=== key_packetizer ===
===== config.mk =====
export PLATFORM = sky130hd
export DESIGN_NAME = key_packetizer
export DESIGN_NICKNAME = d
export VERILOG_FILES = /design/src/rtl/key_packetizer_pkg.sv /design/src/rtl/key_debounce.sv /design/src/rtl/key_packetizer.sv
export SDC_FILE = /design/constraint.sdc
export NUM_CORES = 1
export LEC_CHECK = 0
export CELL_PAD_IN_SITES_DETAIL_PLACEMENT = 0
export CELL_PAD_IN_SITES_GLOBAL_PLACEMENT = 1
export CORE_ASPECT_RATIO = 2
export CORE_UTILIZATION = 46
export DETAILED_ROUTE_END_ITERATION = 12
export PLACE_DENSITY = 0.83
export SYNTH_ARGS = -nofsm -noshare
export SYNTH_HDL_FRONTEND = slang
export SYNTH_SLANG_ARGS = --single-unit

===== constraint.sdc =====
create_clock -name clk -period 2.92 [get_ports clk]
set_clock_uncertainty 0.1 [all_clocks]
set_input_delay 0.73 -clock clk [delete_from_list [all_inputs] [get_ports clk]]
set_output_delay 0.73 -clock clk [all_outputs]
set_load 0.03 [all_outputs]

===== src/rtl/key_packetizer_pkg.sv =====
// Shared definitions for the key packetizer and the downstream buffer router.
// Contents: FSM state encoding, packet width, buffer-select field position,
// and the bit values that each push-button contributes to a packet.
package key_packetizer_pkg;

    typedef enum logic [1:0] {
        IDLE    = 2'd0,
        COLLECT = 2'd1,
        HOLD    = 2'd2
    } state_t;

    localparam int PKT_W   = 4;

    // Buffer select field of a packet; the remaining low bits are payload.
    localparam int SEL_MSB = 3;
    localparam int SEL_LSB = 2;

    // key1 contributes a '1', key2 contributes a '0'.
    localparam logic BIT_ONE  = 1'b1;
    localparam logic BIT_ZERO = 1'b0;

endpackage


===== src/rtl/key_debounce.sv =====
// Input conditioning for one raw push-button.
// A 2-flop synchroniser feeds a debounce counter; the debounced level flips
// only after DEBOUNCE_CYCLES consecutive synced samples disagree with it.
// A one-cycle press pulse marks each debounced 0->1 transition.
// Ports:
//   clk   in  system clock
//   rst   in  synchronous active-high reset
//   key   in  raw asynchronous button, active-high pressed
//   press out one-cycle pulse on a debounced press
module key_debounce #(
    parameter int DEBOUNCE_CYCLES = 16
) (
    input  logic clk,
    input  logic rst,
    input  logic key,
    output logic press
);

    localparam int CNT_W = $clog2(DEBOUNCE_CYCLES + 2);

    logic             sync_a;
    logic             sync_b;
    logic             level;
    logic [CNT_W-1:0] cnt;
    logic [CNT_W-1:0] arm_cnt;
    logic             armed;

    always_ff @(posedge clk) begin
        if (rst) begin
            sync_a  <= 1'b0;
            sync_b  <= 1'b0;
            level   <= 1'b0;
            cnt     <= '0;
            arm_cnt <= '0;
            armed   <= 1'b0;
            press   <= 1'b0;
        end else begin
            sync_a <= key;
            sync_b <= sync_a;
            press  <= 1'b0;

            if (sync_b != level) begin
                if (cnt == CNT_W'(DEBOUNCE_CYCLES - 1)) begin
                    level <= sync_b;
                    cnt   <= '0;
                    press <= sync_b & armed;
                end else begin
                    cnt <= cnt + CNT_W'(1);
                end
            end else begin
                cnt <= '0;
            end

            // A button held through reset must not produce a press. Events
            // are enabled only once the button has been seen released for
            // DEBOUNCE_CYCLES+2 samples; the extra two cover the cleared
            // synchroniser flops, which would otherwise read as "released".
            if (!armed) begin
                if (!level && !sync_b) begin
                    if (arm_cnt == CNT_W'(DEBOUNCE_CYCLES + 1)) begin
                        armed <= 1'b1;
                    end else begin
                        arm_cnt <= arm_cnt + CNT_W'(1);
                    end
                end else begin
                    arm_cnt <= '0;
                end
            end
        end
    end

endmodule


===== src/rtl/key_packetizer.sv =====
// Turns two push-buttons into 4-bit packets, shifted in MSB-first, and
// presents each completed packet on a valid/ready handshake.
// Packet layout: [3:2] destination buffer select, [1:0] payload.
// Ports:
//   clk       in  system clock
//   rst       in  synchronous active-high reset
//   key1      in  raw button, press = bit 1
//   key2      in  raw button, press = bit 0
//   pkt_ready in  downstream accepts when pkt_valid && pkt_ready
//   pkt_data  out assembled packet, first press in bit 3, unwritten bits 0
//   pkt_valid out packet complete and stable
//   bit_cnt   out bits collected so far (0..4)
//   drop      out one-cycle pulse when a press is discarded
//   timeout   out one-cycle pulse when a partial packet is abandoned
module key_packetizer
    import key_packetizer_pkg::*;
#(
    parameter int DEBOUNCE_CYCLES = 16,
    parameter int TIMEOUT_CYCLES  = 1000000,
    parameter int PKT_W           = 4
) (
    input  logic             clk,
    input  logic             rst,
    input  logic             key1,
    input  logic             key2,
    input  logic             pkt_ready,
    output logic [PKT_W-1:0] pkt_data,
    output logic             pkt_valid,
    output logic [2:0]       bit_cnt,
    output logic             drop,
    output logic             timeout
);

    localparam int TO_W  = $clog2(TIMEOUT_CYCLES + 1);
    localparam int IDX_W = $clog2(PKT_W);

    logic press1;
    logic press2;

    key_debounce #(.DEBOUNCE_CYCLES(DEBOUNCE_CYCLES)) u_deb_key1 (
        .clk   (clk),
        .rst   (rst),
        .key   (key1),
        .press (press1)
    );

    key_debounce #(.DEBOUNCE_CYCLES(DEBOUNCE_CYCLES)) u_deb_key2 (
        .clk   (clk),
        .rst   (rst),
        .key   (key2),
        .press (press2)
    );

    state_t            state;
    state_t            state_nxt;
    logic [PKT_W-1:0]  data_nxt;
    logic [2:0]        cnt_nxt;
    logic              valid_nxt;
    logic              drop_nxt;
    logic              timeout_nxt;
    logic [TO_W-1:0]   idle_cnt;
    logic [TO_W-1:0]   idle_nxt;

    logic              both;
    logic              single;
    logic              new_bit;
    logic [IDX_W-1:0]  wr_idx;

    always_comb begin
        both    = press1 & press2;
        single  = press1 ^ press2;
        new_bit = press1 ? BIT_ONE : BIT_ZERO;
        // Bits fill from the MSB down; in IDLE bit_cnt is 0 so this is bit 3.
        wr_idx  = IDX_W'(PKT_W - 1) - bit_cnt[IDX_W-1:0];

        state_nxt   = state;
        data_nxt    = pkt_data;
        cnt_nxt     = bit_cnt;
        valid_nxt   = pkt_valid;
        drop_nxt    = 1'b0;
        timeout_nxt = 1'b0;
        idle_nxt    = idle_cnt;

        case (state)
            IDLE: begin
                if (both) begin
                    drop_nxt = 1'b1;
                end else if (single) begin
                    data_nxt[wr_idx] = new_bit;
                    cnt_nxt          = 3'd1;
                    idle_nxt         = '0;
                    state_nxt        = COLLECT;
                end
            end

            COLLECT: begin
                // A single event in the expiry cycle takes priority over
                // the timeout; a simultaneous (dropped) pair does not.
                if (single) begin
                    data_nxt[wr_idx] = new_bit;
                    cnt_nxt          = bit_cnt + 3'd1;
                    idle_nxt         = '0;
                    if (bit_cnt == 3'(PKT_W - 1)) begin
                        state_nxt = HOLD;
                        valid_nxt = 1'b1;
                    end
                end else begin
                    drop_nxt = both;
                    if (idle_cnt == TO_W'(TIMEOUT_CYCLES - 1)) begin
                        timeout_nxt = 1'b1;
                        data_nxt    = '0;
                        cnt_nxt     = 3'd0;
                        idle_nxt    = '0;
                        state_nxt   = IDLE;
                    end else begin
                        idle_nxt = idle_cnt + TO_W'(1);
                    end
                end
            end

            HOLD: begin
                // Presses while a packet waits are never carried over,
                // including one landing in the acceptance cycle.
                drop_nxt = press1 | press2;
                if (pkt_valid && pkt_ready) begin
                    valid_nxt = 1'b0;
                    data_nxt  = '0;
                    cnt_nxt   = 3'd0;
                    state_nxt = IDLE;
                end
            end

            default: begin
                state_nxt = IDLE;
                data_nxt  = '0;
                cnt_nxt   = 3'd0;
                valid_nxt = 1'b0;
                idle_nxt  = '0;
            end
        endcase
    end

    always_ff @(posedge clk) begin
        if (rst) begin
            state     <= IDLE;
            pkt_data  <= '0;
            pkt_valid <= 1'b0;
            bit_cnt   <= 3'd0;
            drop      <= 1'b0;
            timeout   <= 1'b0;
            idle_cnt  <= '0;
        end else begin
            state     <= state_nxt;
            pkt_data  <= data_nxt;
            pkt_valid <= valid_nxt;
            bit_cnt   <= cnt_nxt;
            drop      <= drop_nxt;
            timeout   <= timeout_nxt;
            idle_cnt  <= idle_nxt;
        end
    end

endmodule


key_packetizer/met2.png
Scale: 6 px per um.
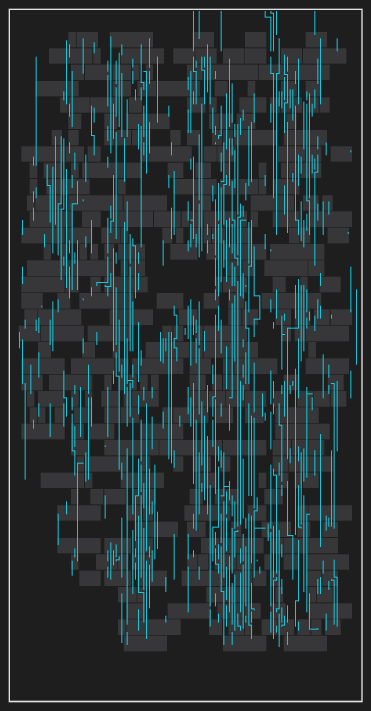
wire length on this layer: 3120 um
nets with wire on the layer: 314
longest straight run: 40.8 um
share of all routed wire: 53%
main direction: vertical

key_packetizer/cell_classes.png
Scale: 4 px per um. Fill, decap, tap and diode cells in gray.
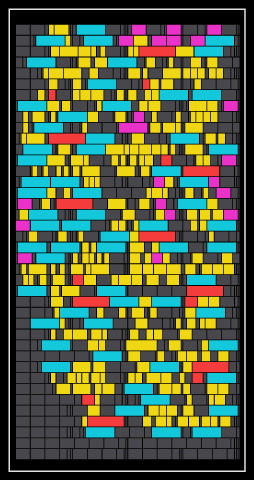
| color | class | cells | share of their area |
|---|---|---|---|
| cyan | flip-flops | 62 | 37% |
| red | clock drivers and dummy loads | 16 | 8.2% |
| yellow | all other logic | 249 | 49% |
| magenta | other buffers and delay cells | 21 | 6.1% |
post-route cell area: 3470 um^2
Core ar.: 6110 um^2
FP Rows: 40
sequential share of cell area: 0.358

==> CHANGELOG.md <==
### Physical design

* Main logic family: simple AND/OR/NAND/NOR gates
* Crit path cell chain: inv_1 -> ha_1 -> nor3b_1 -> buf_12 -> o21ai_1 -> or4_1 -> a22oi_1
* MUX area fraction at 0.0170
* Gpl congestion at 0.807
* Worst vdd ir at 0.406 mV
* Top cells, area: dfxtp_1 42%, ha_1 7.7%, xor2_1 4.2%, a21oi_1 3.6%, nor2_1 3.6%
* Max-capacitance violation count at 0
* Critical Path Max Stage Delay at 0.57 ns
* Grt total ovfl at 0
* AND-OR/OR-AND Cells, Area Fraction at 0.165
* Placed Cells at 416
* Chip Area at 6740 um^2
* DRT iter0 DRCs at 96
* Max FFs per register at 20
* Comb power frac at 0.028
* DR WL/cell at 13.6 um
* CTS Hold Bufs at 0
* Drt pass-1 iters at 4
* CP delay by family, top: simple AND/OR/NAND/NOR gates
* Critical path required time at 3.07 ns
* Status: complete, no violations
* # fillers at 589
* Worst-Skew Late Latency at 0.33 ns
key_packetizer/port_nets.png
Scale: 4 px per um.
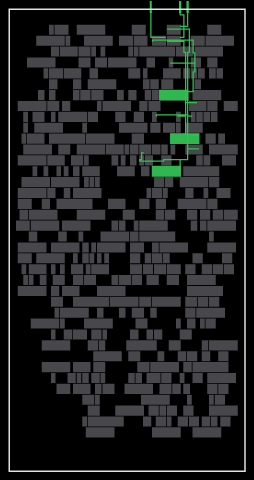
| color | port | bits | direction | end cells | buffers | wire |
|---|---|---|---|---|---|---|
| green | bit_cnt | 3 | output | 3 | 3 | 161 um |

## stage by stage
stage               hold slack (ns)  instance area [um^2]
finish                        0.335                  3470
global route                  0.360                  3470
CTS                           0.342                  3470
detailed placement            0.330                  3190
global placement              0.318                  3190
floorplan                     0.314                  2940
## worst paths after layout
check                                  startpoint           endpoint  slack, ns  cells after the start
worst max-delay path             u_deb_key1.press       idle_cnt[12]       0.43                      7
worst min-delay path            u_deb_key1.sync_a  u_deb_key1.sync_b       0.34                      1
worst max register to register   u_deb_key1.press       idle_cnt[12]       0.43                      7
worst min register to register  u_deb_key1.sync_a  u_deb_key1.sync_b       0.34                      1

=== flash_arbiter ===
flash_arbiter/cell_classes.png
Scale: 3 px per um. Fill, decap, tap and diode cells in gray.
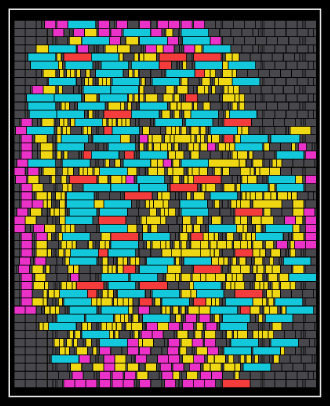
flash_arbiter/clock_map.png
Scale: 4 px per um.
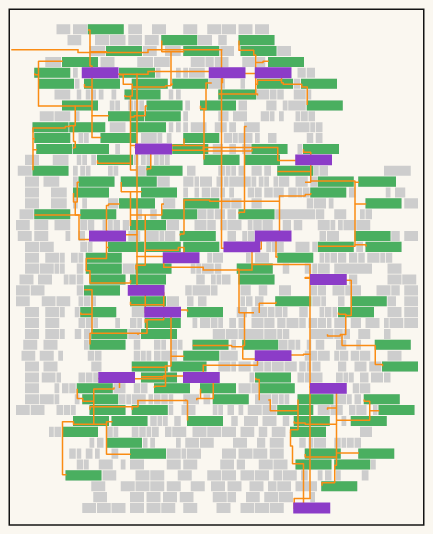
### src/rtl/flash_arbiter.sv
// Two-client round-robin arbiter for an SPI NOR flash doing 0x03 reads, SPI mode 0 at clk/2.
// Optional FLASH_WAKE_EN: sends release-power-down (0xAB) and waits WAKE_CYCLES before first grant.
module flash_arbiter #(
   parameter int unsigned WAKE_CYCLES = 16,
   parameter int unsigned CS_IDLE     = 4
) (
   input  logic        clk,
   input  logic        reset,
   input  logic        req0,
   input  logic        req1,
   input  logic [23:0] addr0,
   input  logic [23:0] addr1,
   input  logic [15:0] len0,
   input  logic [15:0] len1,
   output logic [1:0]  gnt,
   output logic [15:0] rdata,
   output logic        valid,
   output logic        done0,
   output logic        done1,
   output logic        spi_cs,
   output logic        spi_sclk,
   output logic        spi_mosi,
   input  logic        spi_miso
);

   localparam int unsigned CNT_MAX = (WAKE_CYCLES > CS_IDLE) ? WAKE_CYCLES : CS_IDLE;
   localparam int unsigned CW      = $clog2(CNT_MAX + 1);

   typedef enum logic [2:0] {IDLE, WAKE, WAKE_WAIT, CMD, DATA, GAP} state_t;

   state_t        state_q, state_d;
   logic          cs_q, sclk_q, own, last, abort_q;
   logic [31:0]   sh;
   logic [14:0]   rx;
   logic [4:0]    bit_cnt;
   logic [15:0]   word_cnt, len_q;
   logic [CW-1:0] cnt;
   logic [1:0]    gnt_q;

   logic        win, can_grant, owner_req, quit, cmd_end, word_end, last_word, gap_end;
   logic [15:0] sel_len;
   logic [23:0] sel_addr;

   // Simultaneous requests go to the client not served last.
   assign win       = (req0 & req1) ? ~last : req1;
   assign sel_len   = win ? len1 : len0;
   assign sel_addr  = win ? addr1 : addr0;
   assign can_grant = (state_q == IDLE) && (req0 | req1) && (gnt_q == 2'b00) && !done0 && !done1;
   assign owner_req = own ? req1 : req0;
   assign quit      = abort_q | ~owner_req;
   assign cmd_end   = (state_q == CMD)  && sclk_q && (bit_cnt == 5'd31);
   assign word_end  = (state_q == DATA) && sclk_q && (bit_cnt == 5'd15);
   assign last_word = (word_cnt + 16'd1) == len_q;
   assign gap_end   = (state_q == GAP)  && (cnt == CW'(CS_IDLE - 1));

`ifdef FLASH_WAKE_EN
   logic wake_end;
   assign wake_end = (state_q == WAKE) && !cs_q && sclk_q && (bit_cnt == 5'd7);
`endif

   always_ff @(posedge clk or posedge reset) begin
      if (reset) begin
`ifdef FLASH_WAKE_EN
         state_q <= WAKE;
`else
         state_q <= IDLE;
`endif
      end else begin
         state_q <= state_d;
      end
   end

   always_comb begin
      state_d = state_q;
      case (state_q)
         IDLE: if (can_grant && sel_len != 16'd0) state_d = CMD;
         CMD:  if (cmd_end) state_d = quit ? GAP : DATA;
         DATA: if (word_end && (quit || last_word)) state_d = GAP;
         GAP:  if (gap_end) state_d = IDLE;
`ifdef FLASH_WAKE_EN
         WAKE:      if (wake_end) state_d = WAKE_WAIT;
         WAKE_WAIT: if (cnt == CW'(WAKE_CYCLES - 1)) state_d = IDLE;
`endif
         default: state_d = IDLE;
      endcase
   end

   always_ff @(posedge clk or posedge reset) begin
      if (reset) begin
         cs_q     <= 1'b1;
         sclk_q   <= 1'b0;
         own      <= 1'b0;
         last     <= 1'b1;
         abort_q  <= 1'b0;
         sh       <= '0;
         rx       <= '0;
         bit_cnt  <= '0;
         word_cnt <= '0;
         len_q    <= '0;
         cnt      <= '0;
         gnt_q    <= '0;
         rdata    <= '0;
         valid    <= 1'b0;
         done0    <= 1'b0;
         done1    <= 1'b0;
      end else begin
         valid <= 1'b0;
         done0 <= 1'b0;
         done1 <= 1'b0;
         case (state_q)
            IDLE: begin
               sclk_q <= 1'b0;
               // A non-zero gnt while idle is a zero-length grant: answer with done.
               if (gnt_q != 2'b00) begin
                  gnt_q <= '0;
                  done0 <= gnt_q[0];
                  done1 <= gnt_q[1];
               end else if (can_grant) begin
                  own      <= win;
                  last     <= win;
                  len_q    <= sel_len;
                  word_cnt <= '0;
                  bit_cnt  <= '0;
                  abort_q  <= 1'b0;
                  gnt_q    <= win ? 2'b10 : 2'b01;
                  if (sel_len != 16'd0) begin
                     cs_q <= 1'b0;
                     sh   <= {8'h03, sel_addr};
                  end
               end
            end
            CMD, DATA: begin
               sclk_q <= ~sclk_q;
               if (!owner_req) abort_q <= 1'b1;
               if (sclk_q) begin
                  sh      <= {sh[30:0], 1'b0};
                  rx      <= {rx[13:0], spi_miso};
                  bit_cnt <= bit_cnt + 5'd1;
               end
               if (cmd_end && quit) begin
                  cs_q  <= 1'b1;
                  gnt_q <= '0;
                  cnt   <= '0;
               end
               if (word_end) begin
                  bit_cnt  <= '0;
                  word_cnt <= word_cnt + 16'd1;
                  if (!quit) begin
                     rdata <= {rx, spi_miso};
                     valid <= 1'b1;
                  end
                  if (quit || last_word) begin
                     cs_q  <= 1'b1;
                     gnt_q <= '0;
                     cnt   <= '0;
                     if (!quit) begin
                        done0 <= ~own;
                        done1 <= own;
                     end
                  end
               end
            end
            GAP: cnt <= cnt + CW'(1);
`ifdef FLASH_WAKE_EN
            WAKE: begin
               if (cs_q) begin
                  cs_q    <= 1'b0;
                  sh      <= {8'hAB, 24'h0};
                  bit_cnt <= '0;
               end else begin
                  sclk_q <= ~sclk_q;
                  if (sclk_q) begin
                     sh      <= {sh[30:0], 1'b0};
                     bit_cnt <= bit_cnt + 5'd1;
                  end
                  if (wake_end) begin
                     cs_q <= 1'b1;
                     cnt  <= '0;
                  end
               end
            end
            WAKE_WAIT: cnt <= cnt + CW'(1);
`endif
            default: ;
         endcase
      end
   end

   always_comb begin
      spi_cs   = cs_q;
      spi_sclk = sclk_q;
      spi_mosi = ~cs_q & sh[31];
      gnt      = gnt_q;
   end

endmodule

### config.mk
export PLATFORM = sky130hd
export DESIGN_NAME = flash_arbiter
export DESIGN_NICKNAME = d
export VERILOG_FILES = /design/src/rtl/flash_arbiter.sv
export SDC_FILE = /design/constraint.sdc
export NUM_CORES = 1
export LEC_CHECK = 0
export CORE_ASPECT_RATIO = 1.25
export CORE_UTILIZATION = 47
export DETAILED_ROUTE_END_ITERATION = 10
export PLACE_DENSITY = 0.73
export SETUP_SLACK_MARGIN = 0.3
export SLEW_MARGIN = 20
export SYNTH_ARGS = -nofsm -noshare
export SYNTH_HDL_FRONTEND = slang
export SYNTH_SLANG_ARGS = --single-unit
### constraint.sdc
create_clock -name clk -period 7 [get_ports clk]
set_input_delay 1.4 -clock clk [delete_from_list [all_inputs] [get_ports clk]]
set_output_delay 1.4 -clock clk [all_outputs]
set_load 0.05 [all_outputs]
==> CHANGELOG.md <==
### Physical design

* Status: complete, no violations
* Die H at 129 um
* Mean post-synth cell area at 9.43 um^2
* Max clock buf depth at 2
* Area leader, netlist: dfrtp_1
* Main synth FF type: dfrtp_1
* PD cells at 362 nW/um^2
* Initial Utilization at 0.489
* # IOs at 109
* CTS Hold Bufs at 0
* Share of power burned in registers at 0.373
* Most Crowded Layer GR: met2
* Final nets at 822
* Clk pwr share at 0.298
* Gr usage total at 0.240
* Grt total ovfl at 0
* Cells after Synth at 639
* Synth top cell by count: dfrtp_1
* Crit path DAT at 3.90 ns
* HPWL reported at the end of detailed placement at 10.1 mm
## Picture notes: flash_arbiter/cell_classes.png
| color | class | cells | share of their area |
|---|---|---|---|
| cyan | flip-flops | 118 | 39% |
| red | clock drivers and dummy loads | 32 | 7.6% |
| yellow | all other logic | 483 | 39% |
| magenta | other buffers and delay cells | 114 | 15% |
sequential share of cell area: 0.379
Core ar.: 12300 um^2
FP Rows: 45
Core Util, Final: 0.632

## Picture notes: flash_arbiter/clock_map.png
[orange] clock wires | length: 1490 um
[purple] cells driving clock nets | count: 17
[green] flip-flops | count: 118
flops lie: widely spread
routed clock nets: 18

-- cells by family after synthesis --
kind of cell	Yosys count	synth area share
xor gates and xnor gates	30	0.0436
adders and majority gates	3	0.00623
and+or+nand+nor	231	0.173
AOI/OAI and AO/OA	151	0.156
muxes	58	0.0999
buffers and inverters	48	0.0312
DFF	118	0.491
-- cell type report --
cell class	count	area [um^2]
Fill cell	999	4530
Clock buffer	17	425
Sequential cell	118	2960
Inverter	10	40.0
Timing Repair Buffer	114	1130
Tap cell	164	205
Clock inverter	15	151
Multi-Input combinational cell	473	2890

=== dpu_dispatch_scheduler_flat ===
dpu_dispatch_scheduler_flat/met2.png
Scale: 3 px per um.
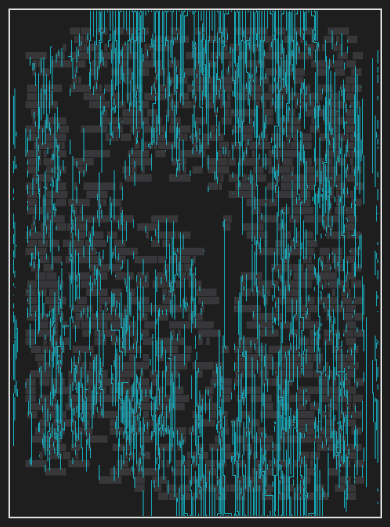
dpu_dispatch_scheduler_flat/clock_map.png
Scale: 3 px per um.
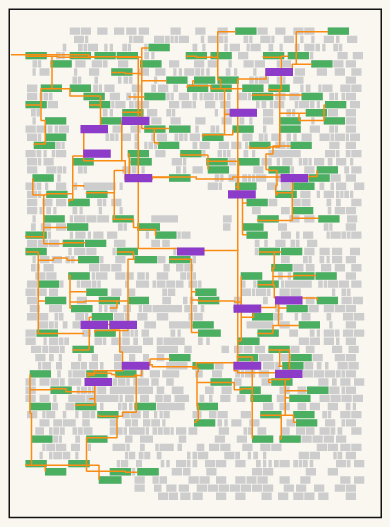
$ cat src/rtl/dpu_dispatch_scheduler_pkg.sv
// Shared DPU types: unit selector, scheduler FSM states and the registered request bundle.
package riscv_dpu_pkg;

  localparam int unsigned DPU_XLEN            = 32;
  localparam int unsigned DPU_TIMEOUT_DEFAULT = 256;

  typedef enum logic [1:0] {
    DPU_FPU  = 2'd0,
    DPU_VPU  = 2'd1,
    DPU_MLIU = 2'd2,
    DPU_RSVD = 2'd3
  } dpu_unit_e;

  typedef enum logic [1:0] {
    StIdle,
    StIssue,
    StWait,
    StResp
  } dpu_sched_state_e;

  typedef struct packed {
    logic [6:0]          op;
    logic [DPU_XLEN-1:0] operand_a;
    logic [DPU_XLEN-1:0] operand_b;
    logic [4:0]          rd;
    dpu_unit_e           unit;
  } dpu_req_t;

  function automatic logic [2:0] dpu_unit_onehot(input dpu_unit_e unit);
    logic [2:0] oh;
    oh = 3'b000;
    case (unit)
      DPU_FPU:  oh = 3'b001;
      DPU_VPU:  oh = 3'b010;
      DPU_MLIU: oh = 3'b100;
      default:  oh = 3'b000;
    endcase
    return oh;
  endfunction

endpackage

$ cat src/rtl/dpu_dispatch_scheduler_if.sv
// Issue/result bus between the dispatch scheduler and the three shared DPU units.
interface dpu_dispatch_scheduler_if #(
  parameter int unsigned XLEN = 32
);
  logic [2:0]        valid;
  logic [2:0]        ready;
  logic [6:0]        op;
  logic [XLEN-1:0]   operand_a;
  logic [XLEN-1:0]   operand_b;
  logic [2:0]        result_valid;
  logic [3*XLEN-1:0] result;

  modport master (
    output valid, op, operand_a, operand_b,
    input  ready, result_valid, result
  );

  modport slave (
    input  valid, op, operand_a, operand_b,
    output ready, result_valid, result
  );
endinterface

$ cat src/rtl/dpu_dispatch_scheduler_watchdog.sv
// Per-operation cycle watchdog with a saturating count of expiry events.
module dpu_watchdog #(
  parameter int unsigned TIMEOUT_CYCLES = 256
) (
  input  logic        clk_i,
  input  logic        rst_i,
  input  logic        clear_i,
  input  logic        enable_i,
  output logic        expire_o,
  output logic [15:0] event_count_o
);

  localparam int unsigned CntW = $clog2(TIMEOUT_CYCLES);

  logic [CntW-1:0] r_cnt;
  logic [CntW-1:0] w_cnt_next;
  logic [15:0]     r_events;

  // Expiry is judged on the next count so the owner sees it one cycle before the limit.
  assign w_cnt_next    = r_cnt + CntW'(1);
  assign expire_o      = enable_i && (w_cnt_next == CntW'(TIMEOUT_CYCLES - 1));
  assign event_count_o = r_events;

  always_ff @(posedge clk_i) begin
    if (rst_i) begin
      r_cnt    <= '0;
      r_events <= '0;
    end else begin
      if (clear_i) begin
        r_cnt <= '0;
      end else if (enable_i) begin
        r_cnt <= w_cnt_next;
      end
      if (expire_o && (r_events != 16'hFFFF)) begin
        r_events <= r_events + 16'd1;
      end
    end
  end

endmodule

$ cat src/rtl/dpu_dispatch_scheduler.sv
// Issues one Execute-stage op at a time to FPU/VPU/MLIU and returns its result to writeback.
module dpu_dispatch_scheduler
  import riscv_dpu_pkg::*;
#(
  parameter int unsigned XLEN           = DPU_XLEN,
  parameter int unsigned TIMEOUT_CYCLES = DPU_TIMEOUT_DEFAULT
) (
  input  logic                      clk_i,
  input  logic                      rst_i,
  input  logic                      req_valid_i,
  output logic                      req_ready_o,
  input  logic [1:0]                req_unit_sel_i,
  input  logic [6:0]                req_op_i,
  input  logic [XLEN-1:0]           req_operand_a_i,
  input  logic [XLEN-1:0]           req_operand_b_i,
  input  logic [4:0]                req_rd_addr_i,
  input  logic                      flush_i,
  output logic                      stall_o,
  dpu_dispatch_scheduler_if.master  unit_if,
  output logic                      wb_valid_o,
  input  logic                      wb_ready_i,
  output logic [4:0]                wb_rd_addr_o,
  output logic [XLEN-1:0]           wb_data_o,
  output logic                      wb_error_o,
  output logic [15:0]               timeout_count_o
);

  dpu_sched_state_e r_state, w_state_d;
  dpu_req_t         r_req, w_req_d;
  logic [2:0]       r_unit_valid, w_unit_valid_d;
  logic             r_wb_valid, w_wb_valid_d;
  logic             r_wb_error, w_wb_error_d;
  logic [XLEN-1:0]  r_wb_data, w_wb_data_d;
  logic [4:0]       r_wb_rd, w_wb_rd_d;
  logic             r_kill, w_kill_d;

  logic             w_accept, w_expire, w_kill, w_handshake, w_result_hit;
  logic             w_wd_clear, w_wd_enable;
  logic [XLEN-1:0]  w_sel_result;

  assign req_ready_o = (r_state == StIdle) && !flush_i;
  assign w_accept    = req_valid_i && req_ready_o;
  assign stall_o     = (r_state != StIdle) || (req_valid_i && !req_ready_o);
  assign w_kill      = r_kill || flush_i;
  assign w_handshake = |(r_unit_valid & unit_if.ready);
  assign w_wd_clear  = (r_state == StIdle);
  assign w_wd_enable = (r_state == StIssue) || (r_state == StWait);

  assign unit_if.valid     = r_unit_valid;
  assign unit_if.op        = r_req.op;
  assign unit_if.operand_a = r_req.operand_a;
  assign unit_if.operand_b = r_req.operand_b;
  assign wb_valid_o        = r_wb_valid;
  assign wb_rd_addr_o      = r_wb_rd;
  assign wb_data_o         = r_wb_data;
  assign wb_error_o        = r_wb_error;

  // Strobes from units other than the selected one never reach the FSM.
  always_comb begin
    w_sel_result = '0;
    w_result_hit = 1'b0;
    case (r_req.unit)
      DPU_FPU:  begin w_sel_result = unit_if.result[0*XLEN +: XLEN];
                      w_result_hit = unit_if.result_valid[0]; end
      DPU_VPU:  begin w_sel_result = unit_if.result[1*XLEN +: XLEN];
                      w_result_hit = unit_if.result_valid[1]; end
      DPU_MLIU: begin w_sel_result = unit_if.result[2*XLEN +: XLEN];
                      w_result_hit = unit_if.result_valid[2]; end
      default:  ;
    endcase
  end

  dpu_watchdog #(
    .TIMEOUT_CYCLES(TIMEOUT_CYCLES)
  ) u_watchdog (
    .clk_i        (clk_i),
    .rst_i        (rst_i),
    .clear_i      (w_wd_clear),
    .enable_i     (w_wd_enable),
    .expire_o     (w_expire),
    .event_count_o(timeout_count_o)
  );

  always_comb begin
    w_state_d      = r_state;
    w_req_d        = r_req;
    w_unit_valid_d = r_unit_valid;
    w_wb_valid_d   = r_wb_valid;
    w_wb_error_d   = r_wb_error;
    w_wb_data_d    = r_wb_data;
    w_wb_rd_d      = r_wb_rd;
    w_kill_d       = r_kill;
    case (r_state)
      StIdle: begin
        if (w_accept) begin
          w_req_d.op        = req_op_i;
          w_req_d.operand_a = req_operand_a_i;
          w_req_d.operand_b = req_operand_b_i;
          w_req_d.rd        = req_rd_addr_i;
          w_req_d.unit      = dpu_unit_e'(req_unit_sel_i);
          if (dpu_unit_e'(req_unit_sel_i) == DPU_RSVD) begin
            w_state_d    = StResp;
            w_wb_valid_d = 1'b1;
            w_wb_error_d = 1'b1;
            w_wb_data_d  = '0;
            w_wb_rd_d    = req_rd_addr_i;
          end else begin
            w_state_d      = StIssue;
            w_unit_valid_d = dpu_unit_onehot(dpu_unit_e'(req_unit_sel_i));
          end
        end
      end
      StIssue: begin
        w_kill_d = w_kill;
        if (w_expire) begin
          w_unit_valid_d = '0;
          if (w_kill) begin
            w_state_d = StIdle;
          end else begin
            w_state_d    = StResp;
            w_wb_valid_d = 1'b1;
            w_wb_error_d = 1'b1;
            w_wb_data_d  = '0;
            w_wb_rd_d    = r_req.rd;
          end
        end else if (w_handshake) begin
          w_unit_valid_d = '0;
          w_state_d      = StWait;
        end
      end
      StWait: begin
        w_kill_d = w_kill;
        if (w_result_hit || w_expire) begin
          if (w_kill) begin
            w_state_d = StIdle;
          end else begin
            w_state_d    = StResp;
            w_wb_valid_d = 1'b1;
            w_wb_error_d = !w_result_hit;
            w_wb_data_d  = w_result_hit ? w_sel_result : '0;
            w_wb_rd_d    = r_req.rd;
          end
        end
      end
      StResp: begin
        if (wb_ready_i) begin
          w_state_d    = StIdle;
          w_wb_valid_d = 1'b0;
        end
      end
      default: w_state_d = StIdle;
    endcase
    if (w_state_d == StIdle) w_kill_d = 1'b0;
  end

  always_ff @(posedge clk_i) begin
    if (rst_i) begin
      r_state      <= StIdle;
      r_req        <= '0;
      r_unit_valid <= '0;
      r_wb_valid   <= 1'b0;
      r_wb_error   <= 1'b0;
      r_wb_data    <= '0;
      r_wb_rd      <= '0;
      r_kill       <= 1'b0;
    end else begin
      r_state      <= w_state_d;
      r_req        <= w_req_d;
      r_unit_valid <= w_unit_valid_d;
      r_wb_valid   <= w_wb_valid_d;
      r_wb_error   <= w_wb_error_d;
      r_wb_data    <= w_wb_data_d;
      r_wb_rd      <= w_wb_rd_d;
      r_kill       <= w_kill_d;
    end
  end

endmodule

$ cat src/flat_wrapper.sv
// flat-port wrapper written by rule: the top's interface ports become plain ports
module dpu_dispatch_scheduler_flat import riscv_dpu_pkg::*;
#(
  parameter int unsigned XLEN           = DPU_XLEN,
  parameter int unsigned TIMEOUT_CYCLES = DPU_TIMEOUT_DEFAULT
)
  (clk_i, rst_i, req_valid_i, req_ready_o, req_unit_sel_i, req_op_i, req_operand_a_i, req_operand_b_i, req_rd_addr_i, flush_i, stall_o, wb_valid_o, wb_ready_i, wb_rd_addr_o, wb_data_o, wb_error_o, timeout_count_o, unit_if_valid, unit_if_op, unit_if_operand_a, unit_if_operand_b, unit_if_ready, unit_if_result_valid, unit_if_result);
  dpu_dispatch_scheduler_if #(.XLEN(XLEN)) unit_if_i ();
  input  logic clk_i;
  input  logic rst_i;
  input  logic req_valid_i;
  output logic req_ready_o;
  input  logic [1:0] req_unit_sel_i;
  input  logic [6:0] req_op_i;
  input  logic [XLEN-1:0] req_operand_a_i;
  input  logic [XLEN-1:0] req_operand_b_i;
  input  logic [4:0] req_rd_addr_i;
  input  logic flush_i;
  output logic stall_o;
  output logic wb_valid_o;
  input  logic wb_ready_i;
  output logic [4:0] wb_rd_addr_o;
  output logic [XLEN-1:0] wb_data_o;
  output logic wb_error_o;
  output logic [15:0] timeout_count_o;
  output wire logic [$bits(unit_if_i.valid)-1:0] unit_if_valid;
  output wire logic [$bits(unit_if_i.op)-1:0] unit_if_op;
  output wire logic [$bits(unit_if_i.operand_a)-1:0] unit_if_operand_a;
  output wire logic [$bits(unit_if_i.operand_b)-1:0] unit_if_operand_b;
  input wire logic [$bits(unit_if_i.ready)-1:0] unit_if_ready;
  input wire logic [$bits(unit_if_i.result_valid)-1:0] unit_if_result_valid;
  input wire logic [$bits(unit_if_i.result)-1:0] unit_if_result;
  assign unit_if_valid = unit_if_i.valid;
  assign unit_if_op = unit_if_i.op;
  assign unit_if_operand_a = unit_if_i.operand_a;
  assign unit_if_operand_b = unit_if_i.operand_b;
  assign unit_if_i.ready = unit_if_ready;
  assign unit_if_i.result_valid = unit_if_result_valid;
  assign unit_if_i.result = unit_if_result;
  dpu_dispatch_scheduler #(.XLEN(XLEN), .TIMEOUT_CYCLES(TIMEOUT_CYCLES)) u_core (.clk_i(clk_i), .rst_i(rst_i), .req_valid_i(req_valid_i), .req_ready_o(req_ready_o), .req_unit_sel_i(req_unit_sel_i), .req_op_i(req_op_i), .req_operand_a_i(req_operand_a_i), .req_operand_b_i(req_operand_b_i), .req_rd_addr_i(req_rd_addr_i), .flush_i(flush_i), .stall_o(stall_o), .unit_if(unit_if_i), .wb_valid_o(wb_valid_o), .wb_ready_i(wb_ready_i), .wb_rd_addr_o(wb_rd_addr_o), .wb_data_o(wb_data_o), .wb_error_o(wb_error_o), .timeout_count_o(timeout_count_o));
endmodule
$ cat config.mk
export PLATFORM = sky130hd
export DESIGN_NAME = dpu_dispatch_scheduler_flat
export DESIGN_NICKNAME = d
export VERILOG_FILES = /design/src/rtl/dpu_dispatch_scheduler_pkg.sv /design/src/rtl/dpu_dispatch_scheduler_if.sv /design/src/rtl/dpu_dispatch_scheduler_watchdog.sv /design/src/rtl/dpu_dispatch_scheduler.sv /design/src/flat_wrapper.sv
export SDC_FILE = /design/constraint.sdc
export NUM_CORES = 1
export LEC_CHECK = 0
export CORE_ASPECT_RATIO = 1.4
export CORE_MARGIN = 5
export CORE_UTILIZATION = 38
export CTS_CLUSTER_DIAMETER = 30
export CTS_CLUSTER_SIZE = 40
export DETAILED_ROUTE_END_ITERATION = 16
export HOLD_SLACK_MARGIN = 0.05
export MAX_ROUTING_LAYER = met4
export PLACE_DENSITY_LB_ADDON = 0.12
export SYNTH_ARGS = -nofsm -noshare
export SYNTH_HDL_FRONTEND = slang
export SYNTH_SLANG_ARGS = --single-unit
$ cat constraint.sdc
create_clock -name clk_i -period 2.2 [get_ports clk_i]
set_input_delay 0.22 -clock clk_i [delete_from_list [all_inputs] [get_ports clk_i]]
set_output_delay 0.22 -clock clk_i [all_outputs]
set_load 0.03 [all_outputs]
==> CHANGELOG.md <==
### Physical design

* Hold endpoint: u_core.u_watchdog.event_count_o[11]
* Worst vdd ir at 0.448 mV
* Largest class: non-clock buffers
* Non-Clock Buffer Count at 355
* F_max at 459 MHz
* Status: complete, no violations
* Grt total ovfl at 0
* Power Internal at 6.13 mW
* Simple-Gate Area Share at 0.184
* Number of global-route vias before repair at 6080
* Drt total wl at 22.6 mm
* # IOs at 316
* Final Cycle Share at 0.990
* Adder-Cell Fraction of Synth Area at 0.0128
* Synth cell count leaders: 211 x nand2_1, 147 x dfxtp_1, 84 x a21oi_1
* Minimum clock period at 2.18 ns
* Net Sw Power at 2.95 mW
* Clock skew at 0.00907 ns
About dpu_dispatch_scheduler_flat/met2.png:
main direction: vertical
longest straight run: 56.6 um

About dpu_dispatch_scheduler_flat/clock_map.png:
[green] flip-flops | count: 147
[orange] clock wires | length: 1880 um
[purple] cells driving clock nets | count: 17
routed clock nets: 18
flops lie: widely spread
Clk. pwr: 2.90 mW
Worst-Skew Late Latency: 0.42 ns

per-layer routing:
metal / global-route usage / vias to the layer above / wire length (um)
met1: 0.235 / 2939 / 8960
met3: 0.0662 / 27 / 1960
li1: - / 3217 / -
met4: 0.0680 / 0 / 498
met5: - / - / 0
met2: 0.361 / 237 / 11200
stage by stage:
| stage | setup slack, ns | hold WS (ns) |
|---|---|---|
| 2_1_floorplan | 0.0157 | 0.356 |
| 3_3_place_gp | -0.129 | 0.438 |
| 3_5_place_dp | -0.176 | 0.446 |
| 4_1_cts | -0.0179 | 0.135 |
| 5_1_grt | -0.109 | 0.155 |
| 6_report | 0.0218 | 0.157 |

=== alu_seq ===
alu_seq/final_clocks.png
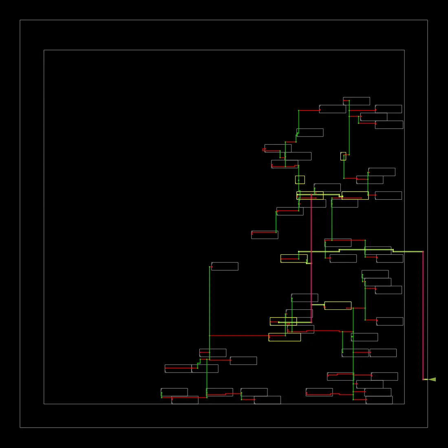
alu_seq/port_nets.png
Scale: 3 px per um.
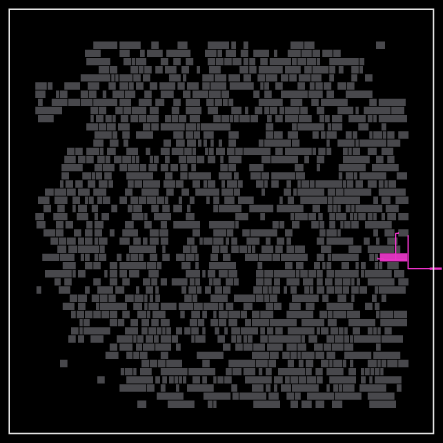
alu_seq/met2.png
Scale: 3 px per um.
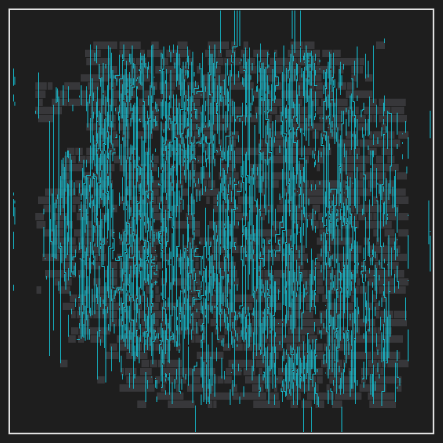
**src/rtl/alu_pkg.sv**
```systemverilog
// Shared types and constants for the sequential ALU.
package alu_pkg;

    localparam int unsigned DEF_W = 8;

    typedef enum logic [3:0] {
        OP_ADD  = 4'b0000,
        OP_SUB  = 4'b0001,
        OP_AND  = 4'b0010,
        OP_OR   = 4'b0011,
        OP_XOR  = 4'b0100,
        OP_NOTB = 4'b0101,
        OP_SHL  = 4'b0110,
        OP_SHR  = 4'b0111,
        OP_CLR  = 4'b1000,
        OP_PASA = 4'b1001,
        OP_PASB = 4'b1010,
        OP_PARB = 4'b1011,
        OP_MUL  = 4'b1100,
        OP_ROL  = 4'b1101,
        OP_ROR  = 4'b1110,
        OP_ASR  = 4'b1111
    } op_t;

    typedef enum logic [0:0] {
        IDLE = 1'b0,
        MUL  = 1'b1
    } state_t;

endpackage

```
**src/rtl/alu_core.sv**
```systemverilog
// Combinational single-cycle datapath; produces 0 for MUL, which is handled iteratively by alu_seq.
module alu_core
    import alu_pkg::*;
#(
    parameter int unsigned W   = DEF_W,
    parameter int unsigned SHW = $clog2(W)
) (
    input  op_t          i_op,
    input  logic [W-1:0] i_a,
    input  logic [W-1:0] i_b,
    input  logic         i_sc,
    output logic [W-1:0] o_y,
    output logic         o_sc
);

    logic [W:0]  w_add;
    logic [W:0]  w_sub;
    logic [31:0] w_amt;

    assign w_add = {1'b0, i_a} + {1'b0, i_b} + {{W{1'b0}}, i_sc};
    assign w_sub = {1'b0, i_a} + {1'b0, ~i_b} + {{W{1'b0}}, 1'b1};
    // Rotate amount reduced modulo W so non-power-of-two widths still wrap correctly
    assign w_amt = 32'(i_b[SHW-1:0]) % 32'(W);

    always_comb begin
        o_y  = '0;
        o_sc = 1'b0;
        case (i_op)
            OP_ADD:  {o_sc, o_y} = w_add;
            OP_SUB:  {o_sc, o_y} = w_sub;
            OP_AND:  o_y = i_a & i_b;
            OP_OR:   o_y = i_a | i_b;
            OP_XOR:  o_y = i_a ^ i_b;
            OP_NOTB: o_y = ~i_b;
            OP_SHL:  o_y = i_a << i_b;
            OP_SHR:  o_y = i_a >> i_b;
            OP_CLR:  o_y = '0;
            OP_PASA: {o_sc, o_y} = {i_sc, i_a};
            OP_PASB: {o_sc, o_y} = {i_sc, i_b};
            OP_PARB: o_y = {{(W-1){1'b0}}, ^i_b};
            OP_MUL:  o_y = '0;
            OP_ROL:  o_y = (i_a << w_amt) | (i_a >> (32'(W) - w_amt));
            OP_ROR:  o_y = (i_a >> w_amt) | (i_a << (32'(W) - w_amt));
            OP_ASR:  o_y = $unsigned($signed(i_a) >>> i_b);
            default: o_y = '0;
        endcase
    end

endmodule

```
**src/rtl/alu_seq.sv**
```systemverilog
// Sequential ALU: single-cycle ops via alu_core, unsigned MUL via a W-step shift-add loop.
module alu_seq
    import alu_pkg::*;
#(
    parameter int unsigned W   = DEF_W,
    parameter int unsigned SHW = $clog2(W)
) (
    input  logic         i_clk,
    input  logic         i_rst_n,
    input  logic         i_start,
    input  logic [3:0]   i_op,
    input  logic [W-1:0] i_a,
    input  logic [W-1:0] i_b,
    input  logic         i_sc,
    output logic [W-1:0] o_out,
    output logic [W-1:0] o_hi,
    output logic         o_sc,
    output logic         o_zero,
    output logic         o_parity,
    output logic         o_odd,
    output logic         o_negative,
    output logic         o_busy,
    output logic         o_done
);

    localparam int unsigned CW = $clog2(W);
    localparam logic [CW-1:0] CNT_LAST = CW'(W - 1);

    state_t         r_state;
    logic [CW-1:0]  r_cnt;
    logic [2*W-1:0] r_prod;
    logic [W-1:0]   r_mcand;
    logic [W-1:0]   r_out;
    logic [W-1:0]   r_hi;
    logic           r_sc;
    logic           r_busy;
    logic           r_done;

    op_t            w_op;
    logic [W-1:0]   w_y;
    logic           w_sc;
    logic [W:0]     w_sum;
    logic [2*W-1:0] w_prod_next;

    assign w_op = op_t'(i_op);

    alu_core #(
        .W   (W),
        .SHW (SHW)
    ) u_core (
        .i_op (w_op),
        .i_a  (i_a),
        .i_b  (i_b),
        .i_sc (i_sc),
        .o_y  (w_y),
        .o_sc (w_sc)
    );

    // Upper half accumulates the multiplicand; lower half shifts the multiplier out bit by bit
    assign w_sum       = {1'b0, r_prod[2*W-1:W]} + (r_prod[0] ? {1'b0, r_mcand} : '0);
    assign w_prod_next = {w_sum, r_prod[W-1:1]};

    always_ff @(posedge i_clk or negedge i_rst_n) begin
        if (!i_rst_n) begin
            r_state <= IDLE;
            r_cnt   <= '0;
            r_prod  <= '0;
            r_mcand <= '0;
            r_out   <= '0;
            r_hi    <= '0;
            r_sc    <= 1'b0;
            r_busy  <= 1'b0;
            r_done  <= 1'b0;
        end else begin
            r_done <= 1'b0;
            case (r_state)
                IDLE: begin
                    if (i_start) begin
                        if (w_op == OP_MUL) begin
                            r_prod  <= {{W{1'b0}}, i_b};
                            r_mcand <= i_a;
                            r_cnt   <= '0;
                            r_busy  <= 1'b1;
                            r_state <= MUL;
                        end else begin
                            r_out  <= w_y;
                            r_hi   <= '0;
                            r_sc   <= w_sc;
                            r_done <= 1'b1;
                        end
                    end
                end
                MUL: begin
                    if (r_cnt == CNT_LAST) begin
                        r_out   <= w_prod_next[W-1:0];
                        r_hi    <= w_prod_next[2*W-1:W];
                        r_sc    <= |w_prod_next[2*W-1:W];
                        r_done  <= 1'b1;
                        r_busy  <= 1'b0;
                        r_state <= IDLE;
                    end else begin
                        r_prod <= w_prod_next;
                        r_cnt  <= r_cnt + CW'(1);
                    end
                end
                default: r_state <= IDLE;
            endcase
        end
    end

    assign o_out      = r_out;
    assign o_hi       = r_hi;
    assign o_sc       = r_sc;
    assign o_busy     = r_busy;
    assign o_done     = r_done;
    assign o_zero     = ~|r_out;
    assign o_parity   = ^r_out;
    assign o_odd      = r_out[0];
    assign o_negative = r_out[W-1];

endmodule

```
**config.mk**
```make
export PLATFORM = sky130hd
export DESIGN_NAME = alu_seq
export DESIGN_NICKNAME = d
export VERILOG_FILES = /design/src/rtl/alu_pkg.sv /design/src/rtl/alu_core.sv /design/src/rtl/alu_seq.sv
export SDC_FILE = /design/constraint.sdc
export NUM_CORES = 1
export LEC_CHECK = 0
export CAP_MARGIN = 20
export CORE_MARGIN = 8
export CORE_UTILIZATION = 36
export CTS_CLUSTER_SIZE = 24
export DETAILED_ROUTE_END_ITERATION = 8
export GPL_TIMING_DRIVEN = 1
export SYNTH_ARGS = -nofsm -noshare
export SYNTH_HDL_FRONTEND = slang
export SYNTH_SLANG_ARGS = --single-unit
```
**constraint.sdc**
```tcl
create_clock -name i_clk -period 2 [get_ports i_clk]
set_input_delay 0.6 -clock i_clk [delete_from_list [all_inputs] [get_ports i_clk]]
set_output_delay 0.6 -clock i_clk [all_outputs]
set_load 0.02 [all_outputs]
```
==> CHANGELOG.md <==
### Physical design

* Sw frac at 0.426
* Finished Layout Cells at 1202
* Flop2flop setup slack at -0.37 ns
* Total number of yosys warnings at 0
* HPWL reported at the end of detailed placement at 21.7 mm
* Setup Viol. Count Final at 20
* H-tree Lvls at 2
* Share of power burned in registers at 0.214
* Final Worst Setup Slack at -0.404 ns
* WL met2 at 12.4 mm
* Initial antenna violation count at 0
* Crit path cell chain: clkbuf_16 -> buf_12 -> clkinv_8 -> fa_2 -> inv_2 -> fa_2 -> a211oi_4 -> nor2_2 -> nor2_2 -> o22ai_2 -> o21ai_2 -> o31a_1
* Clk sinks at 47
* CP delay by family, top: AND-OR/OR-AND gates
* Largest class: logic gates
* Synthesized cell area at 5620 um^2
* Initial Utilization at 0.368
* Failing checks: setup timing
* RSZ-0062 raised after global routing: yes
* Vias per Instance at 5.76
* Leak at 4.28 nW
* Slowest CP cell: fa_2
* Post-synth ARST share at 1.00
* CP Launch Point: i_b[0]
* Status: finished with violations
## Picture notes: alu_seq/final_clocks.png
clock buf count: 5
TritonCTS Buffers: 5
Clk. pwr: 986 uW
flop count: 47
clock skew: 0.00783 ns

## Picture notes: alu_seq/port_nets.png
| color | port | bits | direction | end cells | buffers | wire |
|---|---|---|---|---|---|---|
| magenta | o_busy | 1 | output | 1 | 1 | 39.1 um |
Port Buf Inserts: 46
# IOs: 47

## Picture notes: alu_seq/met2.png
main direction: vertical
longest straight run: 78.2 um
nets with wire on the layer: 923
wire length on this layer: 12400 um
share of all routed wire: 45%

==> cell families (layout without fill, tap and decap cells) <==
group	after synthesis	after routing
AND-OR/OR-AND	219	219
buffers and inverters	95	370
AND/OR/NAND/NOR	235	235
XOR/XNOR	20	20
flip-flops	47	47
adder cells (fa/ha/maj)	46	46
multiplexers	54	54
==> routing by layer <==
metal  up-vias  global-route usage
met3        80              0.0584
met4         0               0.129
li1       3165                   -
met5         -                   0
met2       358               0.428
met1      3320               0.342

=== muldiv_unit ===
<file path="src/rtl/muldiv_unit.sv">
// Iterative MULT/MULTU/DIV/DIVU unit with HI/LO result registers.
// One shift-add or restoring-divide step per cycle; signs are handled on magnitudes.
//
// state | meaning
// IDLE  | waiting for start; MTHI/MTLO accepted
// RUN   | WIDTH iterations of shift-add or restoring division
// FIX   | sign correction and HI/LO commit; done pulses next cycle
module muldiv_unit #(
  parameter int WIDTH = 32
) (
  input  logic             clk,
  input  logic             rst,
  input  logic             start,
  input  logic [1:0]       op,
  input  logic [WIDTH-1:0] rs_data,
  input  logic [WIDTH-1:0] rt_data,
  input  logic             hi_we,
  input  logic             lo_we,
  input  logic [WIDTH-1:0] wdata,
  output logic             busy,
  output logic             done,
  output logic             div_by_zero,
  output logic [WIDTH-1:0] hi,
  output logic [WIDTH-1:0] lo
);

  localparam int CW = $clog2(WIDTH);

  typedef enum logic [1:0] {IDLE, RUN, FIX} state_t;

  state_t               state, state_next;
  logic [CW-1:0]        count;
  logic                 is_div;
  logic                 neg_q;
  logic                 neg_r;
  logic                 zero_div;
  logic [WIDTH-1:0]     a_raw;
  logic [WIDTH-1:0]     mcand;
  logic [2*WIDTH-1:0]   acc;

  logic                 a_neg, b_neg;
  logic [WIDTH-1:0]     a_mag, b_mag;
  logic [WIDTH:0]       mul_sum;
  logic [2*WIDTH-1:0]   mul_next;
  logic [WIDTH:0]       div_upper, div_diff;
  logic                 div_ge;
  logic [2*WIDTH-1:0]   div_next;
  logic [2*WIDTH-1:0]   prod_fix;
  logic [WIDTH-1:0]     quo_fix, rem_fix;

  always_ff @(posedge clk) begin
    if (rst) state <= IDLE;
    else     state <= state_next;
  end

  always_comb begin
    state_next = state;
    case (state)
      IDLE:    if (start) state_next = RUN;
      RUN:     if (count == CW'(WIDTH - 1)) state_next = FIX;
      FIX:     state_next = IDLE;
      default: state_next = IDLE;
    endcase
  end

  assign busy = (state != IDLE);

  always_comb begin
    a_neg = ~op[0] & rs_data[WIDTH-1];
    b_neg = ~op[0] & rt_data[WIDTH-1];
    a_mag = a_neg ? (~rs_data + 1'b1) : rs_data;
    b_mag = b_neg ? (~rt_data + 1'b1) : rt_data;
  end

  // Multiply: accumulator upper half gathers partial sums, lower half shifts out multiplier bits.
  always_comb begin
    mul_sum  = {1'b0, acc[2*WIDTH-1:WIDTH]} + (acc[0] ? {1'b0, mcand} : '0);
    mul_next = {mul_sum, acc[WIDTH-1:1]};
  end

  // Divide: {remainder, dividend/quotient} shifts left, quotient bits enter at the bottom.
  always_comb begin
    div_upper = acc[2*WIDTH-1:WIDTH-1];
    div_diff  = div_upper - {1'b0, mcand};
    div_ge    = ~div_diff[WIDTH];
    div_next  = {(div_ge ? div_diff[WIDTH-1:0] : div_upper[WIDTH-1:0]),
                 acc[WIDTH-2:0], div_ge};
  end

  always_comb begin
    prod_fix = neg_q ? (~acc + 1'b1) : acc;
    quo_fix  = neg_q ? (~acc[WIDTH-1:0] + 1'b1) : acc[WIDTH-1:0];
    rem_fix  = neg_r ? (~acc[2*WIDTH-1:WIDTH] + 1'b1) : acc[2*WIDTH-1:WIDTH];
  end

  always_ff @(posedge clk) begin
    if (rst) begin
      count       <= '0;
      is_div      <= 1'b0;
      neg_q       <= 1'b0;
      neg_r       <= 1'b0;
      zero_div    <= 1'b0;
      a_raw       <= '0;
      mcand       <= '0;
      acc         <= '0;
      hi          <= '0;
      lo          <= '0;
      done        <= 1'b0;
      div_by_zero <= 1'b0;
    end else begin
      done        <= 1'b0;
      div_by_zero <= 1'b0;
      case (state)
        IDLE: begin
          if (start) begin
            count    <= '0;
            is_div   <= op[1];
            neg_q    <= a_neg ^ b_neg;
            neg_r    <= a_neg;
            zero_div <= op[1] & (rt_data == '0);
            a_raw    <= rs_data;
            if (op[1]) begin
              acc   <= {{WIDTH{1'b0}}, a_mag};
              mcand <= b_mag;
            end else begin
              acc   <= {{WIDTH{1'b0}}, b_mag};
              mcand <= a_mag;
            end
          end else begin
            if (hi_we) hi <= wdata;
            if (lo_we) lo <= wdata;
          end
        end
        RUN: begin
          acc   <= is_div ? div_next : mul_next;
          count <= count + 1'b1;
        end
        FIX: begin
          done        <= 1'b1;
          div_by_zero <= zero_div;
          if (zero_div) begin
            lo <= '1;
            hi <= a_raw;
          end else if (is_div) begin
            lo <= quo_fix;
            hi <= rem_fix;
          end else begin
            {hi, lo} <= prod_fix;
          end
        end
        default: ;
      endcase
    end
  end

endmodule

</file>
<file path="config.mk">
export PLATFORM = sky130hd
export DESIGN_NAME = muldiv_unit
export DESIGN_NICKNAME = d
export VERILOG_FILES = /design/src/rtl/muldiv_unit.sv
export SDC_FILE = /design/constraint.sdc
export NUM_CORES = 1
export LEC_CHECK = 0
export CORE_UTILIZATION = 53
export CTS_BUF_LIST = sky130_fd_sc_hd__clkbuf_8
export CTS_CLUSTER_SIZE = 25
export DETAILED_ROUTE_END_ITERATION = 16
export PLACE_DENSITY = 0.77
export SYNTH_ARGS = -nofsm -noshare
export SYNTH_HDL_FRONTEND = slang
export SYNTH_SLANG_ARGS = --single-unit
</file>
<file path="constraint.sdc">
create_clock -name clk -period 4.3 [get_ports clk]
set_input_delay 0.86 -clock clk [delete_from_list [all_inputs] [get_ports clk]]
set_output_delay 0.86 -clock clk [all_outputs]
set_load 0.05 [all_outputs]
</file>
muldiv_unit/port_nets.png
Scale: 2 px per um.
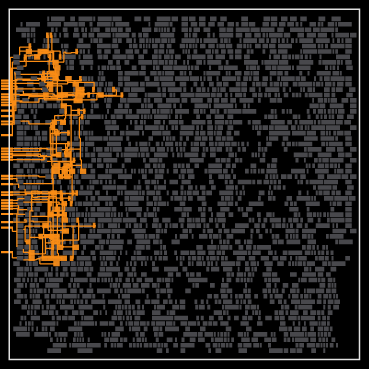
| color | port | bits | direction | end cells | buffers | wire |
|---|---|---|---|---|---|---|
| orange | rs_data | 32 | input | 100 | 32 | 1930 um |
Port Buf Inserts: 169
# IOs: 170

==> CHANGELOG.md <==
### Physical design

* Status: complete, no violations
* Die H at 174 um
* Share of power burned in registers at 0.347
* Final ANT Viol Nets at 0
* Flop count at 205
* DRC at 0
* Relative slew slack at 0.243
* Clk pwr share at 0.336
* Final Cycle Share at 0.860
* Post-CTS sizing at 0
* #MultiIn Comb at 1712
* Combinational share of cell area at 0.579
* Initial Utilization at 0.543
* Maximum number of pins on one net before global-route repair at 81
* Drt pass-1 iters at 6
* Adder-Cell Fraction of Synth Area at 0.0581
* Hold path depth at 2
* Distinct lib cells at 80
* Setup Viol. Count Final at 0
flip-flops by register name (all words and copies together) (netlist names):
register     cells
acc             64
a_raw           32
hi              32
lo              32
mcand           32
count            5
state            2
div_by_zero      1
done             1
is_div           1
neg_q            1
neg_r            1
zero_div         1
critical path: stages, from the launching register on:
cell and delay (ns):
dfxtp_1 0.34, inv_1 0.36, buf_4 0.30, nor2_1 0.09, ha_1 0.36, a21oi_1 0.21, o21ai_0 0.18, a221oi_1 0.31
o31ai_1 0.18, a31oi_1 0.58, o21ai_0 0.22, xor2_1 0.18, o21ai_0 0.14, o21ai_0 0.10

=== phase_meas_ctrl_flat ===
$ cat config.mk
export PLATFORM = sky130hd
export DESIGN_NAME = phase_meas_ctrl_flat
export DESIGN_NICKNAME = d
export VERILOG_FILES = /design/src/rtl/phase_meas_ctrl_pkg.sv /design/src/rtl/phase_meas_ctrl_if.sv /design/src/rtl/phase_meas_ctrl_edge_sync.sv /design/src/rtl/phase_meas_ctrl.sv /design/src/flat_wrapper.sv
export SDC_FILE = /design/constraint.sdc
export NUM_CORES = 1
export LEC_CHECK = 0
export CAP_MARGIN = 20
export CORE_ASPECT_RATIO = 1.5
export CORE_MARGIN = 2
export CORE_UTILIZATION = 44
export DETAILED_ROUTE_END_ITERATION = 8
export PLACE_DENSITY_LB_ADDON = 0.2
export SETUP_SLACK_MARGIN = 0.1
export SLEW_MARGIN = 5
export SYNTH_ARGS = -nofsm -noshare
export SYNTH_HDL_FRONTEND = slang
export SYNTH_HIERARCHICAL = 1
export SYNTH_SLANG_ARGS = --single-unit
$ cat constraint.sdc
create_clock -name clk_400M -period 8.4 [get_ports clk_400M]
set_clock_uncertainty 0.2 [all_clocks]
set_input_delay 0.84 -clock clk_400M [delete_from_list [all_inputs] [get_ports clk_400M]]
set_output_delay 0.84 -clock clk_400M [all_outputs]
set_load 0.03 [all_outputs]
$ cat src/rtl/phase_meas_ctrl_pkg.sv
// Shared types and default sizing for the phase/period measurement controller.
package phase_meas_pkg;

  typedef logic [1:0] state_t;

  localparam state_t IDLE = 2'd0;
  localparam state_t ARM  = 2'd1;
  localparam state_t MEAS = 2'd2;
  localparam state_t DONE = 2'd3;

  localparam int DEF_CNT_W    = 28;
  localparam int DEF_AVG_LOG2 = 4;
  localparam int DEF_TIMEOUT  = 200_000_000;
  localparam int SUM_W        = DEF_CNT_W + DEF_AVG_LOG2;

endpackage

$ cat src/rtl/phase_meas_ctrl_if.sv
// Host-side request/result bundle of the measurement controller.
interface phase_meas_ctrl_if #(
  parameter int CNT_W    = 28,
  parameter int AVG_LOG2 = 4
);
  logic                      start;
  logic                      busy;
  logic                      done;
  logic                      timeout_err;
  logic [CNT_W+AVG_LOG2-1:0] period_sum;
  logic [CNT_W+AVG_LOG2-1:0] delay_sum;
  logic [CNT_W-1:0]          period_avg;
  logic [CNT_W-1:0]          delay_avg;

  modport master (
    output start,
    input  busy, done, timeout_err, period_sum, delay_sum, period_avg, delay_avg
  );

  modport slave (
    input  start,
    output busy, done, timeout_err, period_sum, delay_sum, period_avg, delay_avg
  );
endinterface

$ cat src/rtl/phase_meas_ctrl_edge_sync.sv
// Two-flop synchroniser plus last-value flop; rise is a 1-cycle pulse per rising edge.
module edge_sync (
  input  logic clk,
  input  logic rst_n,
  input  logic din,
  output logic rise
);
  logic s1_q, s2_q, last_q;
  logic s1_d, s2_d, last_d;

  always_comb begin
    s1_d   = din;
    s2_d   = s1_q;
    last_d = s2_q;
  end

  always_ff @(posedge clk) begin
    if (!rst_n) begin
      s1_q   <= 1'b0;
      s2_q   <= 1'b0;
      last_q <= 1'b0;
    end else begin
      s1_q   <= s1_d;
      s2_q   <= s2_d;
      last_q <= last_d;
    end
  end

  assign rise = s2_q & ~last_q;
endmodule

$ cat src/rtl/phase_meas_ctrl.sv
// Times 2^AVG_LOG2 ref periods and ref->test delays, reporting sums, averages and done.
module phase_meas_ctrl
  import phase_meas_pkg::*;
#(
  parameter int CNT_W    = DEF_CNT_W,
  parameter int AVG_LOG2 = DEF_AVG_LOG2,
  parameter int TIMEOUT  = DEF_TIMEOUT
) (
  input  logic             clk_400M,
  input  logic             rst_n,
  input  logic             sig_ref,
  input  logic             sig_test,
  phase_meas_ctrl_if.slave host
);
  localparam int ACC_W  = CNT_W + AVG_LOG2;
  localparam int ITER_W = AVG_LOG2 + 1;
  localparam int TMR_W  = $clog2(TIMEOUT + 1);
  localparam logic [TMR_W-1:0]  T_LAST    = TMR_W'(TIMEOUT - 1);
  localparam logic [ITER_W-1:0] LAST_ITER = ITER_W'((1 << AVG_LOG2) - 1);

  logic ref_rise, test_rise;

  edge_sync u_ref_sync  (.clk(clk_400M), .rst_n(rst_n), .din(sig_ref),  .rise(ref_rise));
  edge_sync u_test_sync (.clk(clk_400M), .rst_n(rst_n), .din(sig_test), .rise(test_rise));

  function automatic logic [CNT_W-1:0] sat_inc(input logic [CNT_W-1:0] v);
    return (&v) ? v : v + CNT_W'(1);
  endfunction

  function automatic logic [CNT_W-1:0] avg_of(input logic [ACC_W-1:0] s);
    logic [ACC_W-1:0] sh;
    sh = s >> AVG_LOG2;
    return sh[CNT_W-1:0];
  endfunction

  state_t             state_q, state_d;
  logic               busy_q, busy_d;
  logic               done_q, done_d;
  logic               tmo_err_q, tmo_err_d;
  logic               got_test_q, got_test_d;
  logic [CNT_W-1:0]   per_cnt_q, per_cnt_d;
  logic [CNT_W-1:0]   dly_cnt_q, dly_cnt_d;
  logic [CNT_W-1:0]   dly_lat_q, dly_lat_d;
  logic [TMR_W-1:0]   timer_q, timer_d;
  logic [ITER_W-1:0]  iter_q, iter_d;
  logic [ACC_W-1:0]   per_acc_q, per_acc_d;
  logic [ACC_W-1:0]   dly_acc_q, dly_acc_d;
  logic [ACC_W-1:0]   per_sum_q, per_sum_d;
  logic [ACC_W-1:0]   dly_sum_q, dly_sum_d;
  logic [CNT_W-1:0]   per_avg_q, per_avg_d;
  logic [CNT_W-1:0]   dly_avg_q, dly_avg_d;

  always_comb begin
    state_d    = state_q;
    busy_d     = busy_q;
    done_d     = 1'b0;
    tmo_err_d  = tmo_err_q;
    got_test_d = got_test_q;
    per_cnt_d  = per_cnt_q;
    dly_cnt_d  = dly_cnt_q;
    dly_lat_d  = dly_lat_q;
    timer_d    = timer_q;
    iter_d     = iter_q;
    per_acc_d  = per_acc_q;
    dly_acc_d  = dly_acc_q;
    per_sum_d  = per_sum_q;
    dly_sum_d  = dly_sum_q;
    per_avg_d  = per_avg_q;
    dly_avg_d  = dly_avg_q;

    case (state_q)
      IDLE: begin
        if (host.start) begin
          state_d   = ARM;
          busy_d    = 1'b1;
          per_acc_d = '0;
          dly_acc_d = '0;
          iter_d    = '0;
          timer_d   = '0;
          tmo_err_d = 1'b0;
        end
      end

      ARM: begin
        if (ref_rise) begin
          state_d    = MEAS;
          per_cnt_d  = CNT_W'(1);
          dly_cnt_d  = '0;
          got_test_d = 1'b0;
          timer_d    = '0;
        end else if (timer_q == T_LAST) begin
          state_d   = IDLE;
          busy_d    = 1'b0;
          tmo_err_d = 1'b1;
        end else begin
          timer_d = timer_q + TMR_W'(1);
        end
      end

      MEAS: begin
        per_cnt_d = sat_inc(per_cnt_q);
        dly_cnt_d = sat_inc(dly_cnt_q);
        timer_d   = timer_q + TMR_W'(1);
        // Latch the post-increment count so a test edge k cycles after ref reads k.
        if (test_rise && !got_test_q) begin
          dly_lat_d  = dly_cnt_d;
          got_test_d = 1'b1;
        end
        if (ref_rise) begin
          if (got_test_q) begin
            per_acc_d = per_acc_q + ACC_W'(per_cnt_q);
            dly_acc_d = dly_acc_q + ACC_W'(dly_lat_q);
            iter_d    = iter_q + ITER_W'(1);
            if (iter_q == LAST_ITER) state_d = DONE;
          end
          // A coincident test edge opens the new period with zero delay.
          per_cnt_d  = CNT_W'(1);
          dly_cnt_d  = '0;
          got_test_d = test_rise;
          dly_lat_d  = '0;
          timer_d    = '0;
        end else if (timer_q == T_LAST) begin
          state_d   = IDLE;
          busy_d    = 1'b0;
          tmo_err_d = 1'b1;
        end
      end

      DONE: begin
        state_d   = IDLE;
        busy_d    = 1'b0;
        done_d    = 1'b1;
        per_sum_d = per_acc_q;
        dly_sum_d = dly_acc_q;
        per_avg_d = avg_of(per_acc_q);
        dly_avg_d = avg_of(dly_acc_q);
      end

      default: state_d = IDLE;
    endcase
  end

  always_ff @(posedge clk_400M) begin
    if (!rst_n) begin
      state_q    <= IDLE;
      busy_q     <= 1'b0;
      done_q     <= 1'b0;
      tmo_err_q  <= 1'b0;
      got_test_q <= 1'b0;
      per_cnt_q  <= '0;
      dly_cnt_q  <= '0;
      dly_lat_q  <= '0;
      timer_q    <= '0;
      iter_q     <= '0;
      per_acc_q  <= '0;
      dly_acc_q  <= '0;
      per_sum_q  <= '0;
      dly_sum_q  <= '0;
      per_avg_q  <= '0;
      dly_avg_q  <= '0;
    end else begin
      state_q    <= state_d;
      busy_q     <= busy_d;
      done_q     <= done_d;
      tmo_err_q  <= tmo_err_d;
      got_test_q <= got_test_d;
      per_cnt_q  <= per_cnt_d;
      dly_cnt_q  <= dly_cnt_d;
      dly_lat_q  <= dly_lat_d;
      timer_q    <= timer_d;
      iter_q     <= iter_d;
      per_acc_q  <= per_acc_d;
      dly_acc_q  <= dly_acc_d;
      per_sum_q  <= per_sum_d;
      dly_sum_q  <= dly_sum_d;
      per_avg_q  <= per_avg_d;
      dly_avg_q  <= dly_avg_d;
    end
  end

  assign host.busy        = busy_q;
  assign host.done        = done_q;
  assign host.timeout_err = tmo_err_q;
  assign host.period_sum  = per_sum_q;
  assign host.delay_sum   = dly_sum_q;
  assign host.period_avg  = per_avg_q;
  assign host.delay_avg   = dly_avg_q;
endmodule

$ cat src/flat_wrapper.sv
// flat-port wrapper written by rule: the top's interface ports become plain ports
module phase_meas_ctrl_flat import phase_meas_pkg::*;
#(
  parameter int CNT_W    = DEF_CNT_W,
  parameter int AVG_LOG2 = DEF_AVG_LOG2,
  parameter int TIMEOUT  = DEF_TIMEOUT
)
  (clk_400M, rst_n, sig_ref, sig_test, host_start, host_busy, host_done, host_timeout_err, host_period_sum, host_delay_sum, host_period_avg, host_delay_avg);
  phase_meas_ctrl_if #(.CNT_W(CNT_W), .AVG_LOG2(AVG_LOG2)) host_i ();
  input  logic clk_400M;
  input  logic rst_n;
  input  logic sig_ref;
  input  logic sig_test;
  input wire logic [$bits(host_i.start)-1:0] host_start;
  output wire logic [$bits(host_i.busy)-1:0] host_busy;
  output wire logic [$bits(host_i.done)-1:0] host_done;
  output wire logic [$bits(host_i.timeout_err)-1:0] host_timeout_err;
  output wire logic [$bits(host_i.period_sum)-1:0] host_period_sum;
  output wire logic [$bits(host_i.delay_sum)-1:0] host_delay_sum;
  output wire logic [$bits(host_i.period_avg)-1:0] host_period_avg;
  output wire logic [$bits(host_i.delay_avg)-1:0] host_delay_avg;
  assign host_i.start = host_start;
  assign host_busy = host_i.busy;
  assign host_done = host_i.done;
  assign host_timeout_err = host_i.timeout_err;
  assign host_period_sum = host_i.period_sum;
  assign host_delay_sum = host_i.delay_sum;
  assign host_period_avg = host_i.period_avg;
  assign host_delay_avg = host_i.delay_avg;
  phase_meas_ctrl #(.CNT_W(CNT_W), .AVG_LOG2(AVG_LOG2), .TIMEOUT(TIMEOUT)) u_core (.clk_400M(clk_400M), .rst_n(rst_n), .sig_ref(sig_ref), .sig_test(sig_test), .host(host_i));
endmodule
phase_meas_ctrl_flat/final_clocks.png
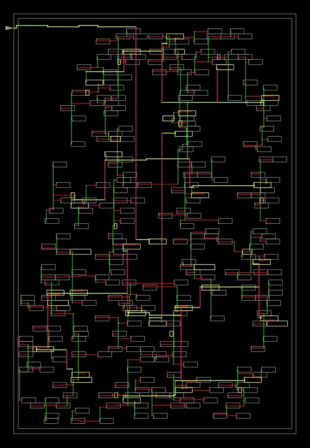
clock buf count: 34
Clk. pwr: 1.24 mW
flop count: 257
Worst-Skew Late Latency: 0.55 ns
clk sinks: 257

phase_meas_ctrl_flat/met2.png
Scale: 2 px per um.
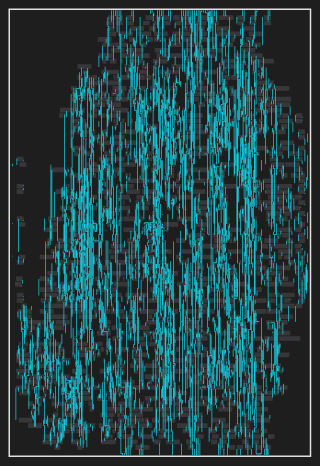
wire length on this layer: 17500 um
nets with wire on the layer: 1442
share of all routed wire: 52%
longest straight run: 62.2 um

==> CHANGELOG.md <==
### Physical design

* Status: complete, no violations
* F_max at 290 MHz
* Drt pass-1 iters at 5
* Chip Area at 33400 um^2
* Area delta synth->final at 14.8%
* Hold path depth at 1
* Number of global-route vias before repair at 11.1k
* Sequential share of cell area at 0.319
* Synth Area in XOR/XNOR at 0.0655
* Hold Fails Final Rpt at 0
* CP Capture Point: u_core/per_cnt_q[10]
* Sequential Area at 5140 um^2
* FF-to-FF path depth at 9
* M1 GR Usage at 0.231
* Drt total wl at 34.1 mm
* CTS Hold Bufs at 0
* Min-Delay Startpoint: u_core/u_ref_sync/s1_q
* Post-CTS sizing at 0
* Net count after synthesis at 1714
* Share of layout cells above drive strength 1 at 0.0524
* Max clock buf depth at 3
* Gpl congestion at 0.911
where the power goes:
part | switching, mW | total, mW | internal [mW]
logic | 0.0792 | 0.111 | 0.0317
registers | 0.00361 | 1.23 | 1.22
clock network | 0.493 | 1.24 | 0.750
worst max-delay path, stage by stage (launching register included):
cell and delay, ns:
dfxtp_1 0.43, inv_1 0.09, ha_1 0.42, nor2b_1 0.36, and3_1 0.26, and4_2 0.25, a21oi_2 0.37, nand3_1 0.33
or3_2 0.49, a21oi_1 0.15

=== eth_10g_mac_tx_pause_quanta_timer ===
<file path="src/rtl/eth_10g_mac_tx_pause_quanta_timer.sv">
// eth_10g_mac_tx_pause_quanta_timer: 802.3x TX pause timer; holds TX off for quanta*CYCLES_PER_QUANTA cycles from a frame boundary
module eth_10g_mac_tx_pause_quanta_timer #(
  parameter int CYCLES_PER_QUANTA = 8
) (
  input  logic        clk,
  input  logic        reset,
  input  logic        in_valid_i,
  input  logic [15:0] in_data_i,
  output logic        in_ready_o,
  input  logic        tx_frame_active_i,
  output logic        tx_pause_active_o,
  output logic [15:0] pause_quanta_remaining_o,
  output logic [15:0] pause_count_o
);
  typedef enum logic [1:0] {IDLE, WAIT_EOF, PAUSED} state_t;
  localparam logic [7:0] RELOAD = 8'(CYCLES_PER_QUANTA - 1);
  state_t      state_q, state_d;
  logic [7:0]  sub_q, sub_d;
  logic [15:0] rem_q, rem_d, held_q, held_d, cnt_q, cnt_d;
  logic        ready_q, xon, req;
  assign xon = in_valid_i & ready_q & (in_data_i == 16'd0);
  assign req = in_valid_i & ready_q & (in_data_i != 16'd0);
  always_comb begin
    state_d = state_q;
    sub_d   = sub_q;
    rem_d   = rem_q;
    held_d  = held_q;
    cnt_d   = cnt_q + {15'd0, req & (cnt_q != 16'hFFFF)};
    case (state_q)
      IDLE:
        if (req && tx_frame_active_i) begin
          state_d = WAIT_EOF;
          held_d  = in_data_i;
        end else if (req) begin
          state_d = PAUSED;
          rem_d   = in_data_i;
          sub_d   = RELOAD;
        end
      WAIT_EOF:
        if (xon) state_d = IDLE;
        else if (!tx_frame_active_i) begin
          state_d = PAUSED;
          rem_d   = req ? in_data_i : held_q;
          sub_d   = RELOAD;
        end else if (req) held_d = in_data_i;
      PAUSED:
        if (xon) begin
          state_d = IDLE;
          rem_d   = 16'd0;
          sub_d   = 8'd0;
        end else if (req) begin
          rem_d = in_data_i;
          sub_d = RELOAD;
        end else if (sub_q != 8'd0) sub_d = sub_q - 8'd1;
        else if (rem_q == 16'd1) begin
          state_d = IDLE;
          rem_d   = 16'd0;
        end else begin
          rem_d = rem_q - 16'd1;
          sub_d = RELOAD;
        end
      default: state_d = IDLE;
    endcase
  end
  always_ff @(posedge clk) begin
    if (reset) begin
      state_q <= IDLE;
      sub_q   <= 8'd0;
      rem_q   <= 16'd0;
      held_q  <= 16'd0;
      cnt_q   <= 16'd0;
      ready_q <= 1'b0;
    end else begin
      state_q <= state_d;
      sub_q   <= sub_d;
      rem_q   <= rem_d;
      held_q  <= held_d;
      cnt_q   <= cnt_d;
      ready_q <= 1'b1;
    end
  end
  assign in_ready_o               = ready_q;
  assign tx_pause_active_o        = (state_q == PAUSED);
  assign pause_quanta_remaining_o = rem_q;
  assign pause_count_o            = cnt_q;
endmodule

</file>
<file path="config.mk">
export PLATFORM = sky130hd
export DESIGN_NAME = eth_10g_mac_tx_pause_quanta_timer
export DESIGN_NICKNAME = d
export VERILOG_FILES = /design/src/rtl/eth_10g_mac_tx_pause_quanta_timer.sv
export SDC_FILE = /design/constraint.sdc
export NUM_CORES = 1
export LEC_CHECK = 0
export ABC_AREA = 1
export CAP_MARGIN = 30
export CORE_ASPECT_RATIO = 1.25
export CORE_MARGIN = 2
export CORE_UTILIZATION = 57
export CTS_CLUSTER_DIAMETER = 120
export DETAILED_ROUTE_END_ITERATION = 8
export PLACE_DENSITY_LB_ADDON = 0.05
export SLEW_MARGIN = 10
export SYNTH_ARGS = -nofsm -noshare
export SYNTH_HDL_FRONTEND = slang
export SYNTH_SLANG_ARGS = --single-unit
</file>
<file path="constraint.sdc">
create_clock -name clk -period 5.99 [get_ports clk]
set_input_delay 0.8985 -clock clk [delete_from_list [all_inputs] [get_ports clk]]
set_output_delay 0.8985 -clock clk [all_outputs]
set_load 0.01 [all_outputs]
</file>
eth_10g_mac_tx_pause_quanta_timer/clock_map.png
Scale: 4 px per um.
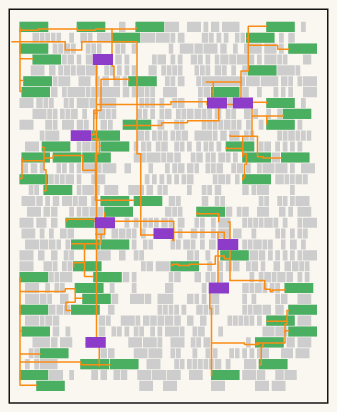
[purple] cells driving clock nets | count: 9
[green] flip-flops | count: 59
[orange] clock wires | length: 839 um
flops lie: widely spread
Worst-Skew Late Latency: 0.35 ns
Clk pwr share: 0.199
Clk. pwr: 377 uW

eth_10g_mac_tx_pause_quanta_timer/final_clocks.png
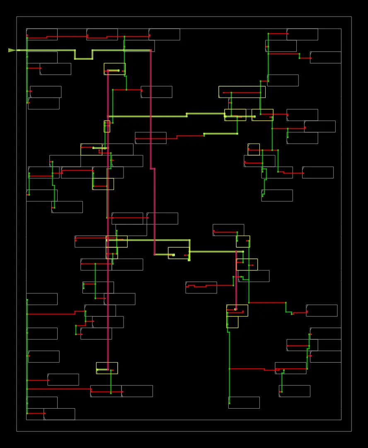
clk sinks: 59
flop count: 59
clock skew: 0.0107 ns
TritonCTS Buffers: 9

eth_10g_mac_tx_pause_quanta_timer/met2.png
Scale: 4 px per um.
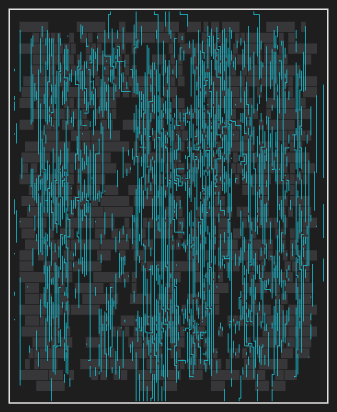
main direction: vertical
wire length on this layer: 5590 um
vias: 4441
drt total wl: 11.6 mm
global routing usage on met2: 0.525

==> CHANGELOG.md <==
### Physical design

* Logic area at 2500 um^2
* Distinct lib cells at 33
* HPWL reported at the end of detailed placement at 8.31 mm
* Status: complete, no violations
* Final Worst Setup Slack at 2.37 ns
* DR WL/cell at 14.5 um
* Flip-flops with a built-in enable at 0
* Most instantiated logic cells after routing: 224 x nand2_1, 88 x nor2_1, 59 x dfxtp_1
* Total number of yosys warnings at 0
* Post-route cell area at 4750 um^2
* Reg clk slew, reported paths at 0.07 ns
* Tapcell count at 90
* Adder-Cell Fraction of Synth Area at 0.0279
* RSZ-0062 raised after global routing: no
* Net Sw Power at 875 uW
* Setup TNS at 0 ns
* Max-capacitance violation count at 0
* Comb. pwr at 982 uW
critical path: cells and delay by family:
family | cells | cell delay [ns]
and+or+nand+nor | 13 | 1.96
AOI/OAI and AO/OA | 1 | 0.23
adders and majority gates | 1 | 0.19
buffers and inverters | 1 | 0.54
per-layer routing:
| metal | vias up | wire length, um |
|---|---|---|
| met3 | 38 | 811 |
| li1 | 2208 | - |
| met5 | - | 0 |
| met1 | 1990 | 4910 |
| met4 | 0 | 325 |
| met2 | 205 | 5590 |

=== c_select_mofn_pipe ===
c_select_mofn_pipe/cell_classes.png
Scale: 4 px per um. Fill, decap, tap and diode cells in gray.
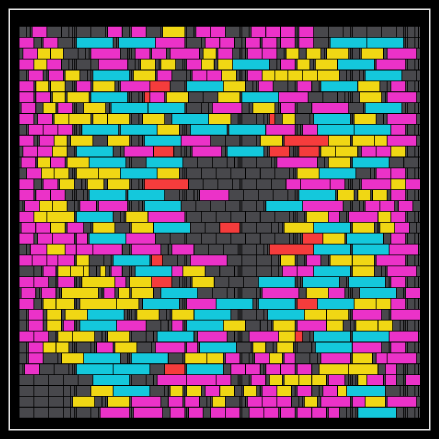
--- config.mk ---
export PLATFORM = sky130hd
export DESIGN_NAME = c_select_mofn_pipe
export DESIGN_NICKNAME = d
export VERILOG_FILES = /design/src/rtl/c_select_mofn_pipe_pkg.sv /design/src/rtl/c_select_mofn_pipe_stage.sv /design/src/rtl/c_select_mofn_pipe.sv
export SDC_FILE = /design/constraint.sdc
export NUM_CORES = 1
export LEC_CHECK = 0
export CAP_MARGIN = 40
export CORE_MARGIN = 2
export CORE_UTILIZATION = 38
export CTS_BUF_LIST = sky130_fd_sc_hd__clkbuf_8 sky130_fd_sc_hd__clkbuf_16
export DETAILED_ROUTE_END_ITERATION = 16
export HOLD_SLACK_MARGIN = 0.1
export PLACE_DENSITY = 0.77
export SYNTH_ARGS = -nofsm -noshare
export SYNTH_HDL_FRONTEND = slang
export SYNTH_HIERARCHICAL = 1
export SYNTH_SLANG_ARGS = --single-unit
--- constraint.sdc ---
create_clock -name clk -period 1.4 [get_ports clk]
set_clock_uncertainty 0.05 [all_clocks]
set_input_delay 0.35 -clock clk [delete_from_list [all_inputs] [get_ports clk]]
set_output_delay 0.35 -clock clk [all_outputs]
set_load 0.05 [all_outputs]
--- src/rtl/c_select_mofn_pipe_pkg.sv ---
// Shared definitions for the pipelined m-of-n select gate: binary operator
// codes, a per-bit operator evaluator and a clog2 helper for counter sizing.
package c_select_mofn_pipe_pkg;

    typedef enum logic [2:0] {
        BINARY_OP_AND  = 3'd0,
        BINARY_OP_NAND = 3'd1,
        BINARY_OP_OR   = 3'd2,
        BINARY_OP_NOR  = 3'd3,
        BINARY_OP_XOR  = 3'd4,
        BINARY_OP_XNOR = 3'd5
    } binary_op_t;

    function automatic logic binary_op(input binary_op_t op, input logic a, input logic b);
        logic r;
        r = a & b;
        case (op)
            BINARY_OP_AND:  r = a & b;
            BINARY_OP_NAND: r = ~(a & b);
            BINARY_OP_OR:   r = a | b;
            BINARY_OP_NOR:  r = ~(a | b);
            BINARY_OP_XOR:  r = a ^ b;
            BINARY_OP_XNOR: r = ~(a ^ b);
            default:        r = a & b;
        endcase
        return r;
    endfunction

    function automatic int unsigned clog2(input int unsigned value);
        int unsigned r;
        r = 0;
        while ((64'd1 << r) < 64'(value)) r++;
        return r;
    endfunction

endpackage

--- src/rtl/c_select_mofn_pipe_stage.sv ---
// One elastic register slice: holds a payload while downstream stalls and
// accepts a new word whenever it is empty or being drained this cycle.
module c_pipe_stage #(
    parameter int unsigned width = 1
) (
    input  logic             clk,
    input  logic             reset_n,
    input  logic             up_valid,
    output logic             up_ready,
    input  logic [width-1:0] up_data,
    output logic             dn_valid,
    input  logic             dn_ready,
    output logic [width-1:0] dn_data
);

    logic             valid;
    logic [width-1:0] data;

    assign up_ready = ~valid | dn_ready;
    assign dn_valid = valid;
    assign dn_data  = data;

    always_ff @(posedge clk or negedge reset_n) begin
        if (!reset_n) begin
            valid <= 1'b0;
            data  <= '0;
        end else begin
            valid <= (up_valid & up_ready) | (valid & ~dn_ready);
            if (up_valid && up_ready) data <= up_data;
        end
    end

endmodule

--- src/rtl/c_select_mofn_pipe.sv ---
// Flow-controlled multi-hot select gate: combines the selected ports' words
// bitwise, then carries result, popcount and empty flag through elastic stages.
module c_select_mofn_pipe
    import c_select_mofn_pipe_pkg::*;
#(
    parameter int unsigned num_ports  = 4,
    parameter int unsigned width      = 32,
    parameter int unsigned num_stages = 2,
    parameter binary_op_t  prod_op    = BINARY_OP_AND,
    parameter binary_op_t  sum_op     = BINARY_OP_OR,
    parameter int unsigned cnt_width  = clog2(num_ports + 1)
) (
    input  logic                         clk,
    input  logic                         reset_n,
    input  logic                         in_valid,
    output logic                         in_ready,
    input  logic                         mode_prio,
    input  logic [0:num_ports-1]         select,
    input  logic [0:num_ports*width-1]   data_in,
    output logic                         out_valid,
    input  logic                         out_ready,
    output logic [0:width-1]             data_out,
    output logic [cnt_width-1:0]         sel_count,
    output logic                         sel_none
);

    localparam int unsigned payload_width = width + cnt_width + 1;

    logic [0:num_ports-1] esel;
    logic                 found;
    logic [0:width-1]     data_c;
    logic [cnt_width-1:0] cnt_c;
    logic                 none_c;
    logic                 acc;

    // Priority mode keeps only the lowest-index set select bit.
    always_comb begin
        esel  = select;
        found = 1'b0;
        if (mode_prio) begin
            esel = '0;
            for (int unsigned j = 0; j < num_ports; j++) begin
                if (select[j] && !found) begin
                    esel[j] = 1'b1;
                    found   = 1'b1;
                end
            end
        end
    end

    always_comb begin
        data_c = '0;
        acc    = 1'b0;
        for (int unsigned i = 0; i < width; i++) begin
            acc = binary_op(prod_op, data_in[i], esel[0]);
            for (int unsigned j = 1; j < num_ports; j++) begin
                acc = binary_op(sum_op, acc, binary_op(prod_op, data_in[i + j*width], esel[j]));
            end
            data_c[i] = acc;
        end
    end

    always_comb begin
        cnt_c = '0;
        for (int unsigned j = 0; j < num_ports; j++) begin
            cnt_c = cnt_c + cnt_width'(esel[j]);
        end
        none_c = (esel == '0);
    end

    logic [num_stages:0]     stg_valid;
    logic [num_stages:0]     stg_ready;
    logic [payload_width-1:0] stg_data [num_stages+1];

    assign stg_valid[0]          = in_valid;
    assign stg_data[0]           = {data_c, cnt_c, none_c};
    assign in_ready              = stg_ready[0];
    assign stg_ready[num_stages] = out_ready;

    for (genvar k = 0; k < int'(num_stages); k++) begin : g_stage
        c_pipe_stage #(
            .width(payload_width)
        ) u_stage (
            .clk      (clk),
            .reset_n  (reset_n),
            .up_valid (stg_valid[k]),
            .up_ready (stg_ready[k]),
            .up_data  (stg_data[k]),
            .dn_valid (stg_valid[k+1]),
            .dn_ready (stg_ready[k+1]),
            .dn_data  (stg_data[k+1])
        );
    end

    assign out_valid                       = stg_valid[num_stages];
    assign {data_out, sel_count, sel_none} = stg_data[num_stages];

endmodule

==> CHANGELOG.md <==
### Physical design

* Core ar. at 9820 um^2
* Hold Fails Final Rpt at 0
* Failing checks: setup timing
* GR Util met3 at 0.0524
* DRT iter0 DRCs at 108
* Status: finished with violations
* Critical path required time at 1.58 ns
* Non-clock inverter count at 2
* Area delta synth->final at 77.6%
* Met3 routed WL at 655 um
* Setup Viol. Count Final at 74
* DIE WIDTH at 105 um
* Final Worst Setup Slack at -0.199 ns
* Clk sinks at 74
* Root buffer cell: clkbuf_8
## Picture notes: c_select_mofn_pipe/cell_classes.png
| color | class | cells | share of their area |
|---|---|---|---|
| cyan | flip-flops | 74 | 28% |
| magenta | other buffers and delay cells | 214 | 40% |
| yellow | all other logic | 155 | 29% |
| red | clock drivers and dummy loads | 16 | 3.5% |

-- flip-flops by register name, summed over array words and instances (netlist names) --
name	count
g_stage.u_stage/dn_valid	2
g_stage.u_stage/dn_data	72
-- layout by cell type, fill, tap and decap left out, types with 3 or more instances in the layout --
cell and count:
clkdlybuf4s50_1 129, inv_1 3, buf_12 46, clkbuf_8 9
a221o_1 32, mux2_4 66, dfrtp_1 72, dlygate4sd2_1 3
bufinv_16 3, a22o_1 32, nand2_8 3, buf_4 16
buf_6 11, clkbuf_16 4, mux2_2 6

=== cv32e41s_rvfi_trace_fifo_flat ===
cv32e41s_rvfi_trace_fifo_flat/final_clocks.png
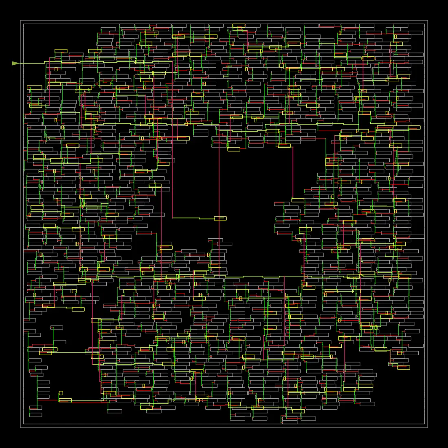
cv32e41s_rvfi_trace_fifo_flat/port_nets.png
Scale: 1 px per um.
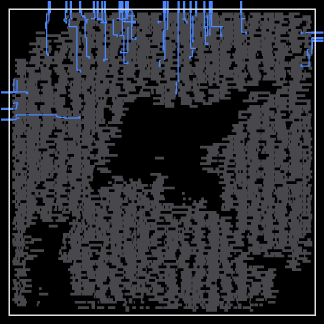
$ cat src/rtl/cv32e41s_rvfi_trace_fifo_if.sv
// cv32e41s_rvfi_trace_fifo_if: RVFI capture inputs and trace record outputs.
// The slave modport is the FIFO; the master modport is the surrounding system.
interface cv32e41s_rvfi_trace_fifo_if #(
    parameter int SEQ_W = 16
);
    logic             enable_i;
    logic             rvfi_valid;
    logic [31:0]      rvfi_pc_rdata;
    logic [31:0]      rvfi_rd_wdata;
    logic [31:0]      rvfi_mem_addr;
    logic [31:0]      rvfi_mem_wdata;
    logic [4:0]       rvfi_rd_addr;
    logic [3:0]       rvfi_mem_rmask;
    logic [3:0]       rvfi_mem_wmask;
    logic             rec_valid_o;
    logic             rec_ready_i;
    logic [31:0]      rec_pc_o;
    logic [31:0]      rec_rd_wdata_o;
    logic [31:0]      rec_mem_addr_o;
    logic [31:0]      rec_mem_wdata_o;
    logic [4:0]       rec_rd_addr_o;
    logic [3:0]       rec_rmask_o;
    logic [3:0]       rec_wmask_o;
    logic [SEQ_W-1:0] rec_seq_o;
    logic             rec_gap_o;
    logic [SEQ_W-1:0] drop_cnt_o;
    logic             full_o;
    logic             empty_o;

    modport master (
        output enable_i, rvfi_valid, rvfi_pc_rdata, rvfi_rd_wdata, rvfi_mem_addr,
               rvfi_mem_wdata, rvfi_rd_addr, rvfi_mem_rmask, rvfi_mem_wmask, rec_ready_i,
        input  rec_valid_o, rec_pc_o, rec_rd_wdata_o, rec_mem_addr_o, rec_mem_wdata_o,
               rec_rd_addr_o, rec_rmask_o, rec_wmask_o, rec_seq_o, rec_gap_o,
               drop_cnt_o, full_o, empty_o
    );

    modport slave (
        input  enable_i, rvfi_valid, rvfi_pc_rdata, rvfi_rd_wdata, rvfi_mem_addr,
               rvfi_mem_wdata, rvfi_rd_addr, rvfi_mem_rmask, rvfi_mem_wmask, rec_ready_i,
        output rec_valid_o, rec_pc_o, rec_rd_wdata_o, rec_mem_addr_o, rec_mem_wdata_o,
               rec_rd_addr_o, rec_rmask_o, rec_wmask_o, rec_seq_o, rec_gap_o,
               drop_cnt_o, full_o, empty_o
    );
endinterface

$ cat src/rtl/cv32e41s_rvfi_trace_fifo.sv
// cv32e41s_rvfi_trace_fifo: RVFI retirement trace FIFO with sequence numbers,
// gap marking and a saturating drop counter.
module cv32e41s_rvfi_trace_fifo #(
    parameter int DEPTH = 8,
    parameter int SEQ_W = 16
) (
    input logic                        clk_i,
    input logic                        rst_ni,
    cv32e41s_rvfi_trace_fifo_if.slave  bus
);
    localparam int AW = $clog2(DEPTH);
    localparam int RW = 4 * 32 + 5 + 4 + 4 + SEQ_W + 1;

    logic [RW-1:0]    mem [DEPTH];
    logic [RW-1:0]    head;
    logic [AW:0]      wptr, rptr;
    logic [SEQ_W-1:0] seq, drop_cnt;
    logic             gap_pend, capture, push, pop, full, empty;

    // pointers carry one extra lap bit so full and empty are distinguishable
    assign empty   = wptr == rptr;
    assign full    = (wptr[AW] != rptr[AW]) && (wptr[AW-1:0] == rptr[AW-1:0]);
    assign capture = bus.rvfi_valid && bus.enable_i;
    assign pop     = !empty && bus.rec_ready_i;
    assign push    = capture && (!full || pop);
    assign head    = empty ? '0 : mem[rptr[AW-1:0]];

    assign {bus.rec_pc_o, bus.rec_rd_wdata_o, bus.rec_mem_addr_o, bus.rec_mem_wdata_o,
            bus.rec_rd_addr_o, bus.rec_rmask_o, bus.rec_wmask_o, bus.rec_seq_o, bus.rec_gap_o} = head;
    assign bus.rec_valid_o = !empty;
    assign bus.empty_o     = empty;
    assign bus.full_o      = full;
    assign bus.drop_cnt_o  = drop_cnt;

    always_ff @(posedge clk_i) begin
        if (push)
            mem[wptr[AW-1:0]] <= {bus.rvfi_pc_rdata, bus.rvfi_rd_wdata, bus.rvfi_mem_addr,
                                  bus.rvfi_mem_wdata, bus.rvfi_rd_addr, bus.rvfi_mem_rmask,
                                  bus.rvfi_mem_wmask, seq, gap_pend};
    end

    always_ff @(posedge clk_i or negedge rst_ni) begin
        if (!rst_ni) begin
            wptr     <= '0;
            rptr     <= '0;
            seq      <= '0;
            gap_pend <= 1'b0;
            drop_cnt <= '0;
        end else begin
            if (push) wptr <= wptr + 1'b1;
            if (pop) rptr <= rptr + 1'b1;
            if (capture) seq <= seq + 1'b1;
            if (push) gap_pend <= 1'b0;
            else if (capture) gap_pend <= 1'b1;
            if (capture && !push && drop_cnt != '1) drop_cnt <= drop_cnt + 1'b1;
        end
    end
endmodule

$ cat src/flat_wrapper.sv
// flat-port wrapper written by rule: the top's interface ports become plain ports
module cv32e41s_rvfi_trace_fifo_flat 
#(
    parameter int DEPTH = 8,
    parameter int SEQ_W = 16
)
  (clk_i, rst_ni, bus_enable_i, bus_rvfi_valid, bus_rvfi_pc_rdata, bus_rvfi_rd_wdata, bus_rvfi_mem_addr, bus_rvfi_mem_wdata, bus_rvfi_rd_addr, bus_rvfi_mem_rmask, bus_rvfi_mem_wmask, bus_rec_ready_i, bus_rec_valid_o, bus_rec_pc_o, bus_rec_rd_wdata_o, bus_rec_mem_addr_o, bus_rec_mem_wdata_o, bus_rec_rd_addr_o, bus_rec_rmask_o, bus_rec_wmask_o, bus_rec_seq_o, bus_rec_gap_o, bus_drop_cnt_o, bus_full_o, bus_empty_o);
  cv32e41s_rvfi_trace_fifo_if #(.SEQ_W(SEQ_W)) bus_i ();
  input logic clk_i;
  input logic rst_ni;
  input wire logic [$bits(bus_i.enable_i)-1:0] bus_enable_i;
  input wire logic [$bits(bus_i.rvfi_valid)-1:0] bus_rvfi_valid;
  input wire logic [$bits(bus_i.rvfi_pc_rdata)-1:0] bus_rvfi_pc_rdata;
  input wire logic [$bits(bus_i.rvfi_rd_wdata)-1:0] bus_rvfi_rd_wdata;
  input wire logic [$bits(bus_i.rvfi_mem_addr)-1:0] bus_rvfi_mem_addr;
  input wire logic [$bits(bus_i.rvfi_mem_wdata)-1:0] bus_rvfi_mem_wdata;
  input wire logic [$bits(bus_i.rvfi_rd_addr)-1:0] bus_rvfi_rd_addr;
  input wire logic [$bits(bus_i.rvfi_mem_rmask)-1:0] bus_rvfi_mem_rmask;
  input wire logic [$bits(bus_i.rvfi_mem_wmask)-1:0] bus_rvfi_mem_wmask;
  input wire logic [$bits(bus_i.rec_ready_i)-1:0] bus_rec_ready_i;
  output wire logic [$bits(bus_i.rec_valid_o)-1:0] bus_rec_valid_o;
  output wire logic [$bits(bus_i.rec_pc_o)-1:0] bus_rec_pc_o;
  output wire logic [$bits(bus_i.rec_rd_wdata_o)-1:0] bus_rec_rd_wdata_o;
  output wire logic [$bits(bus_i.rec_mem_addr_o)-1:0] bus_rec_mem_addr_o;
  output wire logic [$bits(bus_i.rec_mem_wdata_o)-1:0] bus_rec_mem_wdata_o;
  output wire logic [$bits(bus_i.rec_rd_addr_o)-1:0] bus_rec_rd_addr_o;
  output wire logic [$bits(bus_i.rec_rmask_o)-1:0] bus_rec_rmask_o;
  output wire logic [$bits(bus_i.rec_wmask_o)-1:0] bus_rec_wmask_o;
  output wire logic [$bits(bus_i.rec_seq_o)-1:0] bus_rec_seq_o;
  output wire logic [$bits(bus_i.rec_gap_o)-1:0] bus_rec_gap_o;
  output wire logic [$bits(bus_i.drop_cnt_o)-1:0] bus_drop_cnt_o;
  output wire logic [$bits(bus_i.full_o)-1:0] bus_full_o;
  output wire logic [$bits(bus_i.empty_o)-1:0] bus_empty_o;
  assign bus_i.enable_i = bus_enable_i;
  assign bus_i.rvfi_valid = bus_rvfi_valid;
  assign bus_i.rvfi_pc_rdata = bus_rvfi_pc_rdata;
  assign bus_i.rvfi_rd_wdata = bus_rvfi_rd_wdata;
  assign bus_i.rvfi_mem_addr = bus_rvfi_mem_addr;
  assign bus_i.rvfi_mem_wdata = bus_rvfi_mem_wdata;
  assign bus_i.rvfi_rd_addr = bus_rvfi_rd_addr;
  assign bus_i.rvfi_mem_rmask = bus_rvfi_mem_rmask;
  assign bus_i.rvfi_mem_wmask = bus_rvfi_mem_wmask;
  assign bus_i.rec_ready_i = bus_rec_ready_i;
  assign bus_rec_valid_o = bus_i.rec_valid_o;
  assign bus_rec_pc_o = bus_i.rec_pc_o;
  assign bus_rec_rd_wdata_o = bus_i.rec_rd_wdata_o;
  assign bus_rec_mem_addr_o = bus_i.rec_mem_addr_o;
  assign bus_rec_mem_wdata_o = bus_i.rec_mem_wdata_o;
  assign bus_rec_rd_addr_o = bus_i.rec_rd_addr_o;
  assign bus_rec_rmask_o = bus_i.rec_rmask_o;
  assign bus_rec_wmask_o = bus_i.rec_wmask_o;
  assign bus_rec_seq_o = bus_i.rec_seq_o;
  assign bus_rec_gap_o = bus_i.rec_gap_o;
  assign bus_drop_cnt_o = bus_i.drop_cnt_o;
  assign bus_full_o = bus_i.full_o;
  assign bus_empty_o = bus_i.empty_o;
  cv32e41s_rvfi_trace_fifo #(.DEPTH(DEPTH), .SEQ_W(SEQ_W)) u_core (.clk_i(clk_i), .rst_ni(rst_ni), .bus(bus_i));
endmodule
$ cat config.mk
export PLATFORM = sky130hd
export DESIGN_NAME = cv32e41s_rvfi_trace_fifo_flat
export DESIGN_NICKNAME = d
export VERILOG_FILES = /design/src/rtl/cv32e41s_rvfi_trace_fifo_if.sv /design/src/rtl/cv32e41s_rvfi_trace_fifo.sv /design/src/flat_wrapper.sv
export SDC_FILE = /design/constraint.sdc
export NUM_CORES = 1
export LEC_CHECK = 0
export CAP_MARGIN = 10
export CORE_MARGIN = 2
export CORE_UTILIZATION = 55
export CTS_CLUSTER_SIZE = 28
export DETAILED_ROUTE_END_ITERATION = 16
export GPL_ROUTABILITY_DRIVEN = 0
export PLACE_DENSITY = 0.87
export SETUP_SLACK_MARGIN = 0.5
export SLEW_MARGIN = 20
export SYNTH_ARGS = -nofsm -noshare
export SYNTH_HDL_FRONTEND = slang
export SYNTH_SLANG_ARGS = --single-unit
$ cat constraint.sdc
create_clock -name clk_i -period 39.3 [get_ports clk_i]
set_clock_uncertainty 0.15 [all_clocks]
set_input_delay 3.93 -clock clk_i [delete_from_list [all_inputs] [get_ports clk_i]]
set_output_delay 3.93 -clock clk_i [all_outputs]
set_load 0.01 [all_outputs]
==> CHANGELOG.md <==
### Physical design

* FP Rows at 110
* Sequential group power at 1.73 mW
* Vias at 23.5k
* Hold Fails Final Rpt at 0
* H-tree Lvls at 4
* Drt total wl at 106 mm
* Comb power frac at 0.325
* Final Cycle Share at 0.236
* Synth Area in XOR/XNOR at 0.00670
* Gr usage total at 0.233
* Critical path required time at 35.22 ns
* F_max at 108 MHz
* Status: complete, no violations
* Hold path depth at 1
* Critical path peak fanout at 114
* Drt pass-1 iters at 7
* Leak at 19.1 nW
* Grt total ovfl at 0
* Flop2flop setup slack at 34.08 ns
* Setup Viol. Count Final at 0
* Clock Network Area Fraction at 0.0717
* DRC at 0
* Sequential share of cell area at 0.666
## Picture notes: cv32e41s_rvfi_trace_fifo_flat/final_clocks.png
flop count: 1305
clock buf count: 171
Worst-Skew Late Latency: 0.73 ns

## Picture notes: cv32e41s_rvfi_trace_fifo_flat/port_nets.png
| color | port | bits | direction | end cells | buffers | wire |
|---|---|---|---|---|---|---|
| blue | bus_rec_mem_wdata_o | 32 | output | 32 | 32 | 1200 um |

## registers in the layout, indices dropped and copies added (netlist names)
signal,cells
u_core.gap_pend,1
u_core.wptr,4
u_core.bus.drop_cnt_o,16
u_core.mem,1264
u_core.seq,16
u_core.rptr,4
## worst max-delay path, cell delays in order, from the launching register on
cell	delay [ns]
dfrtp_4	0.98
buf_4	0.90
buf_12	0.74
mux4_2	0.59
mux2i_1	0.46
nor2_1	0.13
clkdlybuf4s50_1	0.51

=== config_write_fifo_register ===
`src/rtl/config_write_fifo_register.sv`:
```
// rtl/config_write_fifo_register.sv - config-bus write capture into a typed FIFO stream
module config_write_fifo_register #(
    parameter int unsigned ADDR            = 0,
    parameter type         TYPE            = logic [31:0],
    parameter int          CONF_ADDR_WIDTH = 32,
    parameter int          CONF_DATA_WIDTH = 64,
    parameter int          DEPTH           = 4,
    parameter int          DROP_CNT_WIDTH  = 16
) (
    input  logic                         clk,
    input  logic                         rst_n,
    input  logic                         conf_valid_i,
    input  logic [CONF_ADDR_WIDTH-1:0]   conf_addr_i,
    input  logic [CONF_DATA_WIDTH-1:0]   conf_data_i,
    output logic                         data_valid_o,
    input  logic                         data_ready_i,
    output TYPE                          data_data_o,
    output logic [$clog2(DEPTH+1)-1:0]   fill_o,
    output logic                         overflow_o,
    output logic [DROP_CNT_WIDTH-1:0]    drop_count_o
);

    localparam int W     = $bits(TYPE);
    localparam int CDW   = CONF_DATA_WIDTH;
    localparam int CAW   = CONF_ADDR_WIDTH;
    localparam int WORDS = (W + CDW - 1) / CDW;
    localparam int SW    = WORDS * CDW;
    localparam int AW    = $clog2(DEPTH);
    localparam int PW    = AW + 1;
    localparam int FW    = $clog2(DEPTH + 1);

    localparam logic [CAW-1:0] BASE_A = CAW'(ADDR);
    localparam logic [CAW-1:0] LAST_A = BASE_A + CAW'(WORDS - 1);
    localparam logic [CAW-1:0] CTRL_A = BASE_A + CAW'(WORDS);

    // Staging is kept flat so the commit value is just its low W bits.
    logic [SW-1:0]             stage_q, stage_d;
    TYPE                       mem_q [DEPTH];
    logic [PW-1:0]             wr_q, wr_d, rd_q, rd_d;
    logic                      overflow_q, overflow_d;
    logic [DROP_CNT_WIDTH-1:0] drop_q, drop_d;

    logic [CAW-1:0] offset;
    logic           hit_stage, commit, ctrl, clr, flush;
    logic           empty, full, pop_raw, pop, push, drop;
    TYPE            commit_val;

    assign offset    = conf_addr_i - BASE_A;
    assign hit_stage = conf_valid_i && (offset < CAW'(WORDS));
    assign commit    = conf_valid_i && (conf_addr_i == LAST_A);
    assign ctrl      = conf_valid_i && (conf_addr_i == CTRL_A);
    assign clr       = ctrl && conf_data_i[0];
    assign flush     = ctrl && conf_data_i[1];

    assign empty   = (wr_q == rd_q);
    assign full    = (wr_q[PW-1] != rd_q[PW-1]) && (wr_q[AW-1:0] == rd_q[AW-1:0]);
    assign pop_raw = !empty && data_ready_i;
    // A flush discards the queue, so a coincident pop has no meaning.
    assign pop     = pop_raw && !flush;
    // A full FIFO still takes a commit when the head leaves in the same cycle.
    assign push    = commit && (!full || pop_raw);
    assign drop    = commit && !push;

    // Staging update: the addressed slice takes the write data, others hold.
    always_comb begin
        stage_d = stage_q;
        for (int i = 0; i < WORDS; i++) begin
            if (hit_stage && (offset == CAW'(i))) begin
                stage_d[i*CDW +: CDW] = conf_data_i;
            end
        end
    end

    // The committed value already includes the current write of the last word.
    assign commit_val = TYPE'(stage_d[W-1:0]);

    // Pointer and overflow bookkeeping.
    always_comb begin
        wr_d       = wr_q;
        rd_d       = rd_q;
        overflow_d = overflow_q;
        drop_d     = drop_q;
        if (flush) begin
            wr_d = '0;
            rd_d = '0;
        end else begin
            if (push) wr_d = wr_q + PW'(1);
            if (pop)  rd_d = rd_q + PW'(1);
        end
        if (clr) begin
            overflow_d = 1'b0;
            drop_d     = '0;
        end else if (drop) begin
            overflow_d = 1'b1;
            if (drop_q != {DROP_CNT_WIDTH{1'b1}}) drop_d = drop_q + DROP_CNT_WIDTH'(1);
        end
    end

    // State registers; memory is cleared too so the head reads 0 out of reset.
    always_ff @(posedge clk or negedge rst_n) begin
        if (!rst_n) begin
            stage_q    <= '0;
            wr_q       <= '0;
            rd_q       <= '0;
            overflow_q <= 1'b0;
            drop_q     <= '0;
            for (int i = 0; i < DEPTH; i++) mem_q[i] <= '0;
        end else begin
            stage_q    <= stage_d;
            wr_q       <= wr_d;
            rd_q       <= rd_d;
            overflow_q <= overflow_d;
            drop_q     <= drop_d;
            if (push) mem_q[wr_q[AW-1:0]] <= commit_val;
        end
    end

    assign data_valid_o = !empty;
    assign data_data_o  = mem_q[rd_q[AW-1:0]];
    assign fill_o       = FW'(wr_q - rd_q);
    assign overflow_o   = overflow_q;
    assign drop_count_o = drop_q;

endmodule

```
`config.mk`:
```
export PLATFORM = sky130hd
export DESIGN_NAME = config_write_fifo_register
export DESIGN_NICKNAME = d
export VERILOG_FILES = /design/src/rtl/config_write_fifo_register.sv
export SDC_FILE = /design/constraint.sdc
export NUM_CORES = 1
export LEC_CHECK = 0
export ABC_CLOCK_PERIOD_IN_PS = 2800
export CAP_MARGIN = 20
export CORE_AREA = 2 2 97 170
export CTS_BUF_LIST = sky130_fd_sc_hd__clkbuf_4 sky130_fd_sc_hd__clkbuf_8 sky130_fd_sc_hd__clkbuf_16
export CTS_CLUSTER_DIAMETER = 40
export CTS_CLUSTER_SIZE = 16
export DETAILED_ROUTE_END_ITERATION = 8
export DIE_AREA = 0 0 99 172
export PLACE_DENSITY = 0.84
export SYNTH_ARGS = -nofsm -noshare
export SYNTH_HDL_FRONTEND = slang
export SYNTH_SLANG_ARGS = --single-unit
```
`constraint.sdc`:
```
create_clock -name clk -period 2.8 [get_ports clk]
set_clock_uncertainty 0.05 [all_clocks]
set_input_delay 0.42 -clock clk [delete_from_list [all_inputs] [get_ports clk]]
set_output_delay 0.42 -clock clk [all_outputs]
set_load 0.005 [all_outputs]
```
config_write_fifo_register/final_clocks.png
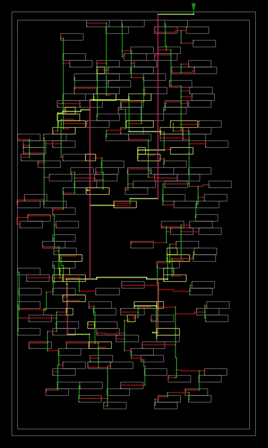
Clk. pwr: 2.45 mW
TritonCTS Buffers: 17

==> CHANGELOG.md <==
### Physical design

* Status: complete, no violations
* Total number of yosys warnings at 0
* Critical Path Max Stage Delay at 0.54 ns
* Most instantiated logic cells after routing: 149 x dfrtp_1, 128 x mux2_2, 119 x clkdlybuf4s50_1
* Largest class: registers
* #MultiIn Comb at 285
* Hold path depth at 1
* Area leader, netlist: dfrtp_1
* CP delay by family, top: buffers and inverters
* Dpl cell area at 8560 um^2
* Pre-CTS WS at -0.0923 ns
* HPWL reported at the end of detailed placement at 11.2 mm
* DRT iter0 DRCs at 149
* RSZ-0062 raised after global routing: no
* Leak at 4.20 nW
* OpenROAD warning count at 62
* DR WL/cell at 19.7 um
* Sequential Area at 3780 um^2
* Gr usage total at 0.197
* # fillers at 1178
* Placed Cells at 779
* Critical path peak fanout at 20
* CP Buf/Inv Count at 2
* GR Util met3 at 0.0420
* Root buffer cell: clkbuf_16
* Hold Slack at 0.440 ns
config_write_fifo_register/cell_classes.png
Scale: 3 px per um. Fill, decap, tap and diode cells in gray.
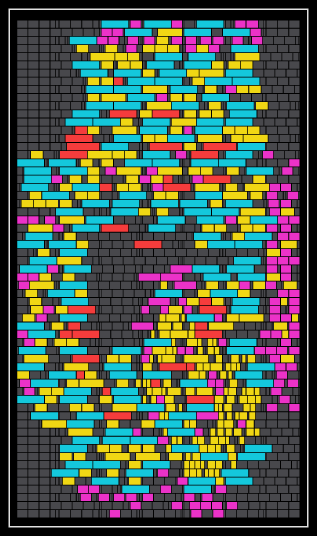
| color | class | cells | share of their area |
|---|---|---|---|
| yellow | all other logic | 294 | 34% |
| red | clock drivers and dummy loads | 32 | 7.0% |
| magenta | other buffers and delay cells | 147 | 17% |
| cyan | flip-flops | 151 | 42% |
Core ar.: 15600 um^2
post-route cell area: 9240 um^2
FP Rows: 61
sequential share of cell area: 0.409

[flip-flops by register name, summed over array words and instances, names as in the netlist]
name / flops
wr_q: 3
mem_q: 128
drop_count_o: 16
overflow_o: 1
rd_q: 3
[power breakdown]
group          total [mW]  internal, mW  switching [mW]
Clock                2.45          1.45            1.01
Sequential           2.20          2.19         0.00882
Combinational       0.605         0.314           0.291

=== px_bus_iface ===
px_bus_iface/cell_classes.png
Scale: 4 px per um. Fill, decap, tap and diode cells in gray.
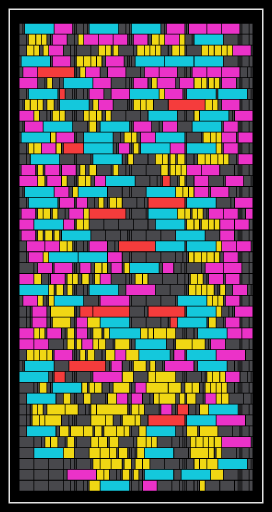
px_bus_iface/clock_map.png
Scale: 4 px per um.
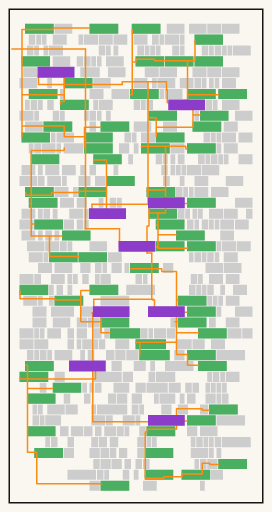
**config.mk**
```make
export PLATFORM = sky130hd
export DESIGN_NAME = px_bus_iface
export DESIGN_NICKNAME = d
export VERILOG_FILES = /design/src/rtl/px_bus_iface.sv
export SDC_FILE = /design/constraint.sdc
export NUM_CORES = 1
export LEC_CHECK = 0
export CAP_MARGIN = 5
export CORE_AREA = 2 2 61 121
export CTS_CLUSTER_DIAMETER = 80
export CTS_CLUSTER_SIZE = 20
export DETAILED_ROUTE_END_ITERATION = 16
export DIE_AREA = 0 0 63 123
export PLACE_DENSITY_LB_ADDON = 0.1
export SLEW_MARGIN = 20
export SYNTH_ARGS = -nofsm -noshare
export SYNTH_HDL_FRONTEND = slang
export SYNTH_SLANG_ARGS = --single-unit
export TNS_END_PERCENT = 20
```
**constraint.sdc**
```tcl
create_clock -name __clk -period 2.2 [get_ports __clk]
set_clock_uncertainty 0.15 [all_clocks]
set_input_delay 0.55 -clock __clk [delete_from_list [all_inputs] [get_ports __clk]]
set_output_delay 0.55 -clock __clk [all_outputs]
set_load 0.05 [all_outputs]
```
**src/rtl/px_bus_iface.sv**
```systemverilog
// CPU-side system bus interface below the P-X state control: grants the bus,
// runs one request/ack memory transfer and pulses the rok_/ren_/rpe_ answer lines.
module px_bus_iface #(
   parameter logic [7:0] TIMEOUT_CYCLES = 8'd200,
   parameter logic [2:0] RESP_CYCLES    = 3'd3
) (
   input  logic        __clk,
   input  logic        clo,
   input  logic        zg,
   output logic        zw1_,
   input  logic        dr_,
   input  logic        dw_,
   input  logic [3:0]  nb,
   input  logic [15:0] ad,
   input  logic [15:0] dt_o,
   output logic [15:0] dt_i,
   output logic        rok_,
   output logic        ren_,
   output logic        rpe_,
   output logic        mem_req,
   output logic        mem_we,
   output logic [19:0] mem_addr,
   output logic [15:0] mem_wdata,
   input  logic        mem_ack,
   input  logic [15:0] mem_rdata,
   input  logic        mem_perr,
   input  logic        mem_nomem
);

   typedef enum logic [2:0] {IDLE, GRANT, REQ, RESP, RELEASE} state_t;

   state_t     state, state_nx;
   logic [7:0] to_cnt;
   logic [2:0] rsp_cnt;
   logic       sel_ok, sel_en, sel_pe;
   logic       one_strobe, to_hit, rsp_last;

   assign one_strobe = dr_ ^ dw_;
   // Compares are widened so a count of 0 or 1 still gives a sane, non-wrapping limit.
   assign to_hit     = ({1'b0, to_cnt} + 9'd1) >= {1'b0, TIMEOUT_CYCLES};
   assign rsp_last   = ({1'b0, rsp_cnt} + 4'd1) >= {1'b0, RESP_CYCLES};

   always_ff @(posedge __clk) begin
      if (clo) state <= IDLE;
      else     state <= state_nx;
   end

   always_comb begin
      state_nx = state;
      zw1_     = 1'b0;
      mem_req  = 1'b0;
      rok_     = 1'b1;
      ren_     = 1'b1;
      rpe_     = 1'b1;
      case (state)
         IDLE: begin
            zw1_ = 1'b1;
            if (zg) state_nx = GRANT;
         end
         GRANT: begin
            if (one_strobe)             state_nx = REQ;
            else if (dr_ && dw_ && !zg) state_nx = IDLE;
         end
         REQ: begin
            mem_req = 1'b1;
            if (mem_ack)     state_nx = RESP;
            else if (to_hit) state_nx = RELEASE;
         end
         RESP: begin
            rok_ = ~sel_ok;
            ren_ = ~sel_en;
            rpe_ = ~sel_pe;
            if (rsp_last) state_nx = RELEASE;
         end
         RELEASE: begin
            if (!zg && dr_ && dw_) state_nx = IDLE;
         end
         default: begin
            zw1_     = 1'b1;
            state_nx = IDLE;
         end
      endcase
   end

   always_ff @(posedge __clk) begin
      if (clo) begin
         to_cnt    <= '0;
         rsp_cnt   <= '0;
         mem_we    <= 1'b0;
         mem_addr  <= '0;
         mem_wdata <= '0;
         dt_i      <= '0;
         sel_ok    <= 1'b0;
         sel_en    <= 1'b0;
         sel_pe    <= 1'b0;
      end else begin
         case (state)
            GRANT: begin
               if (one_strobe) begin
                  mem_addr  <= {nb, ad};
                  mem_wdata <= dt_o;
                  mem_we    <= ~dw_;
                  to_cnt    <= '0;
               end
            end
            REQ: begin
               if (mem_ack) begin
                  // No-memory wins over parity; parity only reported on reads.
                  sel_ok  <= ~mem_nomem;
                  sel_en  <= mem_nomem;
                  sel_pe  <= ~mem_we & mem_perr & ~mem_nomem;
                  rsp_cnt <= '0;
                  mem_we  <= 1'b0;
                  if (!mem_we) dt_i <= mem_rdata;
               end else begin
                  if (to_cnt != 8'hFF) to_cnt <= to_cnt + 8'd1;
                  if (to_hit) mem_we <= 1'b0;
               end
            end
            RESP: begin
               if (!rsp_last) rsp_cnt <= rsp_cnt + 3'd1;
            end
            default: ;
         endcase
      end
   end

endmodule
```
==> CHANGELOG.md <==
### Physical design

* Final Worst Setup Slack at 0.0377 ns
* Clk sinks at 70
* Met3 routed WL at 647 um
* Synth Seq Share at 0.487
* Post-route cell area at 4600 um^2
* MUX area fraction at 0.00739
* CP Capture Point: dt_i[13]
* Status: complete, no violations
* Highest routed metal layer: met4
* Comb. pwr at 1.66 mW
* # fillers at 585
* Critical path depth in cells at 1
* Final ANT Viol Nets at 0
* Setup Viol. Count Final at 0
* Post-synth ARST share at 0
* M1 GR Usage at 0.222
* Max-capacitance violation count at 0
* Reg clk slew, reported paths at 0.05 ns
* Largest power group: combinational logic
* AND-OR/OR-AND Cells, Area Fraction at 0.175
* Most Crowded Layer GR: met2
* Initial Utilization at 0.421
* Power Internal at 2.87 mW
* Critical path class: flip-flop to output pin
* # IOs at 118
* Final nets at 549
* Slowest CP cell: clkdlybuf4s50_1
## Picture notes: px_bus_iface/cell_classes.png
| color | class | cells | share of their area |
|---|---|---|---|
| yellow | all other logic | 272 | 31% |
| red | clock drivers and dummy loads | 16 | 6.2% |
| cyan | flip-flops | 70 | 31% |
| magenta | other buffers and delay cells | 132 | 32% |
Core ar.: 6830 um^2
Core Util, Final: 0.673

## Picture notes: px_bus_iface/clock_map.png
[green] flip-flops | count: 70
[purple] cells driving clock nets | count: 9
[orange] clock wires | length: 834 um
flops lie: widely spread
Worst-Skew Late Latency: 0.32 ns
Clk. pwr: 1.31 mW
Clk pwr share: 0.290

==> placed cells by master (no fill, tap or decap), types with 2 or more instances in the layout <==
master             n
nand2_1          116
nand3_1            5
ha_1               4
a21oi_1           69
inv_1              6
a211oi_1           2
nor3b_1            3
nor3_1             4
and3_1             4
clkdlybuf4s50_1   71
nor4_1             2
clkbuf_16          9
dfxtp_1           67
dlymetal6s2s_1    32
buf_4             20
o21ai_0            8
clkinv_2           2
buf_12             8
nor2_1            18
o211ai_1           2
and2_1             4
dfxtp_2            3
clkinvlp_4         2

=== multicycle_sequencer ===
## src/rtl/multicycle_sequencer.sv

```systemverilog
// multicycle_sequencer: multi-cycle control FSM for the 4-bit-opcode CPU datapath with memory-ready timeout and retire counter
module multicycle_sequencer #(
  parameter int MEM_TIMEOUT = 15,
  parameter int RETIRE_W    = 16
) (
  input  logic                clk,
  input  logic                rst_n,
  input  logic [3:0]          opcode,
  input  logic                alu_lt,
  input  logic                alu_gt,
  input  logic                alu_eq,
  input  logic                mem_ready,
  output logic                pc_write,
  output logic [1:0]          pc_src,
  output logic                ir_write,
  output logic                mem_read,
  output logic                mem_write,
  output logic                alu_src_b,
  output logic [1:0]          alu_op,
  output logic                reg_dst,
  output logic                mem_to_reg,
  output logic                reg_write,
  output logic                halted,
  output logic                bus_err,
  output logic                illegal_op,
  output logic [RETIRE_W-1:0] retired
);
  typedef enum logic [2:0] {IDLE, FETCH, DECODE, EXEC, MEM, WB, HALT} state_t;
  localparam logic [3:0] OP_A    = 4'b0000;
  localparam logic [3:0] OP_LW   = 4'b1000;
  localparam logic [3:0] OP_SW   = 4'b1011;
  localparam logic [3:0] OP_BLT  = 4'b0100;
  localparam logic [3:0] OP_BGT  = 4'b0101;
  localparam logic [3:0] OP_BEQ  = 4'b0110;
  localparam logic [3:0] OP_JMP  = 4'b1100;
  localparam logic [3:0] OP_HALT = 4'b1111;
  state_t      state, state_nx;
  logic [3:0]  op_q;
  logic [7:0]  wait_cnt;
  logic        mem_wait, timeout, legal, is_branch, taken, retire_ev;
  assign mem_wait  = state == FETCH || state == MEM;
  // ready in the cycle the count sits at the limit still completes the access
  assign timeout   = mem_wait && !mem_ready && wait_cnt == 8'(MEM_TIMEOUT);
  assign legal     = opcode inside {OP_A, OP_LW, OP_SW, OP_BLT, OP_BGT, OP_BEQ, OP_JMP, OP_HALT};
  assign is_branch = op_q inside {OP_BLT, OP_BGT, OP_BEQ};
  assign taken     = (op_q == OP_BLT && alu_lt) || (op_q == OP_BGT && alu_gt) || (op_q == OP_BEQ && alu_eq);
  assign retire_ev = (state == DECODE && (opcode == OP_JMP || opcode == OP_HALT || !legal)) ||
                     (state == EXEC && is_branch) ||
                     (state == MEM && op_q == OP_SW && mem_ready) ||
                     state == WB;
  assign halted     = state == HALT;
  assign illegal_op = state == DECODE && !legal;
  // state register
  always_ff @(posedge clk or negedge rst_n)
    if (!rst_n) state <= IDLE;
    else        state <= state_nx;
  // datapath bookkeeping: latched opcode, memory wait counter, retire counter, sticky bus error
  always_ff @(posedge clk or negedge rst_n)
    if (!rst_n) begin
      op_q     <= '0;
      wait_cnt <= '0;
      retired  <= '0;
      bus_err  <= 1'b0;
    end else begin
      op_q     <= state == DECODE ? opcode : op_q;
      wait_cnt <= mem_wait && !mem_ready ? wait_cnt + 8'd1 : 8'd0;
      retired  <= retired + RETIRE_W'(retire_ev);
      bus_err  <= bus_err | timeout;
    end
  // next-state decode
  always_comb begin
    state_nx = state;
    case (state)
      IDLE:    state_nx = FETCH;
      FETCH:   state_nx = timeout ? HALT : mem_ready ? DECODE : FETCH;
      DECODE:  state_nx = opcode == OP_HALT ? HALT : (opcode == OP_JMP || !legal) ? FETCH : EXEC;
      EXEC:    state_nx = op_q == OP_A ? WB : (op_q == OP_LW || op_q == OP_SW) ? MEM : FETCH;
      MEM:     state_nx = timeout ? HALT : !mem_ready ? MEM : op_q == OP_LW ? WB : FETCH;
      WB:      state_nx = FETCH;
      HALT:    state_nx = HALT;
      default: state_nx = IDLE;
    endcase
  end
  // control strobes decoded from state and latched opcode
  always_comb begin
    pc_write   = 1'b0;
    pc_src     = 2'b00;
    ir_write   = 1'b0;
    mem_read   = 1'b0;
    mem_write  = 1'b0;
    alu_src_b  = 1'b0;
    alu_op     = 2'b00;
    reg_dst    = 1'b0;
    mem_to_reg = 1'b0;
    reg_write  = 1'b0;
    case (state)
      FETCH: begin
        mem_read = 1'b1;
        pc_write = mem_ready;
        ir_write = mem_ready;
      end
      DECODE: begin
        pc_write = opcode == OP_JMP;
        pc_src   = opcode == OP_JMP ? 2'b10 : 2'b00;
      end
      EXEC: begin
        alu_op    = op_q == OP_A ? 2'b10 : is_branch ? 2'b01 : 2'b00;
        alu_src_b = op_q == OP_LW || op_q == OP_SW;
        pc_write  = taken;
        pc_src    = taken ? 2'b01 : 2'b00;
      end
      MEM: begin
        mem_read  = op_q == OP_LW;
        mem_write = op_q == OP_SW;
      end
      WB: begin
        reg_write  = 1'b1;
        reg_dst    = op_q == OP_A;
        mem_to_reg = op_q == OP_LW;
      end
      default: ;
    endcase
  end
endmodule

```

## config.mk

```make
export PLATFORM = sky130hd
export DESIGN_NAME = multicycle_sequencer
export DESIGN_NICKNAME = d
export VERILOG_FILES = /design/src/rtl/multicycle_sequencer.sv
export SDC_FILE = /design/constraint.sdc
export NUM_CORES = 1
export LEC_CHECK = 0
export CELL_PAD_IN_SITES_DETAIL_PLACEMENT = 0
export CELL_PAD_IN_SITES_GLOBAL_PLACEMENT = 2
export CORE_UTILIZATION = 33
export DETAILED_ROUTE_END_ITERATION = 7
export PLACE_DENSITY_LB_ADDON = 0.2
export SLEW_MARGIN = 20
export SYNTH_ARGS = -nofsm -noshare
export SYNTH_HDL_FRONTEND = slang
export SYNTH_SLANG_ARGS = --single-unit
```

## constraint.sdc

```tcl
create_clock -name clk -period 6.3 [get_ports clk]
set_input_delay 0.63 -clock clk [delete_from_list [all_inputs] [get_ports clk]]
set_output_delay 0.63 -clock clk [all_outputs]
set_load 0.01 [all_outputs]
```

multicycle_sequencer/cell_classes.png
Scale: 4 px per um. Fill, decap, tap and diode cells in gray.
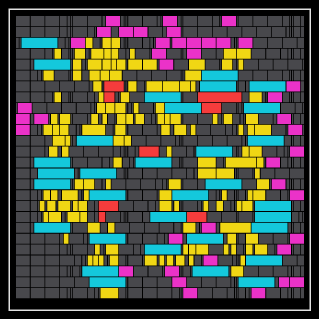
| color | class | cells | share of their area |
|---|---|---|---|
| magenta | other buffers and delay cells | 41 | 18% |
| red | clock drivers and dummy loads | 8 | 4.9% |
| yellow | all other logic | 138 | 41% |
| cyan | flip-flops | 32 | 36% |
Core Util, Final: 0.458
sequential share of cell area: 0.342
FP Rows: 26
Core ar.: 5110 um^2
post-route cell area: 2340 um^2

==> CHANGELOG.md <==
### Physical design

* Status: complete, no violations
* H-tree Lvls at 2
* Clock skew at 0.00769 ns
* First-pass GRT wire length at 6.47 mm
* Net count after synthesis at 187
* Area figure in the yosys stat output at 1750 um^2
* Total number of yosys warnings at 0
* Grt total ovfl at 0
* F_max at 322 MHz
* Relative slew slack at 0.658
* Final Cycle Share at 0.494
* CP delay by family, top: simple AND/OR/NAND/NOR gates
* Clk pwr share at 0.262
* Most used cell, CP: nor2b_1
* Vias per Instance at 4.99
* Sw frac at 0.340
* Setup TNS at 0 ns
* Comb. pwr at 246 uW
* Drt total wl at 3.97 mm
* Area delta synth->final at 33.6%
* Initial Utilization at 0.343
* Synth cell count leaders: 32 x dfrtp_1, 18 x nor2_1, 13 x nand2_1
* Min-Delay Startpoint: retired[15]
[state kept, by name, summed over array words and instances (netlist names)]
name and flops:
retired 16, wait_cnt 8, op_q 4, state 3, bus_err 1
[layout make-up]
| class | count | area share |
|---|---|---|
| sequential | 32 | 0.342 |
| clock buffer | 5 | 0.0294 |
| inverter | 4 | 0.00642 |
| timing repair buffer | 41 | 0.174 |
| clock inverter | 3 | 0.0182 |
| tap | 70 | 0.0374 |
| multi-input combinational | 134 | 0.392 |


==> screenshots <==
Cell classes on the final placement.
shot_01.png
Scale: 2 px per um. Fill, decap, tap and diode cells in gray.
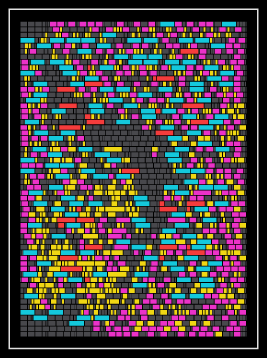
shot_02.png
Scale: 2 px per um. Fill, decap, tap and diode cells in gray.
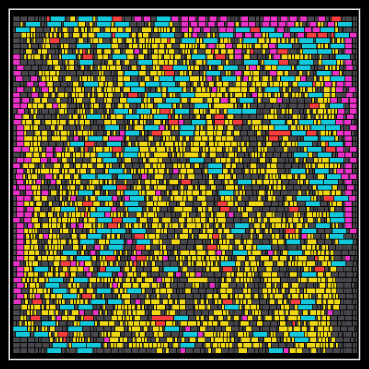
shot_03.png
Scale: 3 px per um. Fill, decap, tap and diode cells in gray.
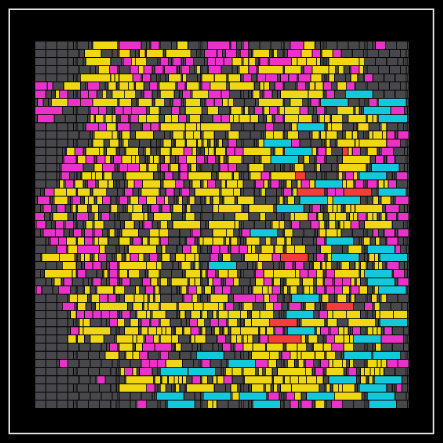
shot_04.png
Scale: 1.5 px per um. Fill, decap, tap and diode cells in gray.
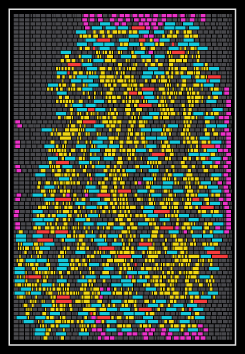
shot_05.png
Scale: 1 px per um. Fill, decap, tap and diode cells in gray.
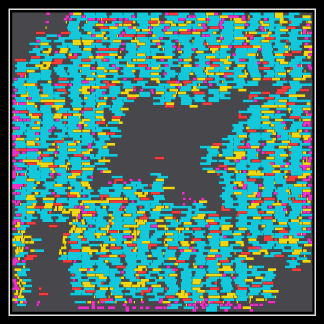
shot_06.png
Scale: 4 px per um. Fill, decap, tap and diode cells in gray.
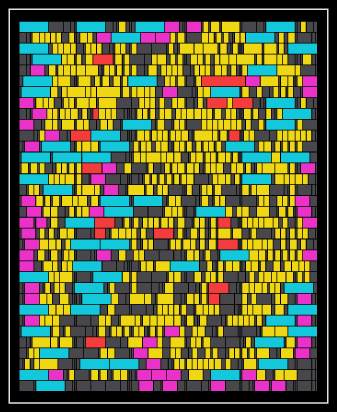
| from | picture |
|---|---|
| cv32e41s_rvfi_trace_fifo_flat | shot_05.png |
| eth_10g_mac_tx_pause_quanta_timer | shot_06.png |
| muldiv_unit | shot_02.png |
| phase_meas_ctrl_flat | shot_04.png |
| dpu_dispatch_scheduler_flat | shot_01.png |
| alu_seq | shot_03.png |
- fewest cells: shot_06.png
- most cells: shot_05.png

Key to shot_04.png:
| color | class | cells | share of their area |
|---|---|---|---|
| red | clock drivers and dummy loads | 48 | 5.9% |
| yellow | all other logic | 1258 | 53% |
| cyan | flip-flops | 257 | 33% |
| magenta | other buffers and delay cells | 136 | 8.6% |


==> layout pictures side by side <==
Clock distribution.
image #1
Scale: 2 px per um.
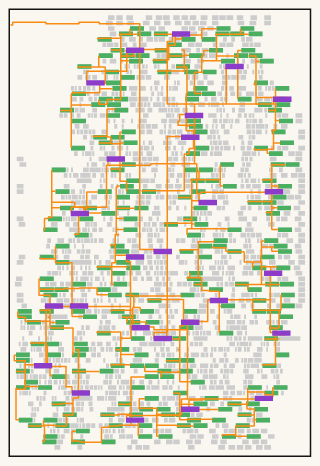
image #2
Scale: 6 px per um.
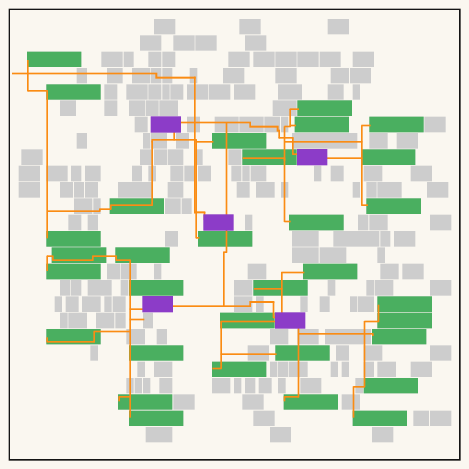
image #3
Scale: 3 px per um.
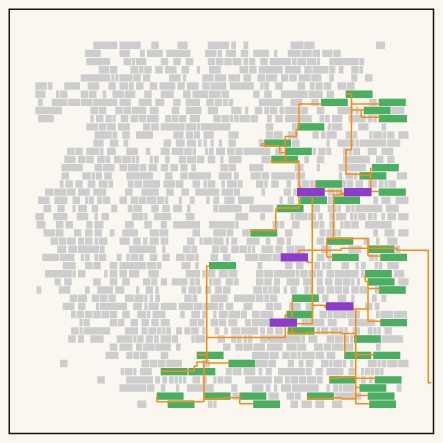
image #4
Scale: 3 px per um.
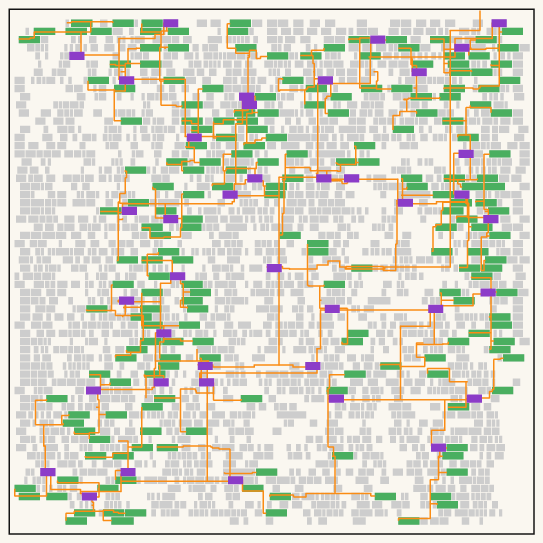
image #5
Scale: 1.5 px per um.
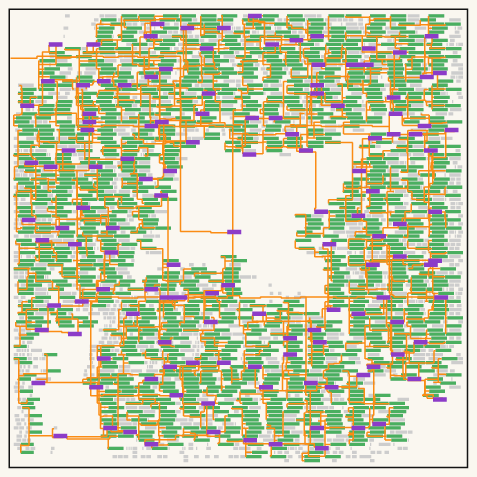
image #6
Scale: 4 px per um.
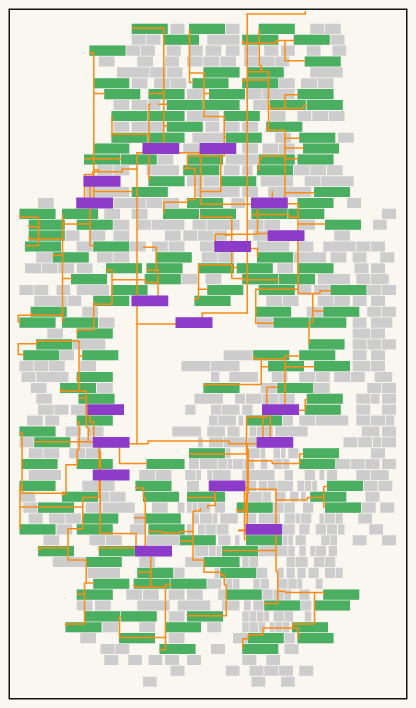
Image #6 is config_write_fifo_register.
Image #5 is cv32e41s_rvfi_trace_fifo_flat.
Image #2 is multicycle_sequencer.
Image #3 is alu_seq.
Image #4 is muldiv_unit.
Image #1 is phase_meas_ctrl_flat.

Key to image #3:
[green] flip-flops | count: 47
[orange] clock wires | length: 721 um
[purple] cells driving clock nets | count: 5
routed clock nets: 6

Power figures rest on the tool's default switching activity, not on a simulated workload.
